==================== uart_rx
File: src/rtl/uart_pkg.sv
// rtl/uart_pkg.sv - shared UART receiver defaults and FSM state encoding
package uart_pkg;

   localparam int NB_DATA_DEF    = 8;
   localparam int OVERSAMPLE_DEF = 16;

   // One-hot state encoding
   localparam logic [3:0] ST_IDLE  = 4'b0001;
   localparam logic [3:0] ST_START = 4'b0010;
   localparam logic [3:0] ST_DATA  = 4'b0100;
   localparam logic [3:0] ST_STOP  = 4'b1000;

   typedef enum logic [3:0] {
      IDLE  = ST_IDLE,
      START = ST_START,
      DATA  = ST_DATA,
      STOP  = ST_STOP
   } state_t;

endpackage

File: src/rtl/uart_sync.sv
// rtl/uart_sync.sv - two-flop synchronizer for the asynchronous serial line
module uart_sync (
   input  logic i_clk,
   input  logic i_reset,
   input  logic i_async,
   output logic o_sync
);

   logic meta;

   // Resets to 1 so an idle line is never mistaken for a start bit
   always_ff @(posedge i_clk) begin
      if (i_reset) begin
         meta   <= 1'b1;
         o_sync <= 1'b1;
      end else begin
         meta   <= i_async;
         o_sync <= meta;
      end
   end

endmodule

File: src/rtl/uart_rx.sv
// rtl/uart_rx.sv - oversampling 8N1-style UART receiver
module uart_rx
   import uart_pkg::*;
#(
   parameter int NB_DATA    = NB_DATA_DEF,
   parameter int OVERSAMPLE = OVERSAMPLE_DEF
) (
   input  logic               i_clk,
   input  logic               i_reset,
   input  logic               i_tick,
   input  logic               i_rx_data,
   output logic [NB_DATA-1:0] o_data,
   output logic               o_valid,
   output logic               o_frame_error
);

   localparam int TW = (OVERSAMPLE > 1) ? $clog2(OVERSAMPLE) : 1;
   localparam int BW = $clog2(NB_DATA + 1);

   // Mid-bit point used to qualify the start bit, and end of a full bit period
   localparam logic [TW-1:0] TICK_MID  = TW'(OVERSAMPLE / 2 - 1);
   localparam logic [TW-1:0] TICK_LAST = TW'(OVERSAMPLE - 1);
   localparam logic [BW-1:0] BIT_LAST  = BW'(NB_DATA - 1);

   logic               rx_s;
   state_t             state,    state_n;
   logic [TW-1:0]      tick_cnt, tick_cnt_n;
   logic [BW-1:0]      bit_cnt,  bit_cnt_n;
   logic [NB_DATA-1:0] shift,    shift_n;
   logic [NB_DATA-1:0] data_n;
   logic               valid_n;
   logic               ferr_n;

   uart_sync u_sync (
      .i_clk   (i_clk),
      .i_reset (i_reset),
      .i_async (i_rx_data),
      .o_sync  (rx_s)
   );

   // State, counters, shift register and registered outputs
   always_ff @(posedge i_clk) begin
      if (i_reset) begin
         state         <= IDLE;
         tick_cnt      <= '0;
         bit_cnt       <= '0;
         shift         <= '0;
         o_data        <= '0;
         o_valid       <= 1'b0;
         o_frame_error <= 1'b0;
      end else begin
         state         <= state_n;
         tick_cnt      <= tick_cnt_n;
         bit_cnt       <= bit_cnt_n;
         shift         <= shift_n;
         o_data        <= data_n;
         o_valid       <= valid_n;
         o_frame_error <= ferr_n;
      end
   end

   // Next-state logic; everything but IDLE->START waits for a tick
   always_comb begin
      state_n    = state;
      tick_cnt_n = tick_cnt;
      bit_cnt_n  = bit_cnt;
      shift_n    = shift;
      data_n     = o_data;
      valid_n    = 1'b0;
      ferr_n     = 1'b0;
      case (state)
         IDLE: begin
            if (!rx_s) begin
               state_n    = START;
               tick_cnt_n = '0;
            end
         end
         START: begin
            if (i_tick) begin
               if (tick_cnt == TICK_MID) begin
                  if (!rx_s) begin
                     state_n    = DATA;
                     tick_cnt_n = '0;
                     bit_cnt_n  = '0;
                  end else begin
                     state_n = IDLE;
                  end
               end else begin
                  tick_cnt_n = tick_cnt + 1'b1;
               end
            end
         end
         DATA: begin
            if (i_tick) begin
               if (tick_cnt == TICK_LAST) begin
                  tick_cnt_n = '0;
                  shift_n    = (shift >> 1) | (NB_DATA'(rx_s) << (NB_DATA - 1));
                  bit_cnt_n  = bit_cnt + 1'b1;
                  if (bit_cnt == BIT_LAST) begin
                     state_n = STOP;
                  end
               end else begin
                  tick_cnt_n = tick_cnt + 1'b1;
               end
            end
         end
         STOP: begin
            if (i_tick) begin
               if (tick_cnt == TICK_LAST) begin
                  tick_cnt_n = '0;
                  state_n    = IDLE;
                  if (rx_s) begin
                     data_n  = shift;
                     valid_n = 1'b1;
                  end else begin
                     ferr_n = 1'b1;
                  end
               end else begin
                  tick_cnt_n = tick_cnt + 1'b1;
               end
            end
         end
         default: begin
            state_n = IDLE;
         end
      endcase
   end

endmodule
File: config.mk
export PLATFORM = sky130hd
export DESIGN_NAME = uart_rx
export DESIGN_NICKNAME = d
export VERILOG_FILES = /design/src/rtl/uart_pkg.sv /design/src/rtl/uart_sync.sv /design/src/rtl/uart_rx.sv
export SDC_FILE = /design/constraint.sdc
export NUM_CORES = 1
export LEC_CHECK = 0
export CAP_MARGIN = 25
export CORE_MARGIN = 1.5
export CORE_UTILIZATION = 45
export DETAILED_ROUTE_END_ITERATION = 8
export GPL_ROUTABILITY_DRIVEN = 0
export PLACE_DENSITY = 0.77
export SYNTH_ARGS = -nofsm -noshare
export SYNTH_HDL_FRONTEND = slang
export SYNTH_SLANG_ARGS = --single-unit
File: constraint.sdc
create_clock -name i_clk -period 3.7 [get_ports i_clk]
set_input_delay 0.74 -clock i_clk [delete_from_list [all_inputs] [get_ports i_clk]]
set_output_delay 0.74 -clock i_clk [all_outputs]
set_load 0.05 [all_outputs]
uart_rx, metal 2:
Drawn at 4 px/um.
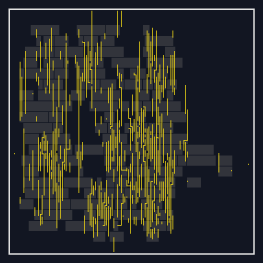
share of all routed wire: 49%
wire length on this layer: 1420 um
main direction: vertical
nets with wire on the layer: 153

==> flow_metrics.py <==
# Metrics from the implementation run
metrics = {
    "run_status": {
        "status": "finished clean",
    },
    "synth": {
        "ff_type": "dfxtp_1",
        "common_cells": "dfxtp_1 (32), nor2_1 (19), mux2i_1 (16)",
        "synth_top_area_share_pct": 42.6,
        "edf_count": 0,
        "synth_top_cell_by_area": "dfxtp_1",
        "ys_types": 43,
        "syn-num-nets": 165,
        "synth_warnings": 0,
    },
    "route": {
        "drc": 0,
        "avgRoutedWirePerCell_um": 13.4,
        "detail_route.iter0.violations": 47,
    },
    "clocking": {
        "clkTransAtPathRegs_ps": 100,
        "ctsHoldBuffers": 0,
        "numCtsBuffers": 5,
        "cts_tree": "done",
        "ctsRootBufferMaster": "clkbuf_4",
    },
    "cells_and_area": {
        "clkCellAreaFrac_pct": 2.94,
        "comb_share_pct": 47.4,
        "drive_gt1_share_pct": 8.77,
        "buffers": 14,
    },
    "worst_setup_path": {
        "cp-start-kind": "register",
        "cp_slowest_cell": "clkdlybuf4s50_1",
        "crit_buf_inv": 1,
        "path_delay_family": "buffers and inverters",
    },
    "run": {
        "maxCapViolations": 0,
    },
    "power_and_ir_drop": {
        "cellPowerDensity_mw_per_mm2": 323,
        "p_seq_share_pct": 63.4,
    },
    "floorplanning": {
        "io_pins": 14,
    },
    "placed_design": {
        "dpl.hpwl_mm": 2.05,
    },
    "timing": {
        "clock.fmax_mhz": 448,
        "setup_ws_ps": 1470,
        "period_needed_ps": 2230,
        "relSlewSlack_pct": 46.4,
    },
}
## layer usage
metal | global-route usage [%] | vias up | part of all wire [%]
met2 | 29.5 | 28 | 49
met3 | 4.48 | 5 | 4.0
met1 | 23.2 | 573 | 45
li1 | - | 607 | -
met4 | 7.45 | 0 | 1.4
met5 | 0 | - | 0
## final timing paths
check	from	end	cells after the start	slack (ps)
setup / recovery	o_data[7]	o_data[7]	1	1470
hold / removal	u_sync.meta	u_sync.o_sync	1	440
setup reg to reg	state[1]	bit_cnt[3]	4	1700
hold reg to reg	u_sync.meta	u_sync.o_sync	1	440
## logic make-up (layout without fill, tap and decap cells)
logic type | Yosys count | after routing | share of synthesized area, %
fa+ha+maj | 2 | 2 | 1.67
simple gates | 65 | 65 | 25.0
xor+xnor | 3 | 3 | 1.75
compound gates | 28 | 28 | 13.9
flops | 32 | 32 | 42.6
mux | 17 | 17 | 11.4
buf+inv | 12 | 24 | 3.66
## state kept, by name (all words and copies together) (netlist names)
name           flops
o_data             8
shift              8
bit_cnt            4
state              4
tick_cnt           4
o_frame_error      1
o_valid            1
u_sync.meta        1
u_sync.o_sync      1

==================== rapid_fetch_queue
rapid_fetch_queue, gate families picked out:
Drawn at 3 px/um.
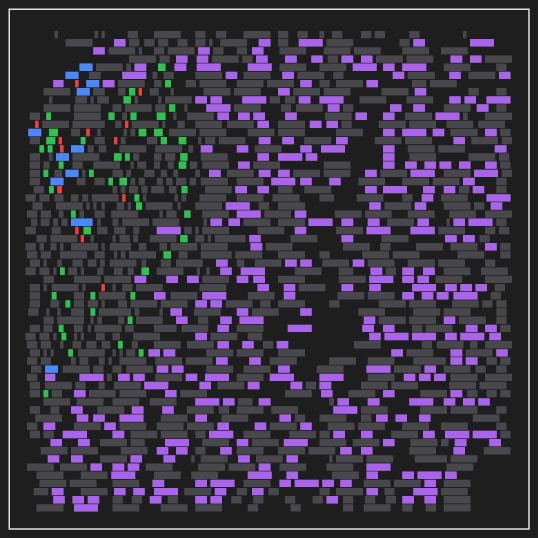
rapid_fetch_queue, metal 2:
Drawn at 1.5 px/um.
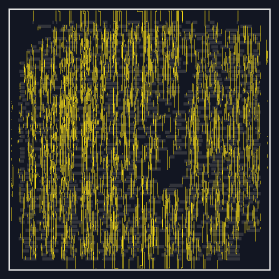
## src/rtl/rapid_fetch_queue.sv

```systemverilog
// Instruction-fetch front end: issues one word fetch at a time to the instruction cache and
// buffers PC-tagged responses in a small FIFO that feeds decode over valid/ready.
module rapid_fetch_queue #(
    parameter int unsigned XLEN         = 32,
    parameter logic [XLEN-1:0] RESET_VECTOR = '0,
    parameter int unsigned WORD_WIDTH   = 4,
    parameter int unsigned QUEUE_DEPTH  = 4
) (
    input  logic                               clk,
    input  logic                               rst,
    output logic                               imem_req_valid,
    input  logic                               imem_req_ready,
    output logic [XLEN-1:0]                    imem_req_addr,
    input  logic                               imem_resp_valid,
    input  logic [31:0]                        imem_resp_data,
    input  logic                               redirect_valid,
    input  logic [XLEN-1:0]                    redirect_pc,
    input  logic                               halt_req,
    input  logic                               resume,
    output logic                               inst_valid,
    input  logic                               inst_ready,
    output logic [31:0]                        inst_data,
    output logic [XLEN-1:0]                    inst_pc,
    output logic                               halted,
    output logic [$clog2(QUEUE_DEPTH+1)-1:0]   queue_count
);

    localparam int unsigned PtrW = $clog2(QUEUE_DEPTH);
    localparam int unsigned CntW = $clog2(QUEUE_DEPTH + 1);
    localparam logic [CntW-1:0] CntFull = CntW'(QUEUE_DEPTH);
    localparam logic [XLEN-1:0] AlignMask = ~(XLEN'(WORD_WIDTH - 1));
    localparam logic [XLEN-1:0] PcStep = XLEN'(WORD_WIDTH);

    typedef enum logic [1:0] {StFetch, StWait, StNext, StHalt} state_e;

    state_e            state_q, state_d;
    logic [XLEN-1:0]   pc_q, pc_d;
    logic              drop_q, drop_d;

    logic [31:0]       data_mem [QUEUE_DEPTH];
    logic [XLEN-1:0]   pc_mem   [QUEUE_DEPTH];
    logic [PtrW-1:0]   wr_q, rd_q;
    logic [CntW-1:0]   count_q;

    logic req_fire;
    logic push;
    logic pop;

    // Outputs are held low while reset is asserted, even though the state already reads FETCH.
    assign imem_req_valid = !rst && (state_q == StFetch) && !halt_req && (count_q < CntFull);
    assign imem_req_addr  = pc_q;
    assign req_fire       = imem_req_valid && imem_req_ready;

    assign inst_valid  = (count_q != '0);
    assign inst_data   = data_mem[rd_q];
    assign inst_pc     = pc_mem[rd_q];
    assign halted      = (state_q == StHalt);
    assign queue_count = count_q;

    assign push = (state_q == StWait) && imem_resp_valid && !drop_q && !redirect_valid;
    assign pop  = inst_valid && inst_ready && !redirect_valid;

    always_comb begin
        state_d = state_q;
        pc_d    = pc_q;
        drop_d  = drop_q;
        unique case (state_q)
            StFetch: begin
                if (halt_req) begin
                    state_d = StHalt;
                end else if (req_fire) begin
                    state_d = StWait;
                end
            end
            StWait: begin
                if (imem_resp_valid) begin
                    drop_d  = 1'b0;
                    state_d = drop_q ? StFetch : StNext;
                end
            end
            StNext: begin
                pc_d    = pc_q + PcStep;
                state_d = halt_req ? StHalt : StFetch;
            end
            StHalt: begin
                if (resume) begin
                    state_d = StFetch;
                end
            end
            default: state_d = StFetch;
        endcase

        if (redirect_valid) begin
            pc_d = redirect_pc & AlignMask;
            case (state_q)
                StFetch: if (req_fire) drop_d = 1'b1;
                StWait: begin
                    // A response arriving with the redirect is already stale; nothing left to drop.
                    if (imem_resp_valid) begin
                        drop_d  = 1'b0;
                        state_d = StFetch;
                    end else begin
                        drop_d = 1'b1;
                    end
                end
                StNext:  state_d = StFetch;
                default: ;
            endcase
        end
    end

    always_ff @(posedge clk or posedge rst) begin
        if (rst) begin
            state_q <= StFetch;
            pc_q    <= RESET_VECTOR;
            drop_q  <= 1'b0;
        end else begin
            state_q <= state_d;
            pc_q    <= pc_d;
            drop_q  <= drop_d;
        end
    end

    always_ff @(posedge clk or posedge rst) begin
        if (rst) begin
            wr_q    <= '0;
            rd_q    <= '0;
            count_q <= '0;
            for (int i = 0; i < QUEUE_DEPTH; i++) begin
                data_mem[i] <= '0;
                pc_mem[i]   <= '0;
            end
        end else if (redirect_valid) begin
            wr_q    <= '0;
            rd_q    <= '0;
            count_q <= '0;
        end else begin
            if (push) begin
                data_mem[wr_q] <= imem_resp_data;
                pc_mem[wr_q]   <= pc_q;
                wr_q           <= wr_q + 1'b1;
            end
            if (pop) begin
                rd_q <= rd_q + 1'b1;
            end
            if (push && !pop) begin
                count_q <= count_q + CntW'(1);
            end else if (pop && !push) begin
                count_q <= count_q - CntW'(1);
            end
        end
    end

endmodule

```

## config.mk

```make
export PLATFORM = sky130hd
export DESIGN_NAME = rapid_fetch_queue
export DESIGN_NICKNAME = d
export VERILOG_FILES = /design/src/rtl/rapid_fetch_queue.sv
export SDC_FILE = /design/constraint.sdc
export NUM_CORES = 1
export LEC_CHECK = 0
export CELL_PAD_IN_SITES_DETAIL_PLACEMENT = 1
export CELL_PAD_IN_SITES_GLOBAL_PLACEMENT = 1
export CORE_MARGIN = 5
export CORE_UTILIZATION = 50
export DETAILED_ROUTE_END_ITERATION = 16
export PLACE_DENSITY = 0.83
export RECOVER_POWER = 25
export SLEW_MARGIN = 0
export SYNTH_ARGS = -nofsm -noshare
export SYNTH_HDL_FRONTEND = slang
export SYNTH_SLANG_ARGS = --single-unit
```

## constraint.sdc

```tcl
create_clock -name clk -period 27.6 [get_ports clk]
set_clock_uncertainty 0.1 [all_clocks]
set_input_delay 2.76 -clock clk [delete_from_list [all_inputs] [get_ports clk]]
set_output_delay 2.76 -clock clk [all_outputs]
set_load 0.005 [all_outputs]
```

==> flow_metrics.py <==
# Metrics from the implementation run
metrics = {
    "cells_and_area": {
        "comb_area_mm2": 0.00563,
        "clkCellAreaFrac_pct": 6.64,
        "comb_share_pct": 35.0,
        "n_clock_buffer": 45,
    },
    "floorplanning": {
        "initCoreUtil_pct": 50.8,
    },
    "timing": {
        "grt_setup_unrepaired": "false",
        "final-setup-viol-count": 0,
        "clock.fmax_mhz": 132,
        "drv_slew": 202,
    },
    "run_status": {
        "violations": "max-capacitance violations, max-slew violations",
        "status": "complete, but fails checks",
    },
    "run": {
        "maxCapViolations": 2,
    },
    "power_and_ir_drop": {
        "ir_drop_mv": 0.0786,
    },
    "route": {
        "drt_first_pass_iters": 4,
        "drt-total-wl_mm": 32.0,
    },
    "synth": {
        "ff_type": "dfrtp_1",
        "ys_seq_share_pct": 54.4,
        "adder_share_pct": 1.10,
    },
    "clocking": {
        "ctsHoldBuffers": 0,
    },
    "grt": {
        "global_route.usage.met3_pct": 4.80,
    },
    "placed_design": {
        "numPortBuffers": 167,
    },
}
## Picture notes: 'gate families picked out' of rapid_fetch_queue
[green] aoi and oai cells | cells: 50 | most used: o21ai_0
[red] inv cells | cells: 13 | most used: inv_1 | where: top left
[purple] mux cells | cells: 312 | most used: mux2_2 | where: spread over the die
[blue] fa/ha/maj cells | cells: 11 | most used: ha_1

## Picture notes: 'metal 2' of rapid_fetch_queue
longest straight run: 71.6 um
main direction: vertical
share of all routed wire: 50%
nets with wire on the layer: 1068

==> power by group through the flow <==
stage / clock [W] / combinational [W] / sequential, W
3_5_place_dp: 0 / 0.000404 / 0.000564
3_3_place_gp: 0 / 0.000392 / 0.000558
2_1_floorplan: 0 / 0.000235 / 0.000528
4_1_cts: 0.000442 / 0.000408 / 0.000558
6_report: 0.000432 / 0.000398 / 0.000557
5_1_grt: 0.000459 / 0.000430 / 0.000568
==> cell usage in the layout (no fill, tap or decap), drive strengths merged, types with 10 or more instances in the layout <==
master         instances
nand4                 13
nand3                 16
o21ai                 18
nor2                  22
clkdlybuf4s50        165
ha                    10
clkbuf                46
inv                   12
mux2                 248
dfrtp                288
mux4                  62
nand2                 34
==> sequential cells by signal, summed over array words and instances, names as in the netlist <==
name and count:
data_mem 128, drop_q 1, imem_req_addr 30, pc_mem 120, queue_count 3, rd_q 2
state_q 2, wr_q 2
==> worst paths after layout <==
path                               from                 to  cells after the start
setup / recovery                    rst       data_mem[16]                      2
max in group clk                    rst     imem_req_valid                      3
setup reg to reg             state_q[1]      data_mem[118]                      6
hold / removal             data_mem[30]       data_mem[30]                      1
hold reg to reg            data_mem[30]       data_mem[30]                      1
min in group asynchronous           rst  imem_req_addr[20]                      2

==================== n_term_s1_turnaround
n_term_s1_turnaround, gate families picked out:
Drawn at 6 px/um.
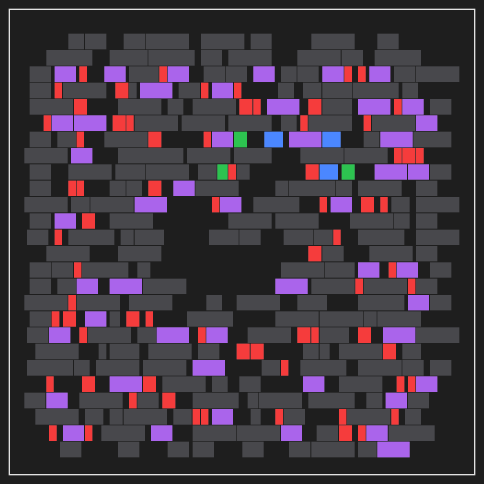
n_term_s1_turnaround, track usage over the die:
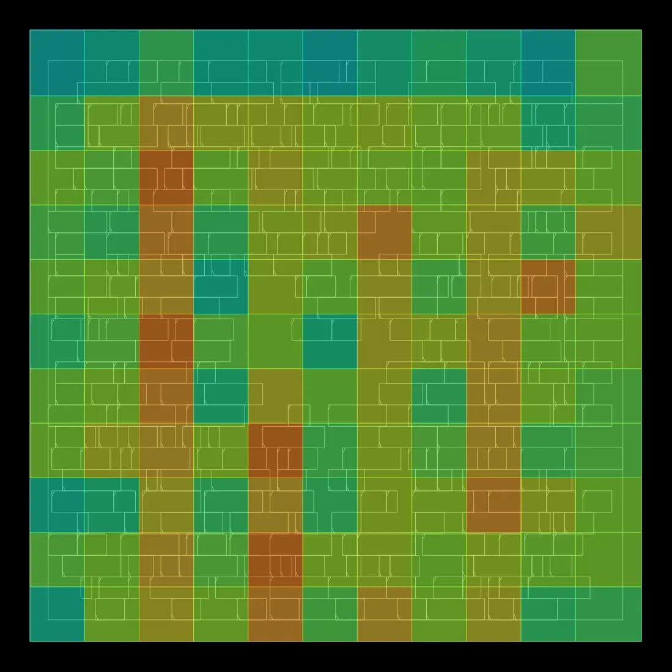
<file path="src/rtl/n_term_pkg.sv">
// Shared constants for the north-edge 1-segment turnaround tile.
// No logic, so no latency or backpressure.
// Wire indices follow the fabric letter order A,B,C,D,F,G,H,I.
package n_term_pkg;

    localparam int NUM_WIRES = 16;

    localparam int WIRE_NA_1S0 = 0;
    localparam int WIRE_NA_1S1 = 1;
    localparam int WIRE_NB_1S0 = 2;
    localparam int WIRE_NB_1S1 = 3;
    localparam int WIRE_NC_1S0 = 4;
    localparam int WIRE_NC_1S1 = 5;
    localparam int WIRE_ND_1S0 = 6;
    localparam int WIRE_ND_1S1 = 7;
    localparam int WIRE_NF_1S0 = 8;
    localparam int WIRE_NF_1S1 = 9;
    localparam int WIRE_NG_1S0 = 10;
    localparam int WIRE_NG_1S1 = 11;
    localparam int WIRE_NH_1S0 = 12;
    localparam int WIRE_NH_1S1 = 13;
    localparam int WIRE_NI_1S0 = 14;
    localparam int WIRE_NI_1S1 = 15;

    typedef enum logic [1:0] {
        MODE_BYPASS = 2'b00,
        MODE_REG    = 2'b01,
        MODE_TIE0   = 2'b10,
        MODE_LFSR   = 2'b11
    } mode_e;

endpackage

</file>
<file path="src/rtl/n_term_lfsr16.sv">
// Free-running 16-bit Galois LFSR used as an edge-routing test pattern.
// Advances one step per clock; reset loads SEED.
// No backpressure: runs every cycle regardless of configuration.
module n_term_lfsr16 #(
    parameter logic [15:0] SEED = 16'hACE1,
    parameter logic [15:0] TAPS = 16'hB400
) (
    input  logic        clk,
    input  logic        rst,
    output logic [15:0] lfsr
);

    if (SEED == 16'h0000) begin : g_bad_seed
        $error("n_term_lfsr16: SEED must be nonzero, an all-zero LFSR never leaves zero");
    end

    always_ff @(posedge clk) begin
        if (rst) begin
            lfsr <= SEED;
        end else if (lfsr[0]) begin
            lfsr <= (lfsr >> 1) ^ TAPS;
        end else begin
            lfsr <= lfsr >> 1;
        end
    end

    // A maximal-length polynomial from a nonzero seed can never hit the lock-up state.
    assert property (@(posedge clk) disable iff (rst) lfsr != 16'h0000);

endmodule

</file>
<file path="src/rtl/n_term_s1_turnaround.sv">
// North-edge terminal: turns 16 north-going 1-seg wires back south, per-wire mode.
// Bypass is zero latency, registered mode is one cycle; mode changes land the cycle after strobe.
// No backpressure: pure wire fabric, every input sampled every cycle.
module n_term_s1_turnaround
    import n_term_pkg::*;
#(
    parameter int          NoConfigBits = 32,
    parameter logic [15:0] LFSR_SEED    = 16'hACE1,
    parameter logic [15:0] LFSR_TAPS    = 16'hB400
) (
    input  logic                    UserCLK,
    input  logic                    RST,
    input  logic [NoConfigBits-1:0] FrameData,
    input  logic                    FrameStrobe,
    input  logic from_NA_1s0, input  logic from_NA_1s1,
    input  logic from_NB_1s0, input  logic from_NB_1s1,
    input  logic from_NC_1s0, input  logic from_NC_1s1,
    input  logic from_ND_1s0, input  logic from_ND_1s1,
    input  logic from_NF_1s0, input  logic from_NF_1s1,
    input  logic from_NG_1s0, input  logic from_NG_1s1,
    input  logic from_NH_1s0, input  logic from_NH_1s1,
    input  logic from_NI_1s0, input  logic from_NI_1s1,
    output logic to_SA_1s0,   output logic to_SA_1s1,
    output logic to_SB_1s0,   output logic to_SB_1s1,
    output logic to_SC_1s0,   output logic to_SC_1s1,
    output logic to_SD_1s0,   output logic to_SD_1s1,
    output logic to_SF_1s0,   output logic to_SF_1s1,
    output logic to_SG_1s0,   output logic to_SG_1s1,
    output logic to_SH_1s0,   output logic to_SH_1s1,
    output logic to_SI_1s0,   output logic to_SI_1s1
);

    logic [NoConfigBits-1:0] mode;
    logic [NUM_WIRES-1:0]    from_n;
    logic [NUM_WIRES-1:0]    to_s;
    logic [NUM_WIRES-1:0]    pipe;
    logic [15:0]             lfsr;

    assign from_n = {from_NI_1s1, from_NI_1s0, from_NH_1s1, from_NH_1s0,
                     from_NG_1s1, from_NG_1s0, from_NF_1s1, from_NF_1s0,
                     from_ND_1s1, from_ND_1s0, from_NC_1s1, from_NC_1s0,
                     from_NB_1s1, from_NB_1s0, from_NA_1s1, from_NA_1s0};

    assign {to_SI_1s1, to_SI_1s0, to_SH_1s1, to_SH_1s0,
            to_SG_1s1, to_SG_1s0, to_SF_1s1, to_SF_1s0,
            to_SD_1s1, to_SD_1s0, to_SC_1s1, to_SC_1s0,
            to_SB_1s1, to_SB_1s0, to_SA_1s1, to_SA_1s0} = to_s;

    // pipe samples unconditionally so switching into registered mode never shows stale data.
    always_ff @(posedge UserCLK) begin
        if (RST) begin
            mode <= '0;
            pipe <= '0;
        end else begin
            if (FrameStrobe) begin
                mode <= FrameData;
            end
            pipe <= from_n;
        end
    end

    n_term_lfsr16 #(
        .SEED (LFSR_SEED),
        .TAPS (LFSR_TAPS)
    ) u_lfsr (
        .clk  (UserCLK),
        .rst  (RST),
        .lfsr (lfsr)
    );

    for (genvar k = 0; k < NUM_WIRES; k++) begin : g_wire
        mode_e wire_mode;
        logic  wire_out;

        assign wire_mode = mode_e'(mode[2*k +: 2]);

        always_comb begin
            wire_out = from_n[k];
            case (wire_mode)
                MODE_BYPASS: wire_out = from_n[k];
                MODE_REG:    wire_out = pipe[k];
                MODE_TIE0:   wire_out = 1'b0;
                MODE_LFSR:   wire_out = lfsr[k];
                default:     wire_out = from_n[k];
            endcase
        end

        assign to_s[k] = wire_out;
    end

endmodule

</file>
<file path="config.mk">
export PLATFORM = sky130hd
export DESIGN_NAME = n_term_s1_turnaround
export DESIGN_NICKNAME = d
export VERILOG_FILES = /design/src/rtl/n_term_pkg.sv /design/src/rtl/n_term_lfsr16.sv /design/src/rtl/n_term_s1_turnaround.sv
export SDC_FILE = /design/constraint.sdc
export NUM_CORES = 1
export LEC_CHECK = 0
export CAP_MARGIN = 20
export CORE_MARGIN = 2
export CORE_UTILIZATION = 45
export DETAILED_ROUTE_END_ITERATION = 10
export MAX_ROUTING_LAYER = met4
export PLACE_DENSITY = 0.76
export SYNTH_ARGS = -nofsm -noshare
export SYNTH_HDL_FRONTEND = slang
export SYNTH_SLANG_ARGS = --single-unit
</file>
<file path="constraint.sdc">
create_clock -name UserCLK -period 1.5 [get_ports UserCLK]
set_input_delay 0.225 -clock UserCLK [delete_from_list [all_inputs] [get_ports UserCLK]]
set_output_delay 0.225 -clock UserCLK [all_outputs]
set_load 0.05 [all_outputs]
</file>
==> flow_metrics.py <==
# Metrics from the implementation run
metrics = {
    "synth": {
        "ys_ff": 64,
        "synth_top_area_share_pct": 52.9,
        "edf_count": 0,
        "yosys_area_mm2": 0.00242,
        "ys_cells": 222,
    },
    "floorplanning": {
        "core_mm2": 0.00514,
        "die_w_um": 77.3,
        "io_pins": 67,
    },
    "clocking": {
        "numCtsBuffers": 9,
        "clkTransAtPathRegs_ps": 70,
        "h-tree-depth": 3,
        "clk_latency_ps": 330,
        "cts_setup_buffers": 14,
        "ctsResizeCount": 30,
    },
    "placed_design": {
        "dp_cells": 350,
        "numPortBuffers": 66,
    },
    "worst_setup_path": {
        "crit_path_end": "to_SG_1s1",
        "rr_endpoint": "mode[23]",
        "r2r_cells": 4,
        "end_kind": "primary output",
        "cp-startpoint": "mode[23]",
    },
    "grt": {
        "grt_start_max_net_pins": 33,
        "grt_overflow": 0,
        "antenna_found_initial": 0,
        "grt_pass1_vias": 1801,
    },
    "route": {
        "wl_met1_mm": 2.22,
        "drt_first_pass_iters": 4,
        "met2_length_mm": 2.32,
        "drc": 0,
        "via_per_inst": 4.65,
        "ant_nets": 0,
    },
    "timing": {
        "period_used_pct": 107,
        "setup_ws_ps": -97.9,
        "finalHoldViolations": 0,
        "final-setup-viol-count": 15,
    },
    "cells_and_area": {
        "regMostFlops": "mode",
        "reg_top3": "mode: 32 flops, pipe: 16 flops, u_lfsr.lfsr: 16 flops",
        "most-common-layout-cells": "nor2_1 (48), clkdlybuf4s50_1 (48), dfxtp_1 (48)",
        "nFillCells": 395,
    },
    "hold_path": {
        "hp-start": "RST",
    },
    "run_status": {
        "status": "complete, but fails checks",
        "violations": "negative setup slack",
    },
    "run": {
        "warnings": 28,
    },
}
About 'gate families picked out' of n_term_s1_turnaround:
[purple] mux cells | cells: 48 | most used: mux2i_1 | where: spread over the die
[red] nor cells | cells: 71 | most used: nor2_1 | where: spread over the die
[blue] xor and xnor cells | cells: 3 | most used: xnor2_1
[green] nand cells | cells: 3 | most used: nand2b_1

About 'track usage over the die' of n_term_s1_turnaround:
grt met2 use: 27.9%
Routed WL per cell: 12.7 um
M1 GR Usage: 21.2%
grt met3 use: 5.12%
Total GRT Usage: 17.7%

logic make-up (layout without fill, tap and decap cells):
kind of cell | Yosys count | in the layout | synth area share, %
mux | 48 | 48 | 20.8
simple gates | 80 | 80 | 15.7
buf+inv | 11 | 101 | 3.88
xor+xnor | 3 | 3 | 1.09
flops | 64 | 64 | 52.9
compound gates | 16 | 16 | 5.64
where the power goes:
part / internal, W / switching, W / leakage (nW)
clock network: 0.000854 / 0.000608 / 0.103
logic: 0.000490 / 0.000357 / 0.993
registers: 0.00181 / 0.0000638 / 0.536
total: 0.00315 / 0.00103 / 1.63
stage by stage:
stage	util (%)	TNS (ps)	hold WS (ps)	instance area [um^2]
CTS	71.0	-1450	280	3650
detailed placement	63.7	0	433	3270
global placement	63.7	0	434	3270
global route	71.9	-1860	287	3690
finish	71.9	-1270	288	3690
floorplan	-	0	353	2420
cell type report:
class,instances,area (um^2),share of cell area [%]
Sequential cell,64,1300,35.2
Timing Repair Buffer,85,978,26.5
Clock buffer,13,159,4.30
Tap cell,70,87.6,2.37
Multi-Input combinational cell,147,1130,30.5
Clock inverter,3,40.0,1.08

==================== hazard_scoreboard_unit_flat
hazard_scoreboard_unit_flat, metal 2:
Drawn at 3 px/um.
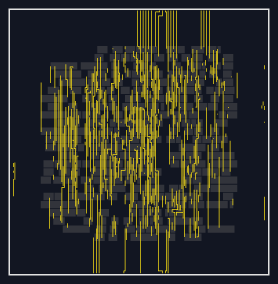
File: config.mk
export PLATFORM = sky130hd
export DESIGN_NAME = hazard_scoreboard_unit_flat
export DESIGN_NICKNAME = d
export VERILOG_FILES = /design/src/rtl/hazard_pkg.sv /design/src/rtl/hazard_scoreboard_unit_if.sv /design/src/rtl/sb_free_finder.sv /design/src/rtl/hazard_scoreboard_unit.sv /design/src/flat_wrapper.sv
export SDC_FILE = /design/constraint.sdc
export NUM_CORES = 1
export LEC_CHECK = 0
export ABC_CLOCK_PERIOD_IN_PS = 2600
export CAP_MARGIN = 10
export CORE_AREA = 10 10 76 78
export CTS_CLUSTER_DIAMETER = 50
export CTS_CLUSTER_SIZE = 8
export DETAILED_ROUTE_END_ITERATION = 12
export DIE_AREA = 0 0 86 88
export GPL_ROUTABILITY_DRIVEN = 0
export PLACE_DENSITY_LB_ADDON = 0.05
export RECOVER_POWER = 100
export SLEW_MARGIN = 20
export SYNTH_ARGS = -nofsm -noshare
export SYNTH_HDL_FRONTEND = slang
export SYNTH_SLANG_ARGS = --single-unit
File: constraint.sdc
create_clock -name clk -period 2.6 [get_ports clk]
set_clock_uncertainty 0.05 [all_clocks]
set_input_delay 0.26 -clock clk [delete_from_list [all_inputs] [get_ports clk]]
set_output_delay 0.26 -clock clk [all_outputs]
set_load 0.02 [all_outputs]
File: src/rtl/hazard_pkg.sv
// rtl/hazard_pkg.sv - shared constants, entry type and select helper for the hazard scoreboard unit
package hazard_pkg;

  // Default register index width for the packed entry type below.
  localparam int PKG_REG_AW = 5;

  // Operand select value meaning "take the register file".
  localparam int SEL_NONE = 0;

  typedef struct packed {
    logic                  valid;
    logic [PKG_REG_AW-1:0] rd;
  } sb_entry_t;

  // Operand select value that picks forwarding stage k.
  function automatic int sel_of_stage(input int k);
    return k + 1;
  endfunction

endpackage

File: src/rtl/hazard_scoreboard_unit_if.sv
// rtl/hazard_scoreboard_unit_if.sv - EX-side bus of the hazard scoreboard unit (perf outputs under HAZARD_PERF_CNT_EN)
interface hazard_scoreboard_unit_if #(
  parameter int NUM_SRC  = 2,
  parameter int NUM_FWD  = 2,
  parameter int SB_DEPTH = 4,
  parameter int REG_AW   = 5
);
  localparam int SEL_W = $clog2(NUM_FWD + 1);
  localparam int TAG_W = $clog2(SB_DEPTH);

  logic [NUM_SRC*REG_AW-1:0] ex_rs;
  logic [NUM_SRC-1:0]        ex_rs_used;
  logic [NUM_FWD*REG_AW-1:0] fwd_rd;
  logic [NUM_FWD-1:0]        fwd_we;
  logic [NUM_SRC*SEL_W-1:0]  fwd_sel;
  logic                      issue_valid;
  logic [REG_AW-1:0]         issue_rd;
  logic                      issue_ready;
  logic [TAG_W-1:0]          issue_tag;
  logic                      cpl_valid;
  logic [TAG_W-1:0]          cpl_tag;
  logic                      flush;
  logic                      stall;
`ifdef HAZARD_PERF_CNT_EN
  logic [31:0]               perf_stall_cnt;
  logic [31:0]               perf_fwd_cnt;
`endif

  // Pipeline side: drives operands, forwarding stages, issue/completion and flush.
  modport master (
    output ex_rs, ex_rs_used, fwd_rd, fwd_we, issue_valid, issue_rd,
           cpl_valid, cpl_tag, flush,
    input  fwd_sel, issue_ready, issue_tag, stall
`ifdef HAZARD_PERF_CNT_EN
    , input perf_stall_cnt, perf_fwd_cnt
`endif
  );

  // Hazard unit side.
  modport slave (
    input  ex_rs, ex_rs_used, fwd_rd, fwd_we, issue_valid, issue_rd,
           cpl_valid, cpl_tag, flush,
    output fwd_sel, issue_ready, issue_tag, stall
`ifdef HAZARD_PERF_CNT_EN
    , output perf_stall_cnt, perf_fwd_cnt
`endif
  );

endinterface

File: src/rtl/sb_free_finder.sv
// rtl/sb_free_finder.sv - lowest-index free entry priority encoder for the scoreboard
module sb_free_finder
  import hazard_pkg::*;
#(
  parameter int DEPTH = 4,
  parameter int IDX_W = $clog2(DEPTH)
) (
  input  logic [DEPTH-1:0] valid,
  output logic             any_free,
  output logic [IDX_W-1:0] free_idx
);

  // Scan from the top down so the lowest free index is the last one written.
  always_comb begin
    any_free = 1'b0;
    free_idx = '0;
    for (int i = DEPTH - 1; i >= 0; i--) begin
      if (!valid[i]) begin
        any_free = 1'b1;
        free_idx = IDX_W'(i);
      end
    end
  end

endmodule

File: src/rtl/hazard_scoreboard_unit.sv
// rtl/hazard_scoreboard_unit.sv - EX forwarding select plus long-latency write scoreboard (optional HAZARD_PERF_CNT_EN)
module hazard_scoreboard_unit
  import hazard_pkg::*;
#(
  parameter int NUM_SRC  = 2,
  parameter int NUM_FWD  = 2,
  parameter int SB_DEPTH = 4,
  parameter int REG_AW   = 5
) (
  input logic                     clk,
  input logic                     rst_n,
  hazard_scoreboard_unit_if.slave bus
);

  localparam int SEL_W = $clog2(NUM_FWD + 1);
  localparam int TAG_W = $clog2(SB_DEPTH);

  logic [SB_DEPTH-1:0]      sb_valid;
  logic [REG_AW-1:0]        sb_rd [SB_DEPTH];
  logic                     any_free;
  logic [TAG_W-1:0]         free_idx;
  logic [NUM_SRC*SEL_W-1:0] sel;
  logic                     stall_c;
  logic                     waw;
  logic                     issue_ready_c;
  logic                     alloc;

  sb_free_finder #(
    .DEPTH (SB_DEPTH),
    .IDX_W (TAG_W)
  ) u_free_finder (
    .valid    (sb_valid),
    .any_free (any_free),
    .free_idx (free_idx)
  );

  // Operand selects: walk oldest to youngest so the youngest matching stage wins; x0 never forwards.
  always_comb begin
    sel = '0;
    for (int s = 0; s < NUM_SRC; s++) begin
      sel[s*SEL_W +: SEL_W] = SEL_W'(SEL_NONE);
      for (int k = NUM_FWD - 1; k >= 0; k--) begin
        if (bus.ex_rs[s*REG_AW +: REG_AW] != '0 && bus.fwd_we[k] &&
            bus.fwd_rd[k*REG_AW +: REG_AW] == bus.ex_rs[s*REG_AW +: REG_AW]) begin
          sel[s*SEL_W +: SEL_W] = SEL_W'(sel_of_stage(k));
        end
      end
    end
  end

  // Stall when a used, non-x0 source is the destination of any pending long-latency write.
  always_comb begin
    stall_c = 1'b0;
    for (int s = 0; s < NUM_SRC; s++) begin
      for (int j = 0; j < SB_DEPTH; j++) begin
        if (bus.ex_rs_used[s] && bus.ex_rs[s*REG_AW +: REG_AW] != '0 &&
            sb_valid[j] && sb_rd[j] == bus.ex_rs[s*REG_AW +: REG_AW]) begin
          stall_c = 1'b1;
        end
      end
    end
  end

  // WAW check against pending destinations; uses pre-completion state so a freed slot waits a cycle.
  always_comb begin
    waw = 1'b0;
    for (int j = 0; j < SB_DEPTH; j++) begin
      if (sb_valid[j] && sb_rd[j] == bus.issue_rd) begin
        waw = 1'b1;
      end
    end
  end

  assign issue_ready_c   = any_free && !waw && !bus.flush;
  assign alloc           = bus.issue_valid && issue_ready_c && (bus.issue_rd != '0);

  assign bus.fwd_sel     = sel;
  assign bus.stall       = stall_c;
  assign bus.issue_ready = issue_ready_c;
  assign bus.issue_tag   = alloc ? free_idx : '0;

  // Entry state: flush wins over everything; an allocation overrides a stray completion of a free slot.
  always_ff @(posedge clk or negedge rst_n) begin
    if (!rst_n) begin
      sb_valid <= '0;
      for (int j = 0; j < SB_DEPTH; j++) begin
        sb_rd[j] <= '0;
      end
    end else if (bus.flush) begin
      sb_valid <= '0;
    end else begin
      if (bus.cpl_valid) begin
        sb_valid[bus.cpl_tag] <= 1'b0;
      end
      if (alloc) begin
        sb_valid[free_idx] <= 1'b1;
        sb_rd[free_idx]    <= bus.issue_rd;
      end
    end
  end

`ifdef HAZARD_PERF_CNT_EN
  logic        fwd_hit;
  logic [31:0] perf_stall_q;
  logic [31:0] perf_fwd_q;

  // A cycle counts as forwarding when any used operand takes a stage instead of the register file.
  always_comb begin
    fwd_hit = 1'b0;
    for (int s = 0; s < NUM_SRC; s++) begin
      if (bus.ex_rs_used[s] && sel[s*SEL_W +: SEL_W] != SEL_W'(SEL_NONE)) begin
        fwd_hit = 1'b1;
      end
    end
  end

  // Free-running event counters; wrap naturally and survive flush.
  always_ff @(posedge clk or negedge rst_n) begin
    if (!rst_n) begin
      perf_stall_q <= '0;
      perf_fwd_q   <= '0;
    end else begin
      perf_stall_q <= perf_stall_q + 32'(stall_c);
      perf_fwd_q   <= perf_fwd_q + 32'(fwd_hit);
    end
  end

  assign bus.perf_stall_cnt = perf_stall_q;
  assign bus.perf_fwd_cnt   = perf_fwd_q;
`endif

endmodule

File: src/flat_wrapper.sv
// flat-port wrapper written by rule: the top's interface ports become plain ports
module hazard_scoreboard_unit_flat import hazard_pkg::*;
#(
  parameter int NUM_SRC  = 2,
  parameter int NUM_FWD  = 2,
  parameter int SB_DEPTH = 4,
  parameter int REG_AW   = 5
)
  (clk, rst_n, bus_ex_rs, bus_ex_rs_used, bus_fwd_rd, bus_fwd_we, bus_issue_valid, bus_issue_rd, bus_cpl_valid, bus_cpl_tag, bus_flush, bus_fwd_sel, bus_issue_ready, bus_issue_tag, bus_stall);
  hazard_scoreboard_unit_if #(.NUM_SRC(NUM_SRC), .NUM_FWD(NUM_FWD), .SB_DEPTH(SB_DEPTH), .REG_AW(REG_AW)) bus_i ();
  input logic clk;
  input logic rst_n;
  input wire logic [$bits(bus_i.ex_rs)-1:0] bus_ex_rs;
  input wire logic [$bits(bus_i.ex_rs_used)-1:0] bus_ex_rs_used;
  input wire logic [$bits(bus_i.fwd_rd)-1:0] bus_fwd_rd;
  input wire logic [$bits(bus_i.fwd_we)-1:0] bus_fwd_we;
  input wire logic [$bits(bus_i.issue_valid)-1:0] bus_issue_valid;
  input wire logic [$bits(bus_i.issue_rd)-1:0] bus_issue_rd;
  input wire logic [$bits(bus_i.cpl_valid)-1:0] bus_cpl_valid;
  input wire logic [$bits(bus_i.cpl_tag)-1:0] bus_cpl_tag;
  input wire logic [$bits(bus_i.flush)-1:0] bus_flush;
  output wire logic [$bits(bus_i.fwd_sel)-1:0] bus_fwd_sel;
  output wire logic [$bits(bus_i.issue_ready)-1:0] bus_issue_ready;
  output wire logic [$bits(bus_i.issue_tag)-1:0] bus_issue_tag;
  output wire logic [$bits(bus_i.stall)-1:0] bus_stall;
  assign bus_i.ex_rs = bus_ex_rs;
  assign bus_i.ex_rs_used = bus_ex_rs_used;
  assign bus_i.fwd_rd = bus_fwd_rd;
  assign bus_i.fwd_we = bus_fwd_we;
  assign bus_i.issue_valid = bus_issue_valid;
  assign bus_i.issue_rd = bus_issue_rd;
  assign bus_i.cpl_valid = bus_cpl_valid;
  assign bus_i.cpl_tag = bus_cpl_tag;
  assign bus_i.flush = bus_flush;
  assign bus_fwd_sel = bus_i.fwd_sel;
  assign bus_issue_ready = bus_i.issue_ready;
  assign bus_issue_tag = bus_i.issue_tag;
  assign bus_stall = bus_i.stall;
  hazard_scoreboard_unit #(.NUM_SRC(NUM_SRC), .NUM_FWD(NUM_FWD), .SB_DEPTH(SB_DEPTH), .REG_AW(REG_AW)) u_core (.clk(clk), .rst_n(rst_n), .bus(bus_i));
endmodule
==> flow_metrics.py <==
# Metrics from the implementation run
metrics = {
    "run_status": {
        "status": "finished clean",
    },
    "hold_path": {
        "hold-path-endpoint": "u_core.sb_rd[0]",
        "hp-start": "u_core.sb_rd[0]",
        "hold_path_depth": 1,
    },
    "worst_setup_path": {
        "r2r-start": "u_core.sb_rd[13]",
        "worstPathCellList": "clkdlybuf4s50_1 > buf_4 > or4_1 > o21ai_1 > nor4_2 > and3_2 > dlygate4sd2_1",
        "cp-startpoint": "bus_issue_rd[1]",
        "r2r_slack_ps": 320,
        "r2r_cells": 7,
        "cp_slowest_cell": "or4_1",
    },
    "synth": {
        "ys_seq_share_pct": 27.6,
        "adder_share_pct": 0,
        "edf_count": 0,
    },
    "cells_and_area": {
        "largestClassByArea": "combinational gates",
        "final-seq-area_um2": 601,
        "n_all_inverters": 3,
        "buf_share_pct": 25.4,
        "final_util_pct": 69.5,
        "n_clock_buffer": 3,
        "logic_gate_count": 173,
    },
    "clocking": {
        "cts_tree": "done",
        "cts_setup_buffers": 0,
        "clkTransAtPathRegs_ps": 80,
        "clk_path_buf_depth": 2,
        "ctsResizeCount": 7,
    },
    "timing": {
        "final-setup-viol-count": 0,
        "drv_slew": 0,
        "finalHoldViolations": 0,
        "relSlewSlack_pct": 9.47,
    },
    "route": {
        "wl_met3_um": 302,
        "drt_first_pass_iters": 4,
        "detail_route.iter0.violations": 118,
        "avgRoutedWirePerCell_um": 18.3,
    },
    "floorplanning": {
        "core_mm2": 0.00429,
    },
    "power_and_ir_drop": {
        "ir_drop_mv": 0.441,
        "largestPowerGroup": "sequential cells",
        "pwr.group.clock_w": 0.000334,
    },
    "grt": {
        "grt_usage_pct": 16.6,
        "antenna_found_initial": 0,
    },
    "run": {
        "warnings": 26,
    },
}
## Picture notes: 'metal 2' of hazard_scoreboard_unit_flat
main direction: vertical
share of all routed wire: 47%
longest straight run: 41.3 um

==> worst reg2reg max path, delay by kind of cell (launching register included) <==
kind	cells	cell delay (ps)
simple gates	3	750
flops	1	470
mux	1	400
buf+inv	2	320
xor+xnor	1	190
==> through the flow <==
step | area [um^2] | worst slack, ps | std cells | hold WS, ps | power (W)
2_1_floorplan | 2180 | 259 | 221 | -85.6 | 0.000924
3_3_place_gp | 2890 | -201 | 338 | 554 | 0.00112
3_5_place_dp | 2890 | -167 | 338 | 561 | 0.00113
4_1_cts | 2970 | 3.47 | 342 | 296 | 0.00147
5_1_grt | 2990 | -6.00 | 342 | 608 | 0.00156
6_report | 2990 | 80.7 | 342 | 585 | 0.00147
==> cell usage after synthesis, drive strengths merged (3+ instances only) <==
cell type | instances | area share [%]
a31o | 3 | 1.2
buf | 9 | 3.3
clkbuf | 12 | 2.1
dfrtp | 24 | 28
inv | 3 | 0.52
mux2 | 20 | 11
nand2 | 8 | 1.4
nand3 | 11 | 2.5
nand4 | 9 | 2.6
nor4 | 17 | 7.0
or4 | 4 | 1.4
xnor2 | 40 | 16
xor2 | 40 | 16
==> registers in the layout, indices dropped and copies added, names as in the netlist <==
register,flops
u_core.sb_valid,4
u_core.sb_rd,20

==================== wb_arbiter
==> src/rtl/wb_arbiter.sv <==
// wb_arbiter: writeback arbiter feeding the 32x32 register file write port.
// Merges ALU (src0) and long-latency (src1) results through one registered
// stage, and tracks pending writes in a 32-bit busy scoreboard.
//
// Ports:
//   clk, rst_n                 clock, async active-low reset
//   src0_valid/ready/rd/data   ALU result handshake
//   src1_valid/ready/rd/data   long-latency unit result handshake
//   iss_valid/ready/rd         issue-stage destination claim
//   we, waddr, wdata           registered register-file write port
//   busy                       scoreboard, bit n = write to xn outstanding
//
// Optional feature: define WB_STARVE_GUARD_EN to add a src1 starvation
// guard; src1 wins once it has waited STARVE_LIMIT consecutive cycles.
module wb_arbiter #(
    parameter int unsigned STARVE_LIMIT = 4
) (
    input  logic        clk,
    input  logic        rst_n,
    input  logic        src0_valid,
    output logic        src0_ready,
    input  logic [4:0]  src0_rd,
    input  logic [31:0] src0_data,
    input  logic        src1_valid,
    output logic        src1_ready,
    input  logic [4:0]  src1_rd,
    input  logic [31:0] src1_data,
    input  logic        iss_valid,
    output logic        iss_ready,
    input  logic [4:0]  iss_rd,
    output logic        we,
    output logic [4:0]  waddr,
    output logic [31:0] wdata,
    output logic [31:0] busy
);

    logic        sel0;
    logic        sel1;
    logic        xfer;
    logic [4:0]  rd_in;
    logic [31:0] data_in;
    logic [31:0] busy_next;

`ifdef WB_STARVE_GUARD_EN
    localparam logic [3:0] LIMIT = 4'(STARVE_LIMIT);

    logic [3:0] starve_cnt;
    logic       starve;

    assign starve     = (starve_cnt >= LIMIT);
    assign src0_ready = !starve;
    assign src1_ready = starve || !src0_valid;

    // Counts consecutive cycles src1 is held off; any src1 transfer
    // or a dropped src1_valid restarts the count.
    always_ff @(posedge clk or negedge rst_n) begin
        if (!rst_n) begin
            starve_cnt <= 4'd0;
        end else if (!src1_valid || src1_ready) begin
            starve_cnt <= 4'd0;
        end else if (starve_cnt != 4'hF) begin
            starve_cnt <= starve_cnt + 4'd1;
        end
    end
`else
    assign src0_ready = 1'b1;
    assign src1_ready = !src0_valid;
`endif

    // The ready equations never grant both sources while both are valid,
    // so the src1 term is masked by sel0 only for robustness.
    always_comb begin
        sel0    = src0_valid && src0_ready;
        sel1    = src1_valid && src1_ready && !sel0;
        xfer    = sel0 || sel1;
        rd_in   = sel0 ? src0_rd : src1_rd;
        data_in = sel0 ? src0_data : src1_data;
    end

    always_ff @(posedge clk or negedge rst_n) begin
        if (!rst_n) begin
            we    <= 1'b0;
            waddr <= 5'd0;
            wdata <= 32'd0;
        end else begin
            // x0 results are consumed but never written.
            we <= xfer && (rd_in != 5'd0);
            if (xfer) begin
                waddr <= rd_in;
                wdata <= data_in;
            end
        end
    end

    assign iss_ready = !busy[iss_rd] || (iss_rd == 5'd0);

    // Clear is applied before set so a same-edge claim keeps the bit.
    always_comb begin
        busy_next = busy;
        if (we) begin
            busy_next[waddr] = 1'b0;
        end
        if (iss_valid && iss_ready && (iss_rd != 5'd0)) begin
            busy_next[iss_rd] = 1'b1;
        end
        busy_next[0] = 1'b0;
    end

    always_ff @(posedge clk or negedge rst_n) begin
        if (!rst_n) begin
            busy <= 32'd0;
        end else begin
            busy <= busy_next;
        end
    end

endmodule

==> config.mk <==
export PLATFORM = sky130hd
export DESIGN_NAME = wb_arbiter
export DESIGN_NICKNAME = d
export VERILOG_FILES = /design/src/rtl/wb_arbiter.sv
export SDC_FILE = /design/constraint.sdc
export NUM_CORES = 1
export LEC_CHECK = 0
export CAP_MARGIN = 25
export CORE_MARGIN = 2
export CORE_UTILIZATION = 45
export DETAILED_ROUTE_END_ITERATION = 8
export PLACE_DENSITY = 0.95
export SLEW_MARGIN = 20
export SYNTH_ARGS = -nofsm -noshare
export SYNTH_HDL_FRONTEND = slang
export SYNTH_SLANG_ARGS = --single-unit
==> constraint.sdc <==
create_clock -name clk -period 4.59 [get_ports clk]
set_input_delay 0.918 -clock clk [delete_from_list [all_inputs] [get_ports clk]]
set_output_delay 0.918 -clock clk [all_outputs]
set_load 0.005 [all_outputs]
wb_arbiter, track usage over the die:
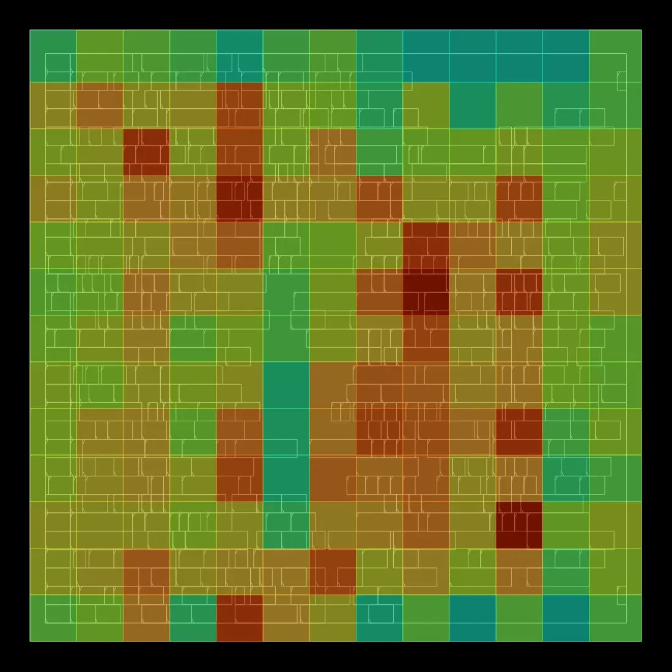
grt met2 use: 44.2%
GRT busiest layer: met2

wb_arbiter, sequential cells grouped by signal name:
Drawn at 4 px/um. Other sequential cells in the stronger grey, the rest of the logic in the fainter grey.
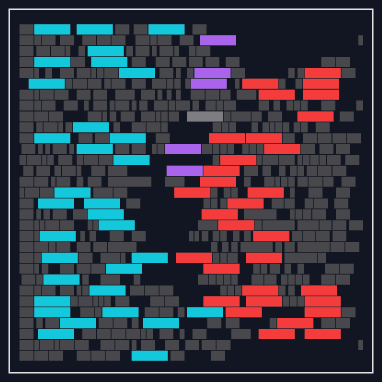
[purple] waddr | placed flops: 5 | where: top middle
[red] busy | placed flops: 31
[cyan] wdata | placed flops: 32

==> flow_metrics.py <==
# Metrics from the implementation run
metrics = {
    "cells_and_area": {
        "buffers": 158,
        "comb_area_mm2": 0.00154,
        "comb_share_pct": 29.8,
        "fin_cells": 585,
        "num-nets-final": 565,
        "syn_to_final_growth_pct": 53.2,
    },
    "power_and_ir_drop": {
        "p_seq_share_pct": 43.1,
        "power_w": 0.00207,
        "clkPwrFrac_pct": 23.2,
        "swShare_pct": 29.3,
    },
    "run_status": {
        "status": "finished clean",
    },
    "worst_setup_path": {
        "r2r-start": "busy[30]",
        "critPathMaxFanout": 11,
        "end_kind": "primary output",
    },
    "grt": {
        "use_met1_pct": 30.5,
        "grt_overflow": 0,
    },
    "clocking": {
        "clk_path_buf_depth": 2,
        "cts_num_sinks": 69,
        "clkTransAtPathRegs_ps": 60,
    },
    "synth": {
        "syn_area_mm2": 0.00337,
        "ys_ff": 69,
        "adder_share_pct": 0,
        "synth_area_per_cell_um2": 10.2,
        "ys_sh_aoi_pct": 17.4,
    },
    "floorplanning": {
        "core_mm2": 0.00725,
        "die_w_um": 90.5,
        "die_h_um": 90.5,
        "io_pins": 157,
    },
    "route": {
        "drc": 0,
        "detail_route.iter0.violations": 164,
    },
    "timing": {
        "tightest_slew_ps": 846,
    },
    "hold_path": {
        "hp-start": "busy[17]",
    },
    "run": {
        "maxCapViolations": 0,
    },
}
-- worst max-delay path, cell delays in order --
cell and delay, ps:
clkdlybuf4s50_1 650, buf_4 270, mux4_2 520, nand3_1 90, a31oi_1 100, nor4_1 310
clkdlybuf4s50_1 550
-- metrics by stage --
| stage | utilization [%] | hold WS (ps) | worst slack (ps) |
|---|---|---|---|
| after floorplan | - | 511 | 1520 |
| after global routing | 71.2 | 599 | 106 |
| final | 71.2 | 539 | 250 |
| after global placement | 68.2 | 520 | 300 |
| after CTS | 70.9 | 548 | 241 |
| after detailed placement | 68.2 | 533 | 254 |
-- cell usage after synthesis, drive strengths merged --
library cell	n
mux2	2
and3b	1
nand2	42
clkbuf	7
o211ai	1
or4b	1
nand3b	9
o21bai	1
o21ai	102
a21oi	1
dfrtp	69
mux4	5
a221oi	1
o211a	1
o32a	1
conb	2
buf	12
nor2	4
or3	1
nand3	6
nor2b	4
a22oi	2
nor3	4
or3b	6
a31oi	1
nor4	1
mux2i	41
inv	3
-- sequential cells by signal (all words and copies together), names as in the netlist --
register  flops
wdata        32
busy         31
waddr         5
we            1

==================== dmem_block_flat
dmem_block_flat, zoomed window:
Window x 217 to 257, y 394 to 434 um. Cells in grey, sequential cells in the stronger grey; small squares are vias.
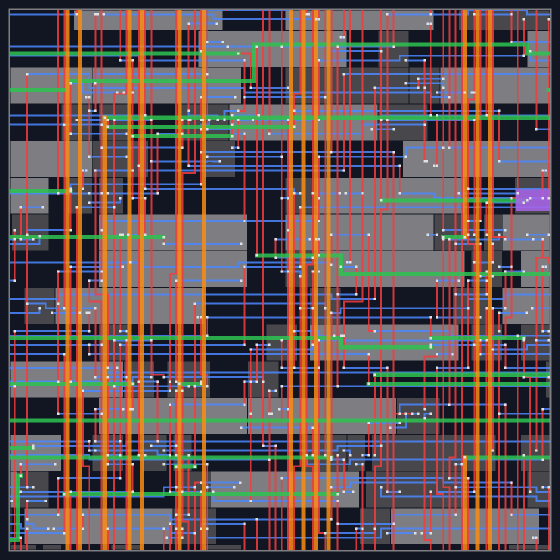
dmem_block_flat, sequential cells grouped by signal name:
Drawn at 1 px/um. Other sequential cells in the stronger grey, the rest of the logic in the fainter grey.
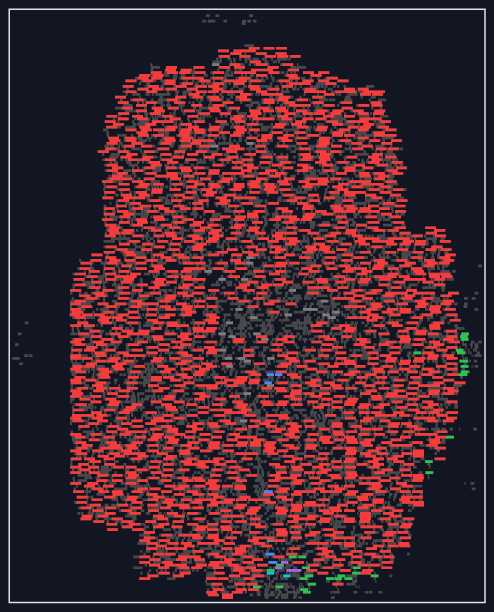
`src/rtl/dmem_pkg.sv`:
```
// dmem_pkg: shared FSM state type and default geometry for the block data memory
package dmem_pkg;
  localparam int DMEM_ADDR_W = 6;
  localparam int DMEM_WORD_W = 32;
  localparam int DMEM_CNT_W = 4;
  typedef enum logic [1:0] {IDLE = 2'b00, BUSY = 2'b01, DONE = 2'b10} state_t;
endpackage

```
`src/rtl/dmem_if.sv`:
```
// dmem_if: cache-to-memory word bus (master = cache, slave = memory)
// read/write/address/writedata flow to memory; readdata/busywait flow back.
interface dmem_if import dmem_pkg::*; #(
  parameter int ADDR_W = DMEM_ADDR_W,
  parameter int WORD_W = DMEM_WORD_W
);
  logic read;
  logic write;
  logic [ADDR_W-1:0] address;
  logic [WORD_W-1:0] writedata;
  logic [WORD_W-1:0] readdata;
  logic busywait;
  modport master (output read, write, address, writedata, input readdata, busywait);
  modport slave (input read, write, address, writedata, output readdata, busywait);
endinterface

```
`src/rtl/dmem_latency_ctr.sv`:
```
// dmem_latency_ctr: loadable down-counter with zero flag timing the access latency
// Ports: clock, reset, load/load_val (preset), en (count down), zero (count is 0).
module dmem_latency_ctr import dmem_pkg::*; #(
  parameter int W = DMEM_CNT_W
) (
  input  logic clock,
  input  logic reset,
  input  logic load,
  input  logic en,
  input  logic [W-1:0] load_val,
  output logic zero
);
  logic [W-1:0] cnt;
  always_ff @(posedge clock)
    cnt <= reset ? '0 : load ? load_val : (en && !zero) ? cnt - 1'b1 : cnt;
  assign zero = cnt == '0;
endmodule

```
`src/rtl/dmem_block.sv`:
```
// dmem_block: multi-cycle word data memory behind the data cache, busywait-stalled
// Ports: clock, reset (sync, active-high), bus (dmem_if.slave); with DMEM_STATS_EN
// defined, rd_count/wr_count report saturating counts of committed reads/writes.
module dmem_block import dmem_pkg::*; #(
  parameter int ADDR_W = DMEM_ADDR_W,
  parameter int WORD_W = DMEM_WORD_W,
  parameter int LATENCY = 5
) (
  input  logic clock,
  input  logic reset,
  dmem_if.slave bus
`ifdef DMEM_STATS_EN
  ,
  output logic [15:0] rd_count,
  output logic [15:0] wr_count
`endif
);
  state_t state, state_n;
  logic [WORD_W-1:0] mem [2**ADDR_W];
  logic [ADDR_W-1:0] addr_q;
  logic [WORD_W-1:0] data_q, rdata_q;
  logic wr_q, req, start, zero, commit;
  assign req = bus.read | bus.write;
  assign start = state == IDLE && req;
  assign commit = state == BUSY && zero;
  // busywait rises combinationally with the request so the cache stalls at its next edge
  assign bus.busywait = start || state == BUSY;
  assign bus.readdata = rdata_q;
  // DONE always falls back to IDLE, giving the cache one cycle to drop its request
  always_comb begin
    state_n = IDLE;
    state_n = state == IDLE ? (req ? BUSY : IDLE) : state == BUSY ? (zero ? DONE : BUSY) : IDLE;
  end
  always_ff @(posedge clock)
    state <= reset ? IDLE : state_n;
  dmem_latency_ctr #(.W(DMEM_CNT_W)) u_ctr (
    .clock(clock),
    .reset(reset),
    .load(start),
    .en(state == BUSY),
    .load_val(DMEM_CNT_W'(LATENCY - 1)),
    .zero(zero)
  );
  // request is latched at acceptance; write wins when read and write are both high
  always_ff @(posedge clock)
    if (reset) begin
      rdata_q <= '0;
      addr_q <= '0;
      data_q <= '0;
      wr_q <= 1'b0;
      for (int i = 0; i < 2**ADDR_W; i++) mem[i] <= '0;
    end else begin
      if (start) begin
        wr_q <= bus.write;
        addr_q <= bus.address;
        data_q <= bus.writedata;
      end
      if (commit && wr_q) mem[addr_q] <= data_q;
      if (commit && !wr_q) rdata_q <= mem[addr_q];
    end
`ifdef DMEM_STATS_EN
  always_ff @(posedge clock) begin
    rd_count <= reset ? '0 : (commit && !wr_q && rd_count != '1) ? rd_count + 1'b1 : rd_count;
    wr_count <= reset ? '0 : (commit && wr_q && wr_count != '1) ? wr_count + 1'b1 : wr_count;
  end
`endif
endmodule
```
`src/flat_wrapper.sv`:
```
// flat-port wrapper written by rule: the top's interface ports become plain ports
module dmem_block_flat import dmem_pkg::*;
#(
  parameter int ADDR_W = DMEM_ADDR_W,
  parameter int WORD_W = DMEM_WORD_W,
  parameter int LATENCY = 5
)
  (clock, reset, bus_read, bus_write, bus_address, bus_writedata, bus_readdata, bus_busywait);
  dmem_if #(.ADDR_W(ADDR_W), .WORD_W(WORD_W)) bus_i ();
  input  logic clock;
  input  logic reset;
  input wire logic [$bits(bus_i.read)-1:0] bus_read;
  input wire logic [$bits(bus_i.write)-1:0] bus_write;
  input wire logic [$bits(bus_i.address)-1:0] bus_address;
  input wire logic [$bits(bus_i.writedata)-1:0] bus_writedata;
  output wire logic [$bits(bus_i.readdata)-1:0] bus_readdata;
  output wire logic [$bits(bus_i.busywait)-1:0] bus_busywait;
  assign bus_i.read = bus_read;
  assign bus_i.write = bus_write;
  assign bus_i.address = bus_address;
  assign bus_i.writedata = bus_writedata;
  assign bus_readdata = bus_i.readdata;
  assign bus_busywait = bus_i.busywait;
  dmem_block #(.ADDR_W(ADDR_W), .WORD_W(WORD_W), .LATENCY(LATENCY)) u_core (.clock(clock), .reset(reset), .bus(bus_i));
endmodule
```
`config.mk`:
```
export PLATFORM = sky130hd
export DESIGN_NAME = dmem_block_flat
export DESIGN_NICKNAME = d
export VERILOG_FILES = /design/src/rtl/dmem_pkg.sv /design/src/rtl/dmem_if.sv /design/src/rtl/dmem_latency_ctr.sv /design/src/rtl/dmem_block.sv /design/src/flat_wrapper.sv
export SDC_FILE = /design/constraint.sdc
export NUM_CORES = 2
export LEC_CHECK = 0
export CORE_ASPECT_RATIO = 1.25
export CORE_MARGIN = 2
export CORE_UTILIZATION = 35
export DETAILED_ROUTE_END_ITERATION = 8
export SLEW_MARGIN = 20
export SYNTH_ARGS = -nofsm -noshare
export SYNTH_HDL_FRONTEND = slang
export SYNTH_SLANG_ARGS = --single-unit
```
`constraint.sdc`:
```
create_clock -name clock -period 3.9 [get_ports clock]
set_input_delay 0.975 -clock clock [delete_from_list [all_inputs] [get_ports clock]]
set_output_delay 0.975 -clock clock [all_outputs]
set_load 0.01 [all_outputs]
```
==> flow_metrics.py <==
# Metrics from the implementation run
metrics = {
    "clocking": {
        "numCtsBuffers": 215,
        "clk_path_buf_depth": 4,
    },
    "worst_setup_path": {
        "cp_slowest_stage_delay_ps": 930,
        "path_delay_family": "AND-OR/OR-AND gates",
        "crit_type": "register to register",
        "critPathMaxFanout": 33,
        "cp.depth": 7,
        "end_kind": "register",
        "cp-start-kind": "register",
        "worstPathCellList": "buf_12 > buf_12 > mux2_2 > a221o_1 > a222oi_1 > a2bb2oi_1 > a41oi_1",
    },
    "synth": {
        "ff_type": "edfxtp_1",
        "synth_area_per_cell_um2": 13.6,
        "syn-num-nets": 7137,
        "netlist_instances": 7094,
        "ys_sh_aoi_pct": 8.50,
        "ys_seq_share_pct": 65.2,
    },
    "cells_and_area": {
        "final_common_cell": "and2_1",
        "most-common-layout-cells": "and2_1 (2050), edfxtp_1 (2048), buf_4 (400)",
    },
    "timing": {
        "relSlewSlack_pct": 13.3,
        "fin_hold_ws_ps": 406,
        "period_used_pct": 99.6,
        "fin_skew_ps": 93.2,
        "grt_setup_unrepaired": "false",
    },
    "placed_design": {
        "dpl-instance-area_mm2": 0.103,
        "place_congestion": 0.952,
        "numPortBuffers": 74,
    },
    "run": {
        "maxCapViolations": 0,
        "warnings": 27,
    },
    "floorplanning": {
        "io_pins": 75,
        "dieArea_mm2": 0.281,
        "core_mm2": 0.275,
    },
    "grt": {
        "use_met1_pct": 31.3,
        "grt_usage_pct": 25.5,
        "antenna_found_initial": 34,
        "use_met2_pct": 40.5,
        "grt_overflow": 0,
    },
    "power_and_ir_drop": {
        "ir_drop_mv": 0.393,
        "cellPowerDensity_mw_per_mm2": 488,
        "power_w": 0.0539,
    },
    "run_status": {
        "status": "finished clean",
    },
    "hold_path": {
        "hp-start": "reset",
        "hold-path-endpoint": "u_core.state[1]",
    },
    "route": {
        "wl_met3_mm": 38.0,
    },
}
About 'zoomed window' of dmem_block_flat:
[purple] metal 5
[red] metal 2
[blue] metal 1
[green] metal 3
[orange] metal 4
most frequent: edfxtp_1 (22), and2_1 (20), a221oi_1 (4)
sequential cells in the window: 22
netlist names of flops here include: u_core.mem (22)
cells with their middle in the window: 65

About 'sequential cells grouped by signal name' of dmem_block_flat:
[purple] u_core.u_ctr.cnt | placed flops: 4 | where: bottom middle
[cyan] u_core.state | placed flops: 2
[green] u_core.data_q | placed flops: 32
[red] u_core.mem | placed flops: 2048
[blue] u_core.addr_q | placed flops: 6
not coloured: 33

## power by group through the flow
stage / sequential [W] / combinational, W / clock, W
after floorplan: 0.0264 / 0.00321 / 0
after global placement: 0.0270 / 0.00637 / 0
after detailed placement: 0.0270 / 0.00640 / 0
after CTS: 0.0266 / 0.00641 / 0.0208
after global routing: 0.0266 / 0.00662 / 0.0216
final: 0.0266 / 0.00659 / 0.0207
## layout make-up
type                    count  area (um^2)  share of cell area (%)
flip-flops and latches   2125        63100                    57.2
clock buffers             275         5700                    5.16
inverters                   6         35.0                  0.0318
well taps                3689         4620                    4.18
repair buffers            554         5350                    4.85
multi-input cells        4211        30400                    27.6
diodes                     14         35.0                  0.0318
clock inverters           112         1110                    1.00
## cells in the mapped netlist, drive strengths merged (9+ instances only)
cell type	number
o21bai	9
nand3	19
and2	2053
a222oi	17
buf	250
a31oi	21
nor2	205
a221o	40
a22oi	177
o22ai	93
a311oi	18
and3	17
o21ai	112
a211oi	16
mux2	195
clkbuf	502
dfxtp	77
a221oi	255
or2	69
mux4	98
a21oi	185
o2bb2ai	20
mux2i	203
edfxtp	2048
nor3	22
nand2	169
o221ai	11
o22a	17
a22o	51

==================== quad_encoder_monitor
===== src/rtl/quad_encoder_monitor.sv =====
// quad_encoder_monitor: multi-channel quadrature decoder with position, per-revolution
// edge count, index (Z) counting, error tracking and a registered read port.
module quad_encoder_monitor #(
    parameter int NCH   = 3,
    parameter int CNT_W = 32,
    parameter int PPR_W = 16,
    parameter bit ZRST  = 1'b0
) (
    input  logic             Clk,
    input  logic             rset,
    input  logic [NCH-1:0]   AIn,
    input  logic [NCH-1:0]   BIn,
    input  logic [NCH-1:0]   ZIn,
    input  logic             rd_en,
    input  logic [2:0]       rd_ch,
    input  logic [1:0]       rd_sel,
    input  logic [NCH-1:0]   flag_clr,
    output logic [31:0]      rd_data,
    output logic             rd_valid,
    output logic [NCH-1:0]   zflagged,
    output logic [NCH-1:0]   dir,
    output logic             err_any
);
    localparam logic [PPR_W-1:0] PPR_MAX = '1;
    logic [CNT_W-1:0] pos [NCH];
    logic [CNT_W-1:0] zcnt [NCH];
    logic [PPR_W-1:0] rev [NCH];
    logic [PPR_W-1:0] ppr [NCH];
    logic [PPR_W-1:0] rev_inc [NCH];
    logic [7:0]       err [NCH];
    logic [1:0]       dlt [NCH];
    logic [NCH-1:0]   armed, pa, pb, pz, fwd, bwd, bad, zr, err_nz;
    logic [31:0]      rd_mux;
    // {A, A^B} turns the Gray sequence into a binary phase, so the phase delta
    // directly gives +1 (1), -1 (3) or an illegal double change (2).
    always_comb begin
        for (int i = 0; i < NCH; i++) begin
            dlt[i] = {AIn[i], AIn[i] ^ BIn[i]} - {pa[i], pa[i] ^ pb[i]};
            fwd[i] = dlt[i] == 2'd1;
            bwd[i] = dlt[i] == 2'd3;
            bad[i] = dlt[i] == 2'd2;
            zr[i] = ZIn[i] & ~pz[i];
            rev_inc[i] = ((fwd[i] | bwd[i]) && rev[i] != PPR_MAX) ? rev[i] + PPR_W'(1) : rev[i];
            err_nz[i] = err[i] != 8'd0;
        end
    end
    always_comb begin
        rd_mux = '0;
        for (int i = 0; i < NCH; i++)
            if (rd_ch == 3'(i))
                rd_mux = rd_sel == 2'd0 ? 32'(pos[i]) :
                         rd_sel == 2'd1 ? 32'(ppr[i]) :
                         rd_sel == 2'd2 ? 32'(zcnt[i]) :
                         {16'd0, err[i], 5'd0, armed[i], dir[i], zflagged[i]};
    end
    assign err_any = |err_nz;
    always_ff @(posedge Clk) begin
        pa <= AIn;
        pb <= BIn;
        pz <= ZIn;
        if (rset) begin
            armed    <= '0;
            zflagged <= '0;
            dir      <= '0;
            rd_valid <= 1'b0;
            rd_data  <= '0;
            for (int i = 0; i < NCH; i++) begin
                pos[i]  <= '0;
                zcnt[i] <= '0;
                rev[i]  <= '0;
                ppr[i]  <= '0;
                err[i]  <= '0;
            end
        end else begin
            rd_valid <= rd_en;
            if (rd_en)
                rd_data <= rd_mux;
            for (int i = 0; i < NCH; i++) begin
                if (ZRST && zr[i])
                    pos[i] <= '0;
                else if (fwd[i])
                    pos[i] <= pos[i] + CNT_W'(1);
                else if (bwd[i])
                    pos[i] <= pos[i] - CNT_W'(1);
                if (fwd[i] | bwd[i])
                    dir[i] <= fwd[i];
                err[i] <= bad[i] ? (err[i] == 8'hff ? err[i] : err[i] + 8'd1) :
                          flag_clr[i] ? 8'd0 : err[i];
                // Z rise takes priority over flag_clr for armed/zflagged.
                if (zr[i]) begin
                    if (armed[i])
                        ppr[i] <= rev_inc[i];
                    rev[i]      <= '0;
                    zcnt[i]     <= zcnt[i] + CNT_W'(1);
                    armed[i]    <= 1'b1;
                    zflagged[i] <= 1'b1;
                end else begin
                    rev[i] <= rev_inc[i];
                    if (flag_clr[i]) begin
                        armed[i]    <= 1'b0;
                        zflagged[i] <= 1'b0;
                    end
                end
            end
        end
    end
endmodule


===== config.mk =====
export PLATFORM = sky130hd
export DESIGN_NAME = quad_encoder_monitor
export DESIGN_NICKNAME = d
export VERILOG_FILES = /design/src/rtl/quad_encoder_monitor.sv
export SDC_FILE = /design/constraint.sdc
export NUM_CORES = 1
export LEC_CHECK = 0
export CORE_MARGIN = 2
export CORE_UTILIZATION = 45
export CTS_CLUSTER_DIAMETER = 50
export CTS_CLUSTER_SIZE = 40
export DETAILED_ROUTE_END_ITERATION = 7
export GPL_ROUTABILITY_DRIVEN = 0
export PLACE_DENSITY_LB_ADDON = 0.1
export SYNTH_ARGS = -nofsm -noshare
export SYNTH_HDL_FRONTEND = slang
export SYNTH_SLANG_ARGS = --single-unit

===== constraint.sdc =====
create_clock -name Clk -period 7.6 [get_ports Clk]
set_input_delay 0.76 -clock Clk [delete_from_list [all_inputs] [get_ports Clk]]
set_output_delay 0.76 -clock Clk [all_outputs]
set_load 0.005 [all_outputs]

quad_encoder_monitor, metal 2:
Drawn at 1 px/um.
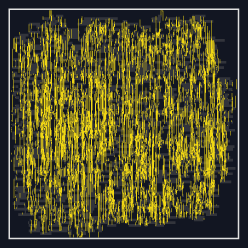
share of all routed wire: 46%
longest straight run: 69.6 um
nets with wire on the layer: 2177
wire length on this layer: 29.0 mm
main direction: vertical

quad_encoder_monitor, track usage over the die:
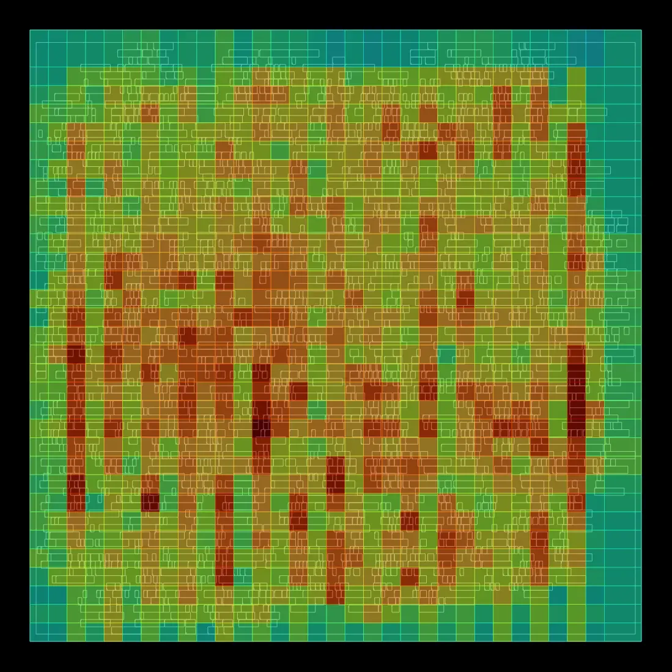
fin util: 51.9%
Routed WL per cell: 19.6 um
Total GRT Usage: 24.4%

metrics by stage:
stage | utilization [%] | total power, W | instance area (um^2) | std cells
final | 51.9 | 0.00676 | 25500 | 3200
after global routing | 51.9 | 0.00709 | 25500 | 3199
after CTS | 51.9 | 0.00680 | 25500 | 3199
after detailed placement | 48.5 | 0.00443 | 23800 | 3109
after global placement | 48.5 | 0.00440 | 23800 | 3109
after floorplan | - | 0.00390 | 22700 | 2483
worst min path at each step:
stage | start | to | slack, ps | cells after the start
2_1_floorplan | dir[1] | dir[1] | 460 | 2
3_3_place_gp | rd_data[4] | rd_data[4] | 460 | 2
3_5_place_dp | rd_data[4] | rd_data[4] | 460 | 2
4_1_cts | rd_data[4] | rd_data[4] | 470 | 2
5_1_grt | rd_data[7] | rd_data[7] | 500 | 2
6_report | rd_data[4] | rd_data[4] | 470 | 2
cell type report:
class                           count  area, um^2  share of cell area (%)
Sequential cell                   360       10100                    39.6
Multi-Input combinational cell   1944       12000                    46.9
Timing Repair Buffer               84         753                    2.95
Clock inverter                     37         409                    1.60
Antenna cell                        1        2.50                 0.00981
Clock buffer                       53        1250                    4.91
Tap cell                          664         831                    3.26
Inverter                           57         214                   0.839
==> flow_metrics.py <==
# Metrics from the implementation run
metrics = {
    "grt": {
        "antenna_found_initial": 0,
        "global_route.usage.met3_pct": 2.87,
        "top_usage_layer": "met2",
    },
    "timing": {
        "period_used_pct": 72.8,
        "fin_skew_ps": 31.2,
        "fin_hold_ws_ps": 468,
        "finalHoldViolations": 0,
        "tightest_slew_ps": 1270,
    },
    "route": {
        "highest_layer": "met4",
        "wl_met3_mm": 2.96,
        "drt_first_pass_iters": 5,
        "ant_nets": 0,
    },
    "clocking": {
        "cts_tree": "done",
        "h-tree-depth": 2,
        "ctsResizeCount": 0,
        "clkTransAtPathRegs_ps": 60,
    },
    "power_and_ir_drop": {
        "p_sw_w": 0.00231,
        "power_leakage_nw": 9.47,
        "clkPwrFrac_pct": 34.8,
        "ir_drop_mv": 0.219,
        "p_seq_share_pct": 42.2,
    },
    "run": {
        "maxCapViolations": 0,
    },
    "cells_and_area": {
        "final_common_cell": "nor2_1",
        "nFillCells": 4627,
        "most-common-layout-cells": "nor2_1 (402), edfxtp_1 (288), a21oi_1 (188)",
        "reg_top3": "pos: 96 flops, zcnt: 96 flops",
    },
    "worst_setup_path": {
        "crit_buf_inv": 2,
        "cp_slowest_cell": "inv_1",
        "r2r_cells": 13,
        "critPathMaxFanout": 31,
        "cp-start-kind": "primary input",
    },
    "synth": {
        "synth_top_cell_by_area": "edfxtp_1",
        "syn_area_mm2": 0.0225,
        "edf_count": 288,
        "async_reset_ff_share_pct": 0,
        "yosys_area_mm2": 0.0225,
        "ff_type": "edfxtp_1",
    },
    "placed_design": {
        "dpl.hpwl_mm": 44.8,
    },
    "run_status": {
        "status": "finished clean",
    },
    "floorplanning": {
        "io_pins": 60,
    },
}

==================== register_file_sort_ctrl
register_file_sort_ctrl, track usage over the die:
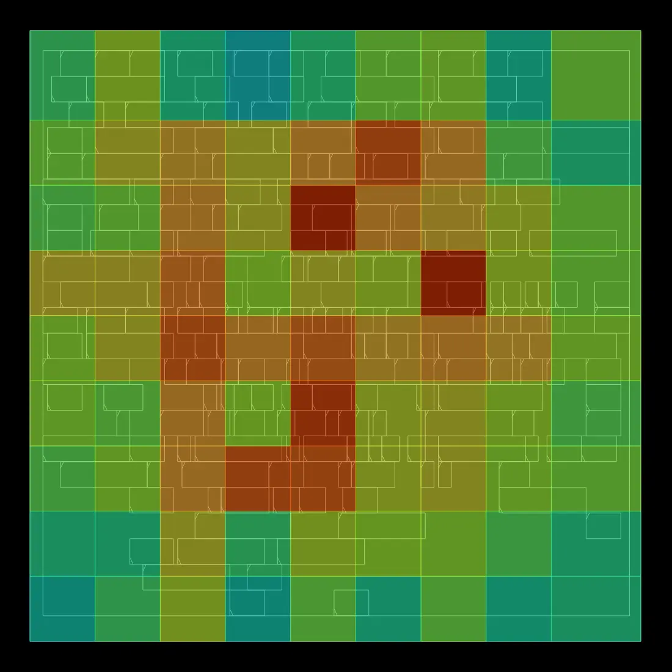
register_file_sort_ctrl, zoomed window:
Window x 12 to 52, y 25 to 65 um. Cells in grey, sequential cells in the stronger grey; small squares are vias.
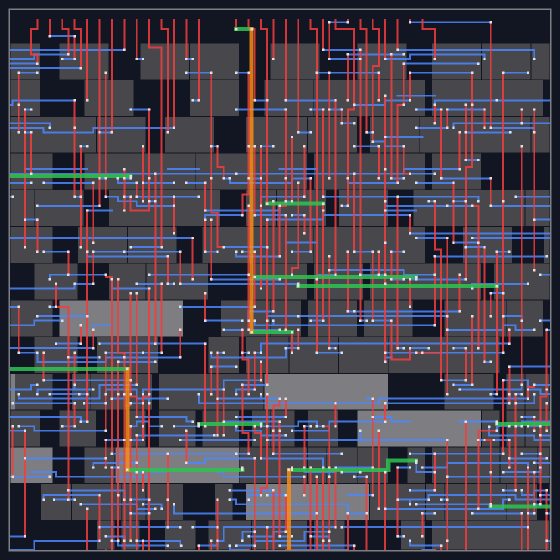
register_file_sort_ctrl, gate families picked out:
Drawn at 8 px/um.
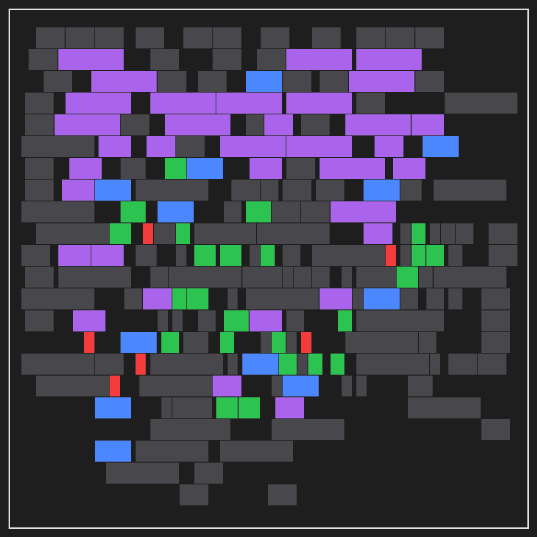
==> src/rtl/register_file_sort_ctrl.sv <==
// register_file_sort_ctrl
//   Drives a register_file_swap's swapxy/x/y inputs to sort its contents in
//   place with a bubble sort that stops early after a pass without swaps.
//   It compares one adjacent pair r[idx], r[idx+1] per cycle. An out-of-order
//   pair costs one extra cycle, during which swapxy is high and the register
//   file swaps at the closing edge. No compare reads r in the cycle a swap
//   commits.
//
// Build option: define SORT_DESCEND_EN to sort into descending order.
//   This does not change the ports or the timing.
//
// Ports
//   clk         in   rising-edge clock
//   init_n      in   asynchronous active-low reset
//   start       in   begin a sort; only honoured in IDLE
//   r           in   register file contents r[NREG-1:0]
//   swapxy      out  swap enable to the register file (registered)
//   x, y        out  swap indices, y = x+1 while swapxy=1 (registered, held)
//   busy        out  high while a sort is running
//   done        out  one-cycle completion pulse
//   swap_count  out  swaps issued in the current/last sort, saturating
module register_file_sort_ctrl #(
  parameter int NREG = 8,
  parameter int DW   = 4,
  parameter int IDXW = 3,
  parameter int CNTW = 6
) (
  input  logic                 clk,
  input  logic                 init_n,
  input  logic                 start,
  input  logic [DW-1:0]        r [NREG-1:0],
  output logic                 swapxy,
  output logic [IDXW-1:0]      x,
  output logic [IDXW-1:0]      y,
  output logic                 busy,
  output logic                 done,
  output logic [CNTW-1:0]      swap_count
);

  typedef enum logic [1:0] {S_IDLE, S_COMPARE, S_SWAP, S_DONE} state_t;

  // Last pair index, and the last pass allowed (NREG-1 passes in total).
  localparam logic [IDXW-1:0] LAST = IDXW'(NREG - 2);

  state_t          r_state, w_nxt;
  logic [IDXW-1:0] r_idx, r_pass, r_x, r_y;
  logic            r_pass_swapped;
  logic [CNTW-1:0] r_cnt;
  logic            r_swapxy, r_busy, r_done;

  logic [IDXW-1:0] w_idx_p1;
  logic            w_ooo, w_last, w_last_pass, w_adv;
  logic            w_swapxy_d, w_busy_d, w_done_d;

  assign w_idx_p1    = r_idx + IDXW'(1);
  assign w_last      = (r_idx == LAST);
  assign w_last_pass = (r_pass == LAST);

`ifdef SORT_DESCEND_EN
  assign w_ooo = (r[r_idx] < r[w_idx_p1]);
`else
  assign w_ooo = (r[r_idx] > r[w_idx_p1]);
`endif

  // The current pair is resolved: either it compared in order, or its swap
  // is committing this cycle.
  assign w_adv = ((r_state == S_COMPARE) && !w_ooo) || (r_state == S_SWAP);

  // State register
  always_ff @(posedge clk or negedge init_n) begin
    if (!init_n) r_state <= S_IDLE;
    else         r_state <= w_nxt;
  end

  // Next-state logic
  always_comb begin
    w_nxt = r_state;
    case (r_state)
      S_IDLE:    if (start) w_nxt = S_COMPARE;
      S_COMPARE: begin
        if (w_ooo)
          w_nxt = S_SWAP;
        else if (w_last && (!r_pass_swapped || w_last_pass))
          w_nxt = S_DONE;
        else
          w_nxt = S_COMPARE;
      end
      // A pass that reaches its swap cycle has swapped, so only the pass
      // limit can end it here.
      S_SWAP:    w_nxt = (w_last && w_last_pass) ? S_DONE : S_COMPARE;
      S_DONE:    w_nxt = S_IDLE;
      default:   w_nxt = S_IDLE;
    endcase
  end

  // Output logic: the next values of the registered outputs follow from the
  // state being entered.
  always_comb begin
    w_swapxy_d = (w_nxt == S_SWAP);
    w_busy_d   = (w_nxt == S_COMPARE) || (w_nxt == S_SWAP);
    w_done_d   = (w_nxt == S_DONE);
  end

  // Datapath and output registers
  always_ff @(posedge clk or negedge init_n) begin
    if (!init_n) begin
      r_idx          <= '0;
      r_pass         <= '0;
      r_pass_swapped <= 1'b0;
      r_cnt          <= '0;
      r_x            <= '0;
      r_y            <= '0;
      r_swapxy       <= 1'b0;
      r_busy         <= 1'b0;
      r_done         <= 1'b0;
    end else begin
      r_swapxy <= w_swapxy_d;
      r_busy   <= w_busy_d;
      r_done   <= w_done_d;

      if (r_state == S_IDLE && start) begin
        r_idx          <= '0;
        r_pass         <= '0;
        r_pass_swapped <= 1'b0;
        r_cnt          <= '0;
      end

      if (r_state == S_COMPARE && w_ooo) begin
        r_x <= r_idx;
        r_y <= w_idx_p1;
      end

      if (r_state == S_SWAP) begin
        r_pass_swapped <= 1'b1;
        if (r_cnt != '1) r_cnt <= r_cnt + CNTW'(1);
      end

      if (w_adv) begin
        if (!w_last) begin
          r_idx <= w_idx_p1;
        end else if (w_nxt == S_COMPARE) begin
          // Start the next pass; this overrides the swap flag set above.
          r_idx          <= '0;
          r_pass         <= r_pass + IDXW'(1);
          r_pass_swapped <= 1'b0;
        end
      end
    end
  end

  assign swapxy     = r_swapxy;
  assign x          = r_x;
  assign y          = r_y;
  assign busy       = r_busy;
  assign done       = r_done;
  assign swap_count = r_cnt;

endmodule

==> config.mk <==
export PLATFORM = sky130hd
export DESIGN_NAME = register_file_sort_ctrl
export DESIGN_NICKNAME = d
export VERILOG_FILES = /design/src/rtl/register_file_sort_ctrl.sv
export SDC_FILE = /design/constraint.sdc
export NUM_CORES = 1
export LEC_CHECK = 0
export CAP_MARGIN = 20
export CORE_UTILIZATION = 45
export CTS_CLUSTER_SIZE = 10
export DETAILED_ROUTE_END_ITERATION = 10
export PLACE_DENSITY = 0.86
export SLEW_MARGIN = 0
export SYNTH_ARGS = -nofsm -noshare
export SYNTH_HDL_FRONTEND = slang
export SYNTH_SLANG_ARGS = --single-unit
==> constraint.sdc <==
create_clock -name clk -period 5.7 [get_ports clk]
set_clock_uncertainty 0.2 [all_clocks]
set_input_delay 0.57 -clock clk [delete_from_list [all_inputs] [get_ports clk]]
set_output_delay 0.57 -clock clk [all_outputs]
set_load 0.01 [all_outputs]
==> flow_metrics.py <==
# Metrics from the implementation run
metrics = {
    "route": {
        "highest_layer": "met4",
        "drt_first_pass_iters": 4,
        "vias": 1436,
        "via_per_inst": 5.79,
    },
    "placed_design": {
        "dpl-instance-area_mm2": 0.00230,
    },
    "grt": {
        "grt_pass1_wl_mm": 6.42,
        "grt_start_max_net_pins": 25,
        "use_met2_pct": 30.7,
        "top_usage_layer": "met2",
    },
    "synth": {
        "synth_top_area_share_pct": 34.0,
        "mux_share_pct": 31.4,
        "ys_seq_share_pct": 34.0,
        "topCellsByArea": "dfrtp_1 (34%), mux4_2 (20%), ha_1 (8.5%), mux2i_1 (4.0%), mux2_1 (3.8%)",
        "synth_warnings": 0,
        "ys_types": 39,
    },
    "floorplanning": {
        "core_mm2": 0.00372,
        "die_h_um": 64.7,
    },
    "clocking": {
        "cts_tree": "done",
        "h-tree-depth": 1,
        "ctsResizeCount": 0,
    },
    "timing": {
        "period_needed_ps": 4500,
        "setup_ws_ps": 1200,
        "clock.fmax_mhz": 222,
        "tightest_slew_ps": 592,
        "grt_setup_unrepaired": "false",
        "drv_slew": 0,
    },
    "power_and_ir_drop": {
        "clkPwrFrac_pct": 12.1,
    },
    "run_status": {
        "status": "finished clean",
    },
    "worst_setup_path": {
        "path_delay_family": "adder cells",
        "critPathMaxFanout": 20,
    },
    "hold_path": {
        "hp-start": "y[2]",
    },
    "run": {
        "maxCapViolations": 0,
    },
    "cells_and_area": {
        "drive_gt1_share_pct": 15.5,
    },
}
## Picture notes: 'track usage over the die' of register_file_sort_ctrl
M1 GR Usage: 29.3%
Total GRT Usage: 20.1%
grt met3 use: 4.75%
Routed WL per cell: 15.7 um

## Picture notes: 'zoomed window' of register_file_sort_ctrl
[blue] metal 1
[red] metal 2
[orange] metal 4
[green] metal 3
sequential cells in the window: 5
most frequent: clkdlybuf4s50_1 (24), mux4_2 (13), ha_1 (6)
netlist names of flops here include: r_idx (2)
cells with their middle in the window: 107

## Picture notes: 'gate families picked out' of register_file_sort_ctrl
[red] inv cells | cells: 6 | most used: inv_1
[purple] mux cells | cells: 34 | most used: mux4_2
[blue] fa/ha/maj cells | cells: 12 | most used: ha_1
[green] aoi and oai cells | cells: 24 | most used: o21ai_0

## worst max path at each step
stage | slack (ps) | endpoint
2_1_floorplan | 1330 | r_pass[0]
3_3_place_gp | 1430 | r_pass[0]
3_5_place_dp | 1220 | r_pass[0]
4_1_cts | 1200 | r_pass[0]
5_1_grt | 890 | r_pass[0]
6_report | 1200 | r_pass[0]
## synthesized netlist by cell type (2+ instances only)
cell type  instances
a211oi_1           3
a21o_1             2
a21oi_1            2
a31oi_1            2
and3_1             2
buf_2              3
clkbuf_1           2
dfrtp_1           24
ha_1              12
inv_1              6
mux2_1             6
mux2_2             5
mux2i_1            7
mux4_2            16
nand2_1           11
nand2b_1           3
nand3_1            3
nand4_1            3
nor2_1             9
nor2b_1            2
o211ai_1           2
o21ai_0            7
o31ai_1            2
xor2_1             2
## area by class of cell
type | instances | area (um^2)
fillers | 296 | 1320
multi-input cells | 115 | 1110
flip-flops and latches | 24 | 601
repair buffers | 51 | 526
well taps | 48 | 60.1
clock buffers | 3 | 41.3
clock inverters | 1 | 30.0
inverters | 6 | 22.5
## per-stage QoR
stage	instances	hold slack (ps)
finish	248	303
floorplan	151	74.4
detailed placement	243	278
CTS	247	305
global placement	243	277
global route	248	319

==================== cirno9_ifu_flat
===== src/rtl/cirno9_ifu_if.sv =====
// cirno9_ifu_if: fetch-unit bus bundle (redirect, memory request/response, decode handoff); master = fetch unit, slave = environment
interface cirno9_ifu_if;
  logic        i_setpc;
  logic [31:0] i_pc;
  logic        hs_if4mem_val;
  logic        hs_mem4if_rdy;
  logic [31:0] o_mem_adr;
  logic        hs_mem4if_rsp;
  logic [31:0] i_mem_rdat;
  logic        i_mem_err;
  logic        hs_if4de_val;
  logic        hs_de4if_rdy;
  logic [31:0] o_in;
  logic [31:0] o_in_pc;
  logic        o_in_err;
  modport master (
    input  i_setpc, i_pc, hs_mem4if_rdy, hs_mem4if_rsp, i_mem_rdat, i_mem_err, hs_de4if_rdy,
    output hs_if4mem_val, o_mem_adr, hs_if4de_val, o_in, o_in_pc, o_in_err
  );
  modport slave (
    output i_setpc, i_pc, hs_mem4if_rdy, hs_mem4if_rsp, i_mem_rdat, i_mem_err, hs_de4if_rdy,
    input  hs_if4mem_val, o_mem_adr, hs_if4de_val, o_in, o_in_pc, o_in_err
  );
endinterface


===== src/rtl/cirno9_ifu.sv =====
// cirno9_ifu: credit-limited instruction fetch unit; ports clk, rst (async, active-high), bus (cirno9_ifu_if.master: redirect, memory request/response, decode queue head)
module cirno9_ifu #(
  parameter int          DEPTH    = 4,
  parameter logic [31:0] RESET_PC = 32'h8000_0000
) (
  input  logic              clk,
  input  logic              rst,
  cirno9_ifu_if.master      bus
);
  localparam int CW = $clog2(DEPTH + 1);
  localparam int PW = $clog2(DEPTH);
  logic [CW-1:0] inflight, drop, count, credit;
  logic [PW-1:0] wp, rp;
  logic [31:0]   fpc, rpc, tgt;
  logic [31:0]   q_dat [DEPTH];
  logic [31:0]   q_pc  [DEPTH];
  logic [DEPTH-1:0] q_err;
  logic acc, rsp_ok, dropping, ret, push, pop, sp;
  assign sp       = bus.i_setpc;
  assign tgt      = bus.i_pc & ~32'h3;
  assign credit   = inflight + count + drop;
  assign acc      = bus.hs_if4mem_val && bus.hs_mem4if_rdy;
  // responses with nothing outstanding are strays and leave all state untouched
  assign rsp_ok   = bus.hs_mem4if_rsp && (inflight != '0 || drop != '0);
  // older, flushed requests answer first, so pending drops absorb responses before live ones
  assign dropping = rsp_ok && drop != '0;
  assign ret      = rsp_ok && drop == '0;
  assign push     = ret && !sp;
  assign pop      = bus.hs_if4de_val && bus.hs_de4if_rdy && !sp;
  assign bus.hs_if4mem_val = !rst && credit < CW'(DEPTH) && !sp;
  assign bus.o_mem_adr     = fpc;
  assign bus.hs_if4de_val  = count != '0;
  assign bus.o_in          = bus.hs_if4de_val ? q_dat[rp] : '0;
  assign bus.o_in_pc       = bus.hs_if4de_val ? q_pc[rp]  : '0;
  assign bus.o_in_err      = bus.hs_if4de_val && q_err[rp];
  always_ff @(posedge clk or posedge rst) begin
    if (rst) begin
      fpc      <= RESET_PC;
      rpc      <= RESET_PC;
      inflight <= '0;
      drop     <= '0;
      count    <= '0;
      wp       <= '0;
      rp       <= '0;
    end else begin
      fpc      <= sp ? tgt : acc ? fpc + 32'd4 : fpc;
      rpc      <= sp ? tgt : push ? rpc + 32'd4 : rpc;
      inflight <= sp ? '0 : inflight + CW'(acc) - CW'(ret);
      // a response landing in the redirect cycle retires one of the requests being flushed
      drop     <= sp ? drop + inflight + CW'(acc) - CW'(rsp_ok) : drop - CW'(dropping);
      count    <= sp ? '0 : count + CW'(push) - CW'(pop);
      wp       <= sp ? '0 : wp + PW'(push);
      rp       <= sp ? '0 : rp + PW'(pop);
    end
  end
  always_ff @(posedge clk) begin
    if (push) begin
      q_dat[wp] <= bus.i_mem_rdat;
      q_pc[wp]  <= rpc;
      q_err[wp] <= bus.i_mem_err;
    end
  end
endmodule


===== src/flat_wrapper.sv =====
// flat-port wrapper written by rule: the top's interface ports become plain ports
module cirno9_ifu_flat 
#(
  parameter int          DEPTH    = 4,
  parameter logic [31:0] RESET_PC = 32'h8000_0000
)
  (clk, rst, bus_i_setpc, bus_i_pc, bus_hs_mem4if_rdy, bus_hs_mem4if_rsp, bus_i_mem_rdat, bus_i_mem_err, bus_hs_de4if_rdy, bus_hs_if4mem_val, bus_o_mem_adr, bus_hs_if4de_val, bus_o_in, bus_o_in_pc, bus_o_in_err);
  cirno9_ifu_if bus_i ();
  input  logic clk;
  input  logic rst;
  input wire logic [$bits(bus_i.i_setpc)-1:0] bus_i_setpc;
  input wire logic [$bits(bus_i.i_pc)-1:0] bus_i_pc;
  input wire logic [$bits(bus_i.hs_mem4if_rdy)-1:0] bus_hs_mem4if_rdy;
  input wire logic [$bits(bus_i.hs_mem4if_rsp)-1:0] bus_hs_mem4if_rsp;
  input wire logic [$bits(bus_i.i_mem_rdat)-1:0] bus_i_mem_rdat;
  input wire logic [$bits(bus_i.i_mem_err)-1:0] bus_i_mem_err;
  input wire logic [$bits(bus_i.hs_de4if_rdy)-1:0] bus_hs_de4if_rdy;
  output wire logic [$bits(bus_i.hs_if4mem_val)-1:0] bus_hs_if4mem_val;
  output wire logic [$bits(bus_i.o_mem_adr)-1:0] bus_o_mem_adr;
  output wire logic [$bits(bus_i.hs_if4de_val)-1:0] bus_hs_if4de_val;
  output wire logic [$bits(bus_i.o_in)-1:0] bus_o_in;
  output wire logic [$bits(bus_i.o_in_pc)-1:0] bus_o_in_pc;
  output wire logic [$bits(bus_i.o_in_err)-1:0] bus_o_in_err;
  assign bus_i.i_setpc = bus_i_setpc;
  assign bus_i.i_pc = bus_i_pc;
  assign bus_i.hs_mem4if_rdy = bus_hs_mem4if_rdy;
  assign bus_i.hs_mem4if_rsp = bus_hs_mem4if_rsp;
  assign bus_i.i_mem_rdat = bus_i_mem_rdat;
  assign bus_i.i_mem_err = bus_i_mem_err;
  assign bus_i.hs_de4if_rdy = bus_hs_de4if_rdy;
  assign bus_hs_if4mem_val = bus_i.hs_if4mem_val;
  assign bus_o_mem_adr = bus_i.o_mem_adr;
  assign bus_hs_if4de_val = bus_i.hs_if4de_val;
  assign bus_o_in = bus_i.o_in;
  assign bus_o_in_pc = bus_i.o_in_pc;
  assign bus_o_in_err = bus_i.o_in_err;
  cirno9_ifu #(.DEPTH(DEPTH), .RESET_PC(RESET_PC)) u_core (.clk(clk), .rst(rst), .bus(bus_i));
endmodule

===== config.mk =====
export PLATFORM = sky130hd
export DESIGN_NAME = cirno9_ifu_flat
export DESIGN_NICKNAME = d
export VERILOG_FILES = /design/src/rtl/cirno9_ifu_if.sv /design/src/rtl/cirno9_ifu.sv /design/src/flat_wrapper.sv
export SDC_FILE = /design/constraint.sdc
export NUM_CORES = 1
export LEC_CHECK = 0
export ABC_AREA = 1
export CAP_MARGIN = 20
export CORE_MARGIN = 2
export CORE_UTILIZATION = 51
export DETAILED_ROUTE_END_ITERATION = 6
export GPL_ROUTABILITY_DRIVEN = 0
export GPL_TIMING_DRIVEN = 0
export PLACE_DENSITY_LB_ADDON = 0.08
export SKIP_CTS_REPAIR_TIMING = 1
export SYNTH_ARGS = -nofsm -noshare
export SYNTH_HDL_FRONTEND = slang
export SYNTH_SLANG_ARGS = --single-unit

===== constraint.sdc =====
create_clock -name clk -period 6.2 [get_ports clk]
set_clock_uncertainty 0.15 [all_clocks]
set_input_delay 1.24 -clock clk [delete_from_list [all_inputs] [get_ports clk]]
set_output_delay 1.24 -clock clk [all_outputs]
set_load 0.05 [all_outputs]

==> flow_metrics.py <==
# Metrics from the implementation run
metrics = {
    "cells_and_area": {
        "final_area_mm2": 0.0186,
        "regMostFlops": "u_core.q_dat",
        "n_clock_buffer": 46,
        "final-seq-area_mm2": 0.00940,
    },
    "grt": {
        "grt_overflow": 0,
    },
    "run_status": {
        "status": "finished clean",
    },
    "run": {
        "warnings": 29,
    },
    "worst_setup_path": {
        "cp.required_ps": 4810,
        "critPathMaxFanout": 10,
    },
    "timing": {
        "final-setup-viol-count": 0,
        "grt_setup_unrepaired": "false",
    },
    "synth": {
        "ys_sh_aoi_pct": 7.77,
    },
    "clocking": {
        "cts_num_sinks": 325,
    },
    "floorplanning": {
        "initCoreUtil_pct": 52.1,
        "io_pins": 170,
    },
}
power by group through the flow:
stage / Sequential [W] / Clock (W) / Combinational, W
5_1_grt: 0.00268 / 0.00208 / 0.00273
3_5_place_dp: 0.00270 / 0 / 0.00256
3_3_place_gp: 0.00270 / 0 / 0.00252
6_report: 0.00266 / 0.00196 / 0.00256
2_1_floorplan: 0.00279 / 0 / 0.00155
4_1_cts: 0.00266 / 0.00199 / 0.00257
worst max-delay path, cell delays in order:
cell and delay, ps:
clkdlybuf4s50_1 460, nor2_1 300, inv_1 90, nor2_2 310
buf_4 250, clkdlybuf4s50_1 820
cell usage after synthesis, types with 5 or more instances:
cell	n
fa_1	5
inv_2	6
nand3b_1	16
buf_2	10
nor3_1	12
o211ai_1	5
nor2_1	347
xor2_1	20
a21oi_1	69
buf_1	19
edfxtp_1	252
nand4_1	5
ha_1	13
nand3_1	93
nand2_1	304
buf_4	11
nand2_2	14
xnor2_1	10
dfrtp_1	71
o21ai_0	148
inv_1	69
nor2_2	5
clkbuf_1	30
metal layers:
metal / track usage, % / up-vias
li1: - / 5671
met1: 34.6 / 5645
met2: 43.3 / 452
met3: 3.51 / 87
met4: 9.54 / 0
met5: 0 / -
cirno9_ifu_flat, gate families picked out:
Drawn at 3 px/um.
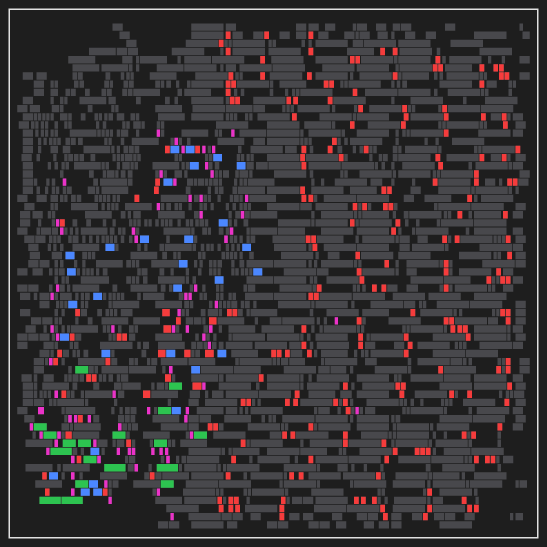
[green] fa/ha/maj cells | cells: 18 | most used: ha_1 | where: bottom left
[blue] xor and xnor cells | cells: 30 | most used: xor2_1
[magenta] inv cells | cells: 76 | most used: inv_1
[red] aoi and oai cells | cells: 227 | most used: o21ai_0 | where: spread over the die

cirno9_ifu_flat, sequential cells grouped by signal name:
Drawn at 3 px/um. Other sequential cells in the stronger grey, the rest of the logic in the fainter grey.
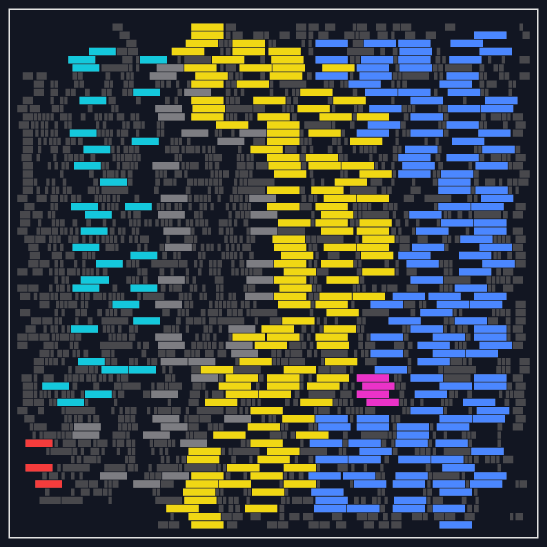
[yellow] u_core.q_pc | placed flops: 120
[cyan] u_core.bus.o_mem_adr | placed flops: 30
[blue] u_core.q_dat | placed flops: 128 | where: a column on the right
[magenta] u_core.q_err | placed flops: 4
[red] u_core.inflight | placed flops: 3

cirno9_ifu_flat, metal 2:
Drawn at 1.5 px/um.
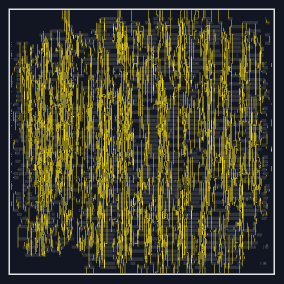
longest straight run: 79.7 um
nets with wire on the layer: 1438


==================== coax_tx
coax_tx, sequential cells grouped by signal name:
Drawn at 6 px/um. Other sequential cells in the stronger grey, the rest of the logic in the fainter grey.
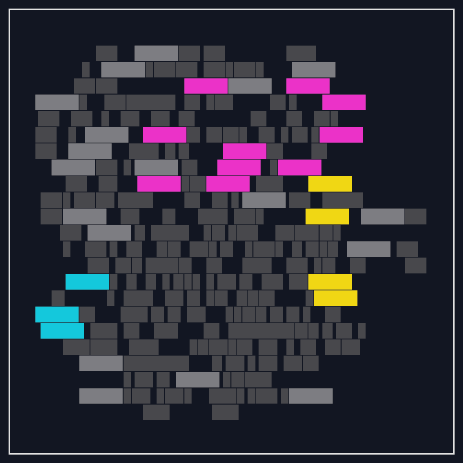
coax_tx, gate families picked out:
Drawn at 6 px/um.
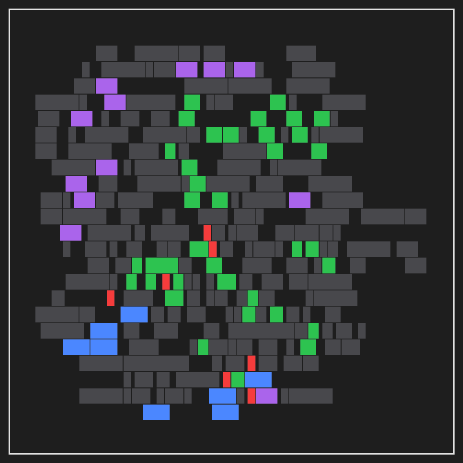
`src/rtl/coax_tx.sv`:
```
// 3270 coax transmitter: holding register, start/code-violation sequence, framed words.
// Optional COAX_TX_DELAY_EN adds tx_delay, tx delayed by CLOCKS_PER_BIT/4 clocks.
module coax_tx #(
  parameter int CLOCKS_PER_BIT = 8
) (
  input  logic       clk,
  input  logic       reset,
  input  logic [9:0] data,
  input  logic       strobe,
  output logic       ready,
  output logic       tx,
  output logic       active
`ifdef COAX_TX_DELAY_EN
  ,
  output logic       tx_delay
`endif
);

  localparam int HALF = CLOCKS_PER_BIT / 2;
  localparam int CW   = $clog2(CLOCKS_PER_BIT);

  typedef enum logic [3:0] {
    IDLE, START, CV_LOW, CV_HIGH, SYNC,
    DATA, PARITY, END_BIT, END_HIGH
  } state_t;

  state_t          state_q, state_d;
  logic [CW-1:0]   cnt_q, cnt_d;
  logic [3:0]      bit_q, bit_d;
  logic [9:0]      hold_q, hold_d;
  logic            hv_q, hv_d;
  logic [9:0]      shift_q, shift_d;
  logic            par_q, par_d;
  logic            tx_q, tx_d;
  logic            active_q, active_d;
  logic            last, mid, load;

  // Line code: '1' is low-then-high, '0' is high-then-low.
  function automatic logic enc(input logic b, input logic [CW-1:0] c);
    return (c >= CW'(HALF)) ? b : !b;
  endfunction

  assign last  = (cnt_q == CW'(CLOCKS_PER_BIT - 1));
  assign mid   = (cnt_q == CW'(HALF - 1));
  assign ready = !reset && !hv_q &&
                 (state_q != END_BIT) && (state_q != END_HIGH);
  assign load  = strobe && ready;

  always_comb begin
    state_d = state_q;
    cnt_d   = last ? '0 : cnt_q + 1'b1;
    bit_d   = bit_q;
    hold_d  = hold_q;
    hv_d    = hv_q;
    shift_d = shift_q;
    par_d   = par_q;
    if (load) begin
      hold_d = data;
      hv_d   = 1'b1;
    end
    unique case (state_q)
      IDLE: begin
        cnt_d = '0;
        bit_d = '0;
        if (hv_q || load) state_d = START;
      end
      START: if (last) begin
        bit_d = bit_q + 4'd1;
        if (bit_q == 4'd4) begin
          state_d = CV_LOW;
          bit_d   = '0;
        end
      end
      // Code violation spans three bit cells split at the mid-point of the second.
      CV_LOW: begin
        if (last) bit_d = bit_q + 4'd1;
        if (mid && bit_q == 4'd1) state_d = CV_HIGH;
      end
      CV_HIGH: if (last) begin
        bit_d = bit_q + 4'd1;
        if (bit_q == 4'd2) begin
          state_d = SYNC;
          bit_d   = '0;
          shift_d = hold_q;
          par_d   = ^hold_q;
          hv_d    = 1'b0;
        end
      end
      SYNC: if (last) state_d = DATA;
      DATA: if (last) begin
        shift_d = {shift_q[8:0], 1'b0};
        bit_d   = bit_q + 4'd1;
        if (bit_q == 4'd9) begin
          state_d = PARITY;
          bit_d   = '0;
        end
      end
      PARITY: if (last) begin
        if (hv_q) begin
          state_d = SYNC;
          shift_d = hold_q;
          par_d   = ^hold_q;
          hv_d    = 1'b0;
        end else begin
          state_d = END_BIT;
        end
      end
      END_BIT:  if (last) state_d = END_HIGH;
      END_HIGH: if (last) state_d = IDLE;
      default:  state_d = IDLE;
    endcase
  end

  always_comb begin
    tx_d = 1'b0;
    unique case (state_d)
      START:    tx_d = enc(1'b1, cnt_d);
      CV_HIGH:  tx_d = 1'b1;
      SYNC:     tx_d = enc(1'b1, cnt_d);
      DATA:     tx_d = enc(shift_d[9], cnt_d);
      PARITY:   tx_d = enc(par_d, cnt_d);
      END_BIT:  tx_d = enc(1'b0, cnt_d);
      END_HIGH: tx_d = 1'b1;
      default:  tx_d = 1'b0;
    endcase
    active_d = (state_d != IDLE);
  end

  always_ff @(posedge clk) begin
    if (reset) begin
      state_q  <= IDLE;
      cnt_q    <= '0;
      bit_q    <= '0;
      hold_q   <= '0;
      hv_q     <= 1'b0;
      shift_q  <= '0;
      par_q    <= 1'b0;
      tx_q     <= 1'b0;
      active_q <= 1'b0;
    end else begin
      state_q  <= state_d;
      cnt_q    <= cnt_d;
      bit_q    <= bit_d;
      hold_q   <= hold_d;
      hv_q     <= hv_d;
      shift_q  <= shift_d;
      par_q    <= par_d;
      tx_q     <= tx_d;
      active_q <= active_d;
    end
  end

  assign tx     = tx_q;
  assign active = active_q;

`ifdef COAX_TX_DELAY_EN
  localparam int DLY = (CLOCKS_PER_BIT / 4 < 1) ? 1 : CLOCKS_PER_BIT / 4;
  logic [DLY-1:0] dly_q;

  always_ff @(posedge clk) begin
    if (reset) begin
      dly_q <= '0;
    end else begin
      dly_q[0] <= tx_q;
      for (int i = 1; i < DLY; i++) dly_q[i] <= dly_q[i-1];
    end
  end

  assign tx_delay = dly_q[DLY-1];
`endif

endmodule

```
`config.mk`:
```
export PLATFORM = sky130hd
export DESIGN_NAME = coax_tx
export DESIGN_NICKNAME = d
export VERILOG_FILES = /design/src/rtl/coax_tx.sv
export SDC_FILE = /design/constraint.sdc
export NUM_CORES = 1
export LEC_CHECK = 0
export ABC_AREA = 0
export CORE_MARGIN = 4
export CORE_UTILIZATION = 45
export DETAILED_ROUTE_END_ITERATION = 8
export PLACE_DENSITY = 0.69
export SLEW_MARGIN = 20
export SYNTH_ARGS = -nofsm -noshare
export SYNTH_HDL_FRONTEND = slang
export SYNTH_SLANG_ARGS = --single-unit
```
`constraint.sdc`:
```
create_clock -name clk -period 3 [get_ports clk]
set_input_delay 0.45 -clock clk [delete_from_list [all_inputs] [get_ports clk]]
set_output_delay 0.45 -clock clk [all_outputs]
set_load 0.005 [all_outputs]
```
==> flow_metrics.py <==
# Metrics from the implementation run
metrics = {
    "synth": {
        "syn_area_mm2": 0.00195,
        "ff_type": "dfxtp_1",
        "logic_family": "simple AND/OR/NAND/NOR gates",
    },
    "floorplanning": {
        "fp-row-count": 23,
    },
    "clocking": {
        "cts_tree": "done",
        "ctsHoldBuffers": 0,
        "cts_num_sinks": 35,
    },
    "run": {
        "maxCapViolations": 0,
    },
    "timing": {
        "period_needed_ps": 2570,
        "drv_slew": 0,
        "tightest_slew_ps": 642,
    },
    "hold_path": {
        "hold_path_class": "register to register",
    },
    "route": {
        "via_per_inst": 5.65,
        "avgRoutedWirePerCell_um": 14.6,
    },
    "grt": {
        "grt_usage_pct": 17.0,
    },
    "run_status": {
        "status": "finished clean",
    },
    "cells_and_area": {
        "drive_gt1_share_pct": 9.01,
    },
}
Notes on 'sequential cells grouped by signal name' of coax_tx above:
[cyan] cnt_q | placed flops: 3
[magenta] shift_q | placed flops: 10
[yellow] state_q | placed flops: 4 | where: right middle

Notes on 'gate families picked out' of coax_tx above:
[purple] mux cells | cells: 12 | most used: mux2i_1
[blue] fa/ha/maj cells | cells: 8 | most used: ha_1
[red] inv cells | cells: 7 | most used: inv_1
[green] aoi and oai cells | cells: 36 | most used: a211oi_1

## final cells by class
type	count	area, um^2
inverter	7	26.3
timing repair buffer	20	188
fill	381	1810
multi-input combinational	163	1170
clock inverter	2	60.1
tap	50	62.6
sequential	35	701
clock buffer	6	72.6
## how the worst max path moves through the flow
stage	endpoint	slack (ps)	cells past startpoint	from
6_report	tx	430	9	cnt_q[0]
5_1_grt	tx	260	9	cnt_q[0]
4_1_cts	tx	430	9	cnt_q[0]
3_5_place_dp	tx	450	9	cnt_q[0]
3_3_place_gp	tx	510	9	cnt_q[0]
2_1_floorplan	tx	660	9	cnt_q[0]
## where the power goes
part           internal, W  leakage (nW)  switching [W]
clock network     0.000332        0.0654       0.000171
registers         0.000479         0.284      0.0000182
logic            0.0000700         0.524      0.0000572
total             0.000881         0.874       0.000247
## worst reg2reg max path: cells and delay by family, from the launching register on
| kind | cells | cell delay [ps] |
|---|---|---|
| compound gates | 2 | 580 |
| mux | 1 | 110 |
| simple gates | 4 | 1140 |
| flops | 1 | 330 |
| fa+ha+maj | 2 | 370 |
## state kept, by name (all words and copies together), names as in the netlist
name     count
bit_q        4
shift_q     10
hold_q      10
cnt_q        3
hv_q         1
state_q      4
active       1
tx           1
par_q        1

==================== rf_write_arbiter_flat
rf_write_arbiter_flat, zoomed window:
Window x 62 to 102, y 95 to 135 um. Cells in grey, sequential cells in the stronger grey; small squares are vias.
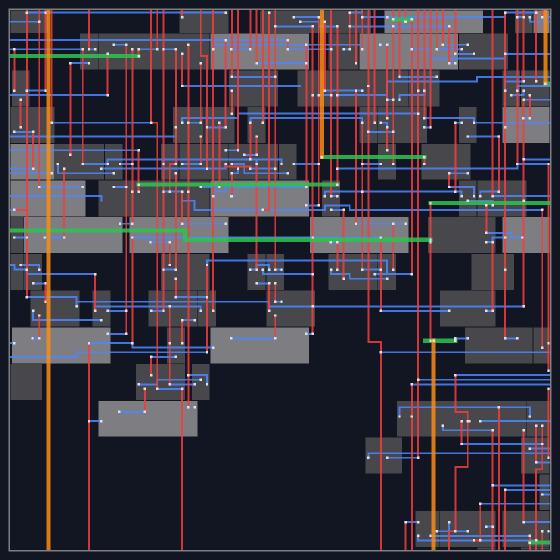
rf_write_arbiter_flat, metal 2:
Drawn at 1.5 px/um.
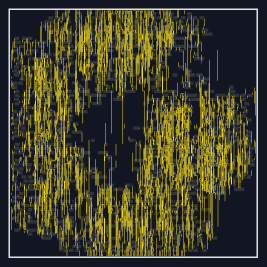
`config.mk`:
```
export PLATFORM = sky130hd
export DESIGN_NAME = rf_write_arbiter_flat
export DESIGN_NICKNAME = d
export VERILOG_FILES = /design/src/rtl/rf_write_arbiter_pkg.sv /design/src/rtl/rf_write_arbiter_if.sv /design/src/rtl/rf_write_arbiter_rr_pick2.sv /design/src/rtl/rf_write_arbiter.sv /design/src/flat_wrapper.sv
export SDC_FILE = /design/constraint.sdc
export NUM_CORES = 1
export LEC_CHECK = 0
export CAP_MARGIN = 20
export CELL_PAD_IN_SITES_DETAIL_PLACEMENT = 0
export CELL_PAD_IN_SITES_GLOBAL_PLACEMENT = 1
export CORE_MARGIN = 1
export CORE_UTILIZATION = 40
export CTS_BUF_LIST = sky130_fd_sc_hd__clkbuf_8
export DETAILED_ROUTE_END_ITERATION = 6
export GPL_ROUTABILITY_DRIVEN = 0
export HOLD_SLACK_MARGIN = 0.08
export PLACE_DENSITY = 0.92
export SYNTH_ARGS = -nofsm -noshare
export SYNTH_HDL_FRONTEND = slang
export SYNTH_HIERARCHICAL = 1
export SYNTH_SLANG_ARGS = --single-unit
```
`constraint.sdc`:
```
create_clock -name clk_i -period 13.85 [get_ports clk_i]
set_input_delay 2.77 -clock clk_i [delete_from_list [all_inputs] [get_ports clk_i]]
set_output_delay 2.77 -clock clk_i [all_outputs]
set_load 0.01 [all_outputs]
```
`src/rtl/rf_write_arbiter_pkg.sv`:
```
// Shared types and sizing for the register-file write arbiter.
// Slot payloads and round-robin pointer helpers live here.
package rf_write_arbiter_pkg;

    localparam int NUM_SRC    = 4;
    localparam int NUM_P_REGS = 64;
    localparam int WORD_SIZE  = 32;
    localparam int PREG_W     = $clog2(NUM_P_REGS);
    localparam int PTR_W      = $clog2(NUM_SRC);

    typedef logic [PREG_W-1:0]    preg_t;
    typedef logic [WORD_SIZE-1:0] word_t;
    typedef logic [PTR_W-1:0]     ptr_t;

    typedef struct packed {
        preg_t dest;
        word_t word;
    } wb_req_t;

    // Modulo-NUM_SRC increment, safe for non-power-of-two source counts.
    function automatic ptr_t ptr_inc(ptr_t p);
        if (int'(p) == NUM_SRC - 1) begin
            return '0;
        end
        return p + 1'b1;
    endfunction

endpackage

```
`src/rtl/rf_write_arbiter_if.sv`:
```
// Writeback-source handshake bundle: one valid/ready lane per source.
// Sources drive the master side, the arbiter sits on the slave side.
interface rf_write_arbiter_if;
    import rf_write_arbiter_pkg::*;

    logic    [NUM_SRC-1:0] valid;
    logic    [NUM_SRC-1:0] ready;
    wb_req_t [NUM_SRC-1:0] req;

    modport master (
        output valid,
        output req,
        input  ready
    );

    modport slave (
        input  valid,
        input  req,
        output ready
    );

endinterface

```
`src/rtl/rf_write_arbiter_rr_pick2.sv`:
```
// Combinational two-port round-robin picker over the holding slots.
// The second grant is withheld when it would alias the first grant's dest.
module rr_pick2
    import rf_write_arbiter_pkg::*;
(
    input  logic                  [NUM_SRC-1:0] req_i,
    input  ptr_t                                rr_ptr_i,
    input  preg_t                 [NUM_SRC-1:0] dest_i,
    output logic                  [NUM_SRC-1:0] gnt0_o,
    output logic                  [NUM_SRC-1:0] gnt1_o,
    output logic                                v0_o,
    output logic                                v1_o,
    output ptr_t                                idx0_o,
    output ptr_t                                idx1_o
);

    ptr_t  idx;
    preg_t d0;
    logic  done;

    always_comb begin
        gnt0_o = '0;
        gnt1_o = '0;
        v0_o   = 1'b0;
        v1_o   = 1'b0;
        idx0_o = '0;
        idx1_o = '0;
        d0     = '0;
        done   = 1'b0;
        idx    = rr_ptr_i;
        for (int i = 0; i < NUM_SRC; i++) begin
            if (req_i[idx] && !done) begin
                if (!v0_o) begin
                    v0_o        = 1'b1;
                    gnt0_o[idx] = 1'b1;
                    idx0_o      = idx;
                    d0          = dest_i[idx];
                end else begin
                    // Only the very next hit may take port 1.
                    done = 1'b1;
                    if (dest_i[idx] != d0) begin
                        v1_o        = 1'b1;
                        gnt1_o[idx] = 1'b1;
                        idx1_o      = idx;
                    end
                end
            end
            idx = ptr_inc(idx);
        end
    end

endmodule

```
`src/rtl/rf_write_arbiter.sv`:
```
// Funnels NUM_SRC writeback results through one-entry slots onto two RF
// write ports; writes to p0 are silently dropped.
module rf_write_arbiter
    import rf_write_arbiter_pkg::*;
(
    input  logic                clk_i,
    input  logic                rst_ni,
    rf_write_arbiter_if.slave   src,
    output logic                reg_write0_o,
    output preg_t               dest0_o,
    output word_t               word0_o,
    output logic                reg_write1_o,
    output preg_t               dest1_o,
    output word_t               word1_o,
    output logic                busy_o
);

    logic    [NUM_SRC-1:0] hold_v;
    wb_req_t [NUM_SRC-1:0] hold;
    ptr_t                  rr_ptr;

    preg_t   [NUM_SRC-1:0] slot_dest;
    logic    [NUM_SRC-1:0] live;
    logic    [NUM_SRC-1:0] drop;
    logic    [NUM_SRC-1:0] drain;
    logic    [NUM_SRC-1:0] acc;
    logic    [NUM_SRC-1:0] gnt0;
    logic    [NUM_SRC-1:0] gnt1;
    logic                  v0;
    logic                  v1;
    ptr_t                  idx0;
    ptr_t                  idx1;

    always_comb begin
        slot_dest = '0;
        live      = '0;
        drop      = '0;
        for (int s = 0; s < NUM_SRC; s++) begin
            slot_dest[s] = hold[s].dest;
            live[s]      = hold_v[s] && (hold[s].dest != '0);
            drop[s]      = hold_v[s] && (hold[s].dest == '0);
        end
    end

    rr_pick2 u_pick (
        .req_i    (live),
        .rr_ptr_i (rr_ptr),
        .dest_i   (slot_dest),
        .gnt0_o   (gnt0),
        .gnt1_o   (gnt1),
        .v0_o     (v0),
        .v1_o     (v1),
        .idx0_o   (idx0),
        .idx1_o   (idx1)
    );

    // p0 slots free themselves without consuming a port.
    assign drain     = drop | gnt0 | gnt1;
    assign src.ready = rst_ni ? (~hold_v | drain) : '0;
    assign acc       = src.valid & src.ready;

    always_ff @(posedge clk_i) begin
        if (!rst_ni) begin
            hold_v <= '0;
            hold   <= '0;
            rr_ptr <= '0;
        end else begin
            for (int s = 0; s < NUM_SRC; s++) begin
                if (acc[s]) begin
                    hold_v[s] <= 1'b1;
                    hold[s]   <= src.req[s];
                end else if (drain[s]) begin
                    hold_v[s] <= 1'b0;
                end
            end
            if (v0) begin
                rr_ptr <= ptr_inc(v1 ? idx1 : idx0);
            end
        end
    end

    assign reg_write0_o = rst_ni & v0;
    assign reg_write1_o = rst_ni & v1;
    assign busy_o       = rst_ni & (|hold_v);

    always_comb begin
        dest0_o = '0;
        word0_o = '0;
        dest1_o = '0;
        word1_o = '0;
        if (reg_write0_o) begin
            dest0_o = hold[idx0].dest;
            word0_o = hold[idx0].word;
        end
        if (reg_write1_o) begin
            dest1_o = hold[idx1].dest;
            word1_o = hold[idx1].word;
        end
    end

endmodule

```
`src/flat_wrapper.sv`:
```
// flat-port wrapper written by rule: the top's interface ports become plain ports
module rf_write_arbiter_flat import rf_write_arbiter_pkg::*;
  (clk_i, rst_ni, reg_write0_o, dest0_o, word0_o, reg_write1_o, dest1_o, word1_o, busy_o, src_valid, src_req, src_ready);
  rf_write_arbiter_if src_i ();
  input  logic clk_i;
  input  logic rst_ni;
  output logic reg_write0_o;
  output preg_t dest0_o;
  output word_t word0_o;
  output logic reg_write1_o;
  output preg_t dest1_o;
  output word_t word1_o;
  output logic busy_o;
  input wire logic [$bits(src_i.valid)-1:0] src_valid;
  input wire logic [$bits(src_i.req)-1:0] src_req;
  output wire logic [$bits(src_i.ready)-1:0] src_ready;
  assign src_i.valid = src_valid;
  assign src_i.req = src_req;
  assign src_ready = src_i.ready;
  rf_write_arbiter u_core (.clk_i(clk_i), .rst_ni(rst_ni), .src(src_i), .reg_write0_o(reg_write0_o), .dest0_o(dest0_o), .word0_o(word0_o), .reg_write1_o(reg_write1_o), .dest1_o(dest1_o), .word1_o(word1_o), .busy_o(busy_o));
endmodule
```
==> flow_metrics.py <==
# Metrics from the implementation run
metrics = {
    "cells_and_area": {
        "comb_share_pct": 51.1,
        "most-common-layout-cells": "nand2_1 (316), clkdlybuf4s50_1 (239), mux2i_1 (163)",
        "clkCellAreaFrac_pct": 3.18,
        "n_all_inverters": 11,
        "fin_cells": 1608,
        "n_clock_buffer": 17,
    },
    "worst_setup_path": {
        "r2r_slack_ps": 7560,
    },
    "clocking": {
        "clk_latency_ps": 470,
        "h-tree-depth": 4,
        "cts_setup_buffers": 0,
    },
    "power_and_ir_drop": {
        "swShare_pct": 42.9,
        "p_seq_share_pct": 22.9,
    },
    "synth": {
        "yosys_area_mm2": 0.0105,
        "synth_top_cell_by_area": "dfxtp_1",
        "syn_area_mm2": 0.0105,
        "topCellsByArea": "dfxtp_1 (30%), mux4_2 (19%), mux2i_1 (15%), nand2_1 (11%), and2_1 (5.3%)",
    },
    "grt": {
        "grt_pass1_vias": 8933,
        "grt_start_max_net_pins": 118,
        "antenna_found_initial": 1,
    },
    "timing": {
        "setup_tns_ps": 0,
        "fin_skew_ps": 19.8,
        "period_used_pct": 72.3,
    },
    "run_status": {
        "status": "finished clean",
    },
    "route": {
        "drc": 0,
    },
    "floorplanning": {
        "initCoreUtil_pct": 40.6,
        "dieArea_mm2": 0.0270,
    },
    "run": {
        "warnings": 33,
    },
}
Notes on 'zoomed window' of rf_write_arbiter_flat above:
[red] metal 2
[green] metal 3
[blue] metal 1
[orange] metal 4
cells with their middle in the window: 67
netlist names of flops here include: u_core/hold (11)
sequential cells in the window: 11
most frequent: nand2_1 (21), mux2i_1 (14), dfxtp_1 (11)

Notes on 'metal 2' of rf_write_arbiter_flat above:
main direction: vertical
longest straight run: 64.1 um
nets with wire on the layer: 1168
share of all routed wire: 49%

[sequential cells by signal, summed over array words and instances, names as in the netlist]
signal,cells
u_core/hold_v,4
u_core/hold,152
u_core/rr_ptr,2
[cells by family after synthesis]
kind of cell / synth area share, %
compound gates: 4.73
xor+xnor: 1.25
fa+ha+maj: 0.475
buf+inv: 4.98
flops: 30.0
mux: 38.4
simple gates: 20.2
[per-stage QoR]
step / setup WS, ps / instance area, um^2 / power (W)
after CTS: 3580 / 13500 / 0.00286
final: 3840 / 13500 / 0.00285
after detailed placement: 4120 / 13000 / 0.00246
after global placement: 4360 / 13000 / 0.00244
after global routing: 3470 / 13500 / 0.00301
after floorplan: 6840 / 10500 / 0.00196
[per-layer routing]
metal	wire length, um	up-vias	track usage [%]
met3	2450	49	6.08
met2	15800	355	40.8
met5	13	-	0
met1	13200	4368	30.6
met4	697	2	6.96
li1	-	4178	-
[final timing paths]
kind,from,endpoint,cells after the start
worst max-delay path,u_core/rr_ptr[0],word1_o[17],13
worst min-delay path,u_core/hold[125],u_core/hold[125],2
worst max register to register,u_core/rr_ptr[0],u_core/hold[120],13
worst min register to register,u_core/hold[125],u_core/hold[125],2


==> notes/layouts.md <==
Pictures saved along the way, in no particular order.

Zoomed window.
picture 1
Window x 66 to 106, y 101 to 141 um. Cells in grey, sequential cells in the stronger grey; small squares are vias.
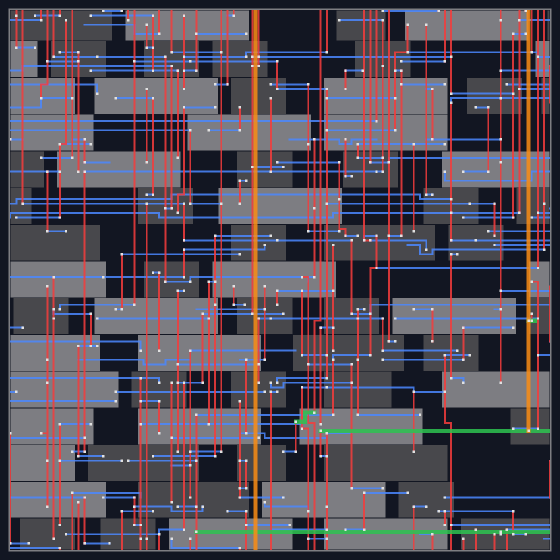
picture 2
Window x 68 to 108, y 103 to 143 um. Cells in grey, sequential cells in the stronger grey; small squares are vias.
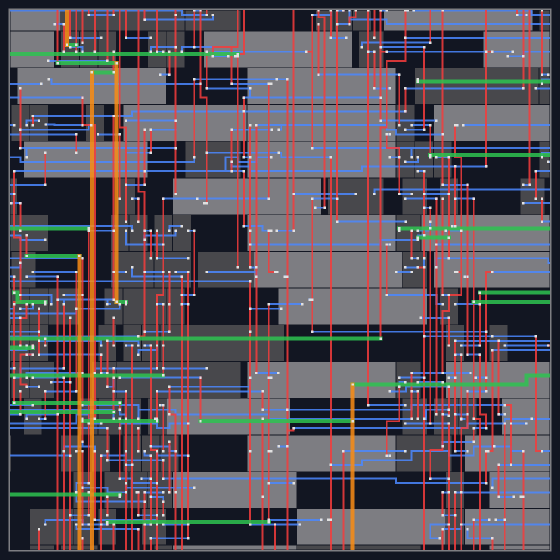
picture 3
Window x 17 to 57, y 32 to 72 um. Cells in grey, sequential cells in the stronger grey; small squares are vias.
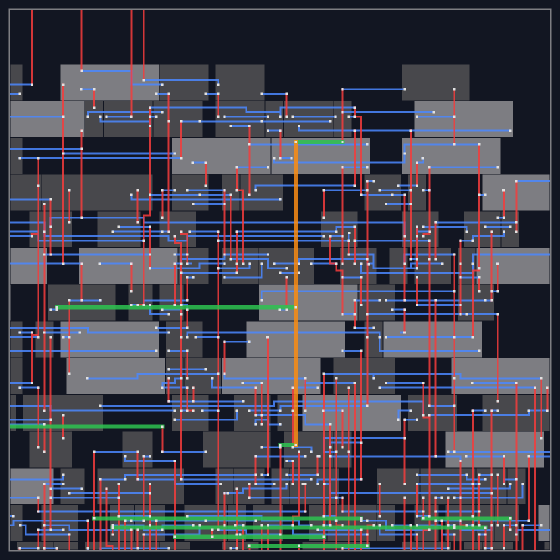
picture 4
Window x 10 to 50, y 21 to 61 um. Cells in grey, sequential cells in the stronger grey; small squares are vias.
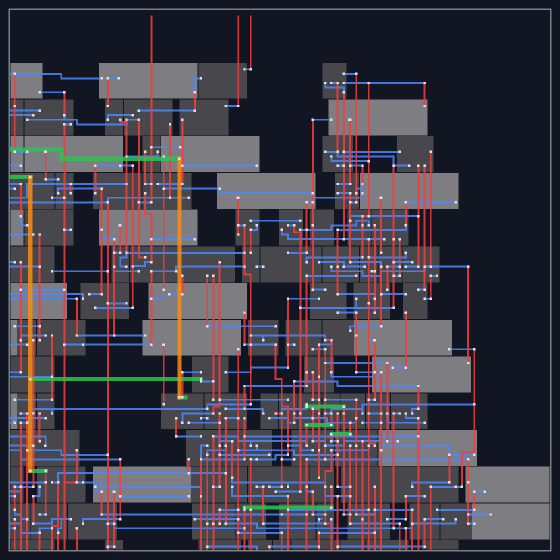
picture 5
Window x 94 to 134, y 139 to 179 um. Cells in grey, sequential cells in the stronger grey; small squares are vias.
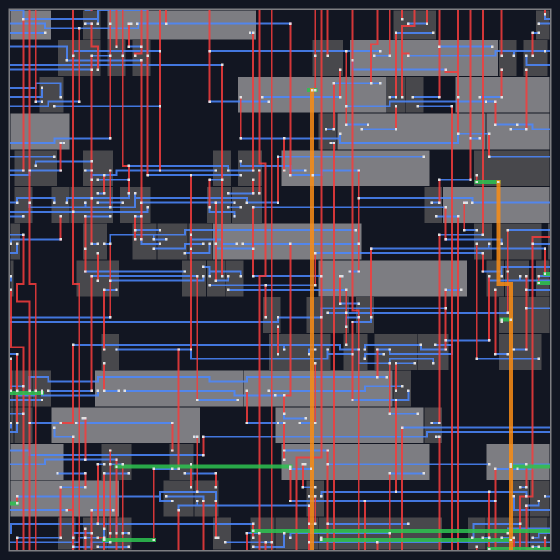
picture 6
Window x 19 to 59, y 34 to 74 um. Cells in grey, sequential cells in the stronger grey; small squares are vias.
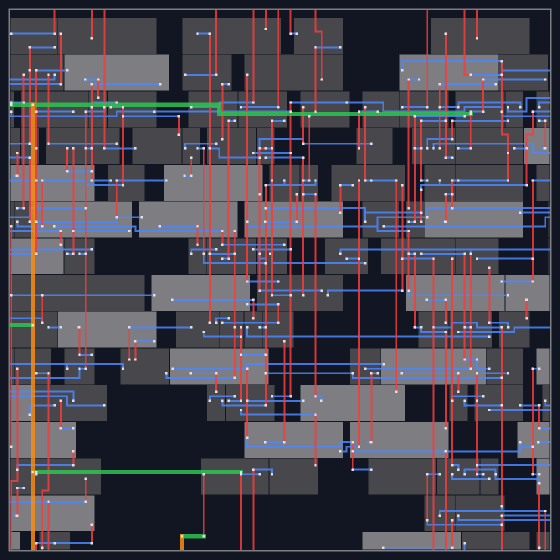
| picture | from |
|---|---|
| picture 5 | quad_encoder_monitor |
| picture 3 | coax_tx |
| picture 2 | cirno9_ifu_flat |
| picture 4 | uart_rx |
| picture 1 | rapid_fetch_queue |
| picture 6 | n_term_s1_turnaround |

Key to picture 1:
[blue] metal 1
[green] metal 3
[orange] metal 4
[red] metal 2
most frequent: dfrtp_1 (27), mux2_2 (22), mux4_2 (6)
cells with their middle in the window: 62
netlist names of flops here include: pc_mem (23), imem_req_addr (4)
sequential cells in the window: 27


==> layout pictures side by side <==
Metal 2.
shot_01.png
Drawn at 1 px/um.
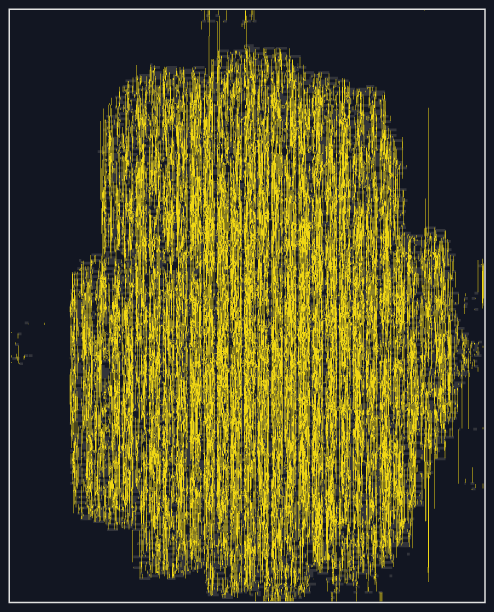
shot_02.png
Drawn at 4 px/um.
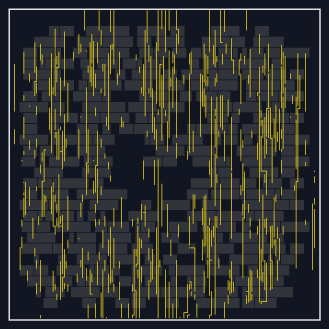
shot_03.png
Drawn at 3 px/um.
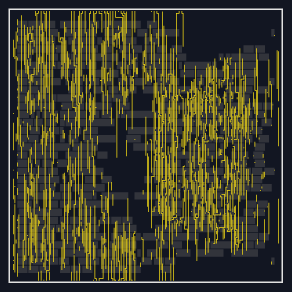
shot_04.png
Drawn at 4 px/um.
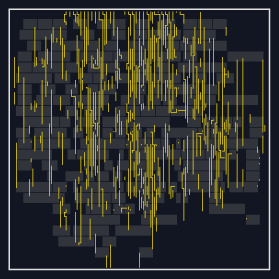
shot_05.png
Drawn at 4 px/um.
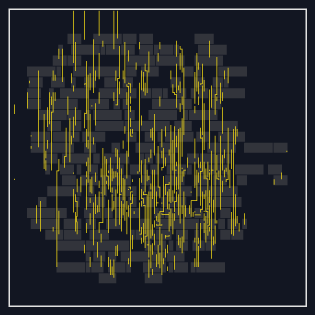
- shot_01.png = dmem_block_flat
- shot_02.png = n_term_s1_turnaround
- shot_04.png = register_file_sort_ctrl
- shot_03.png = wb_arbiter
- shot_05.png = coax_tx

Power figures rest on the tool's default switching activity, not on a simulated workload.
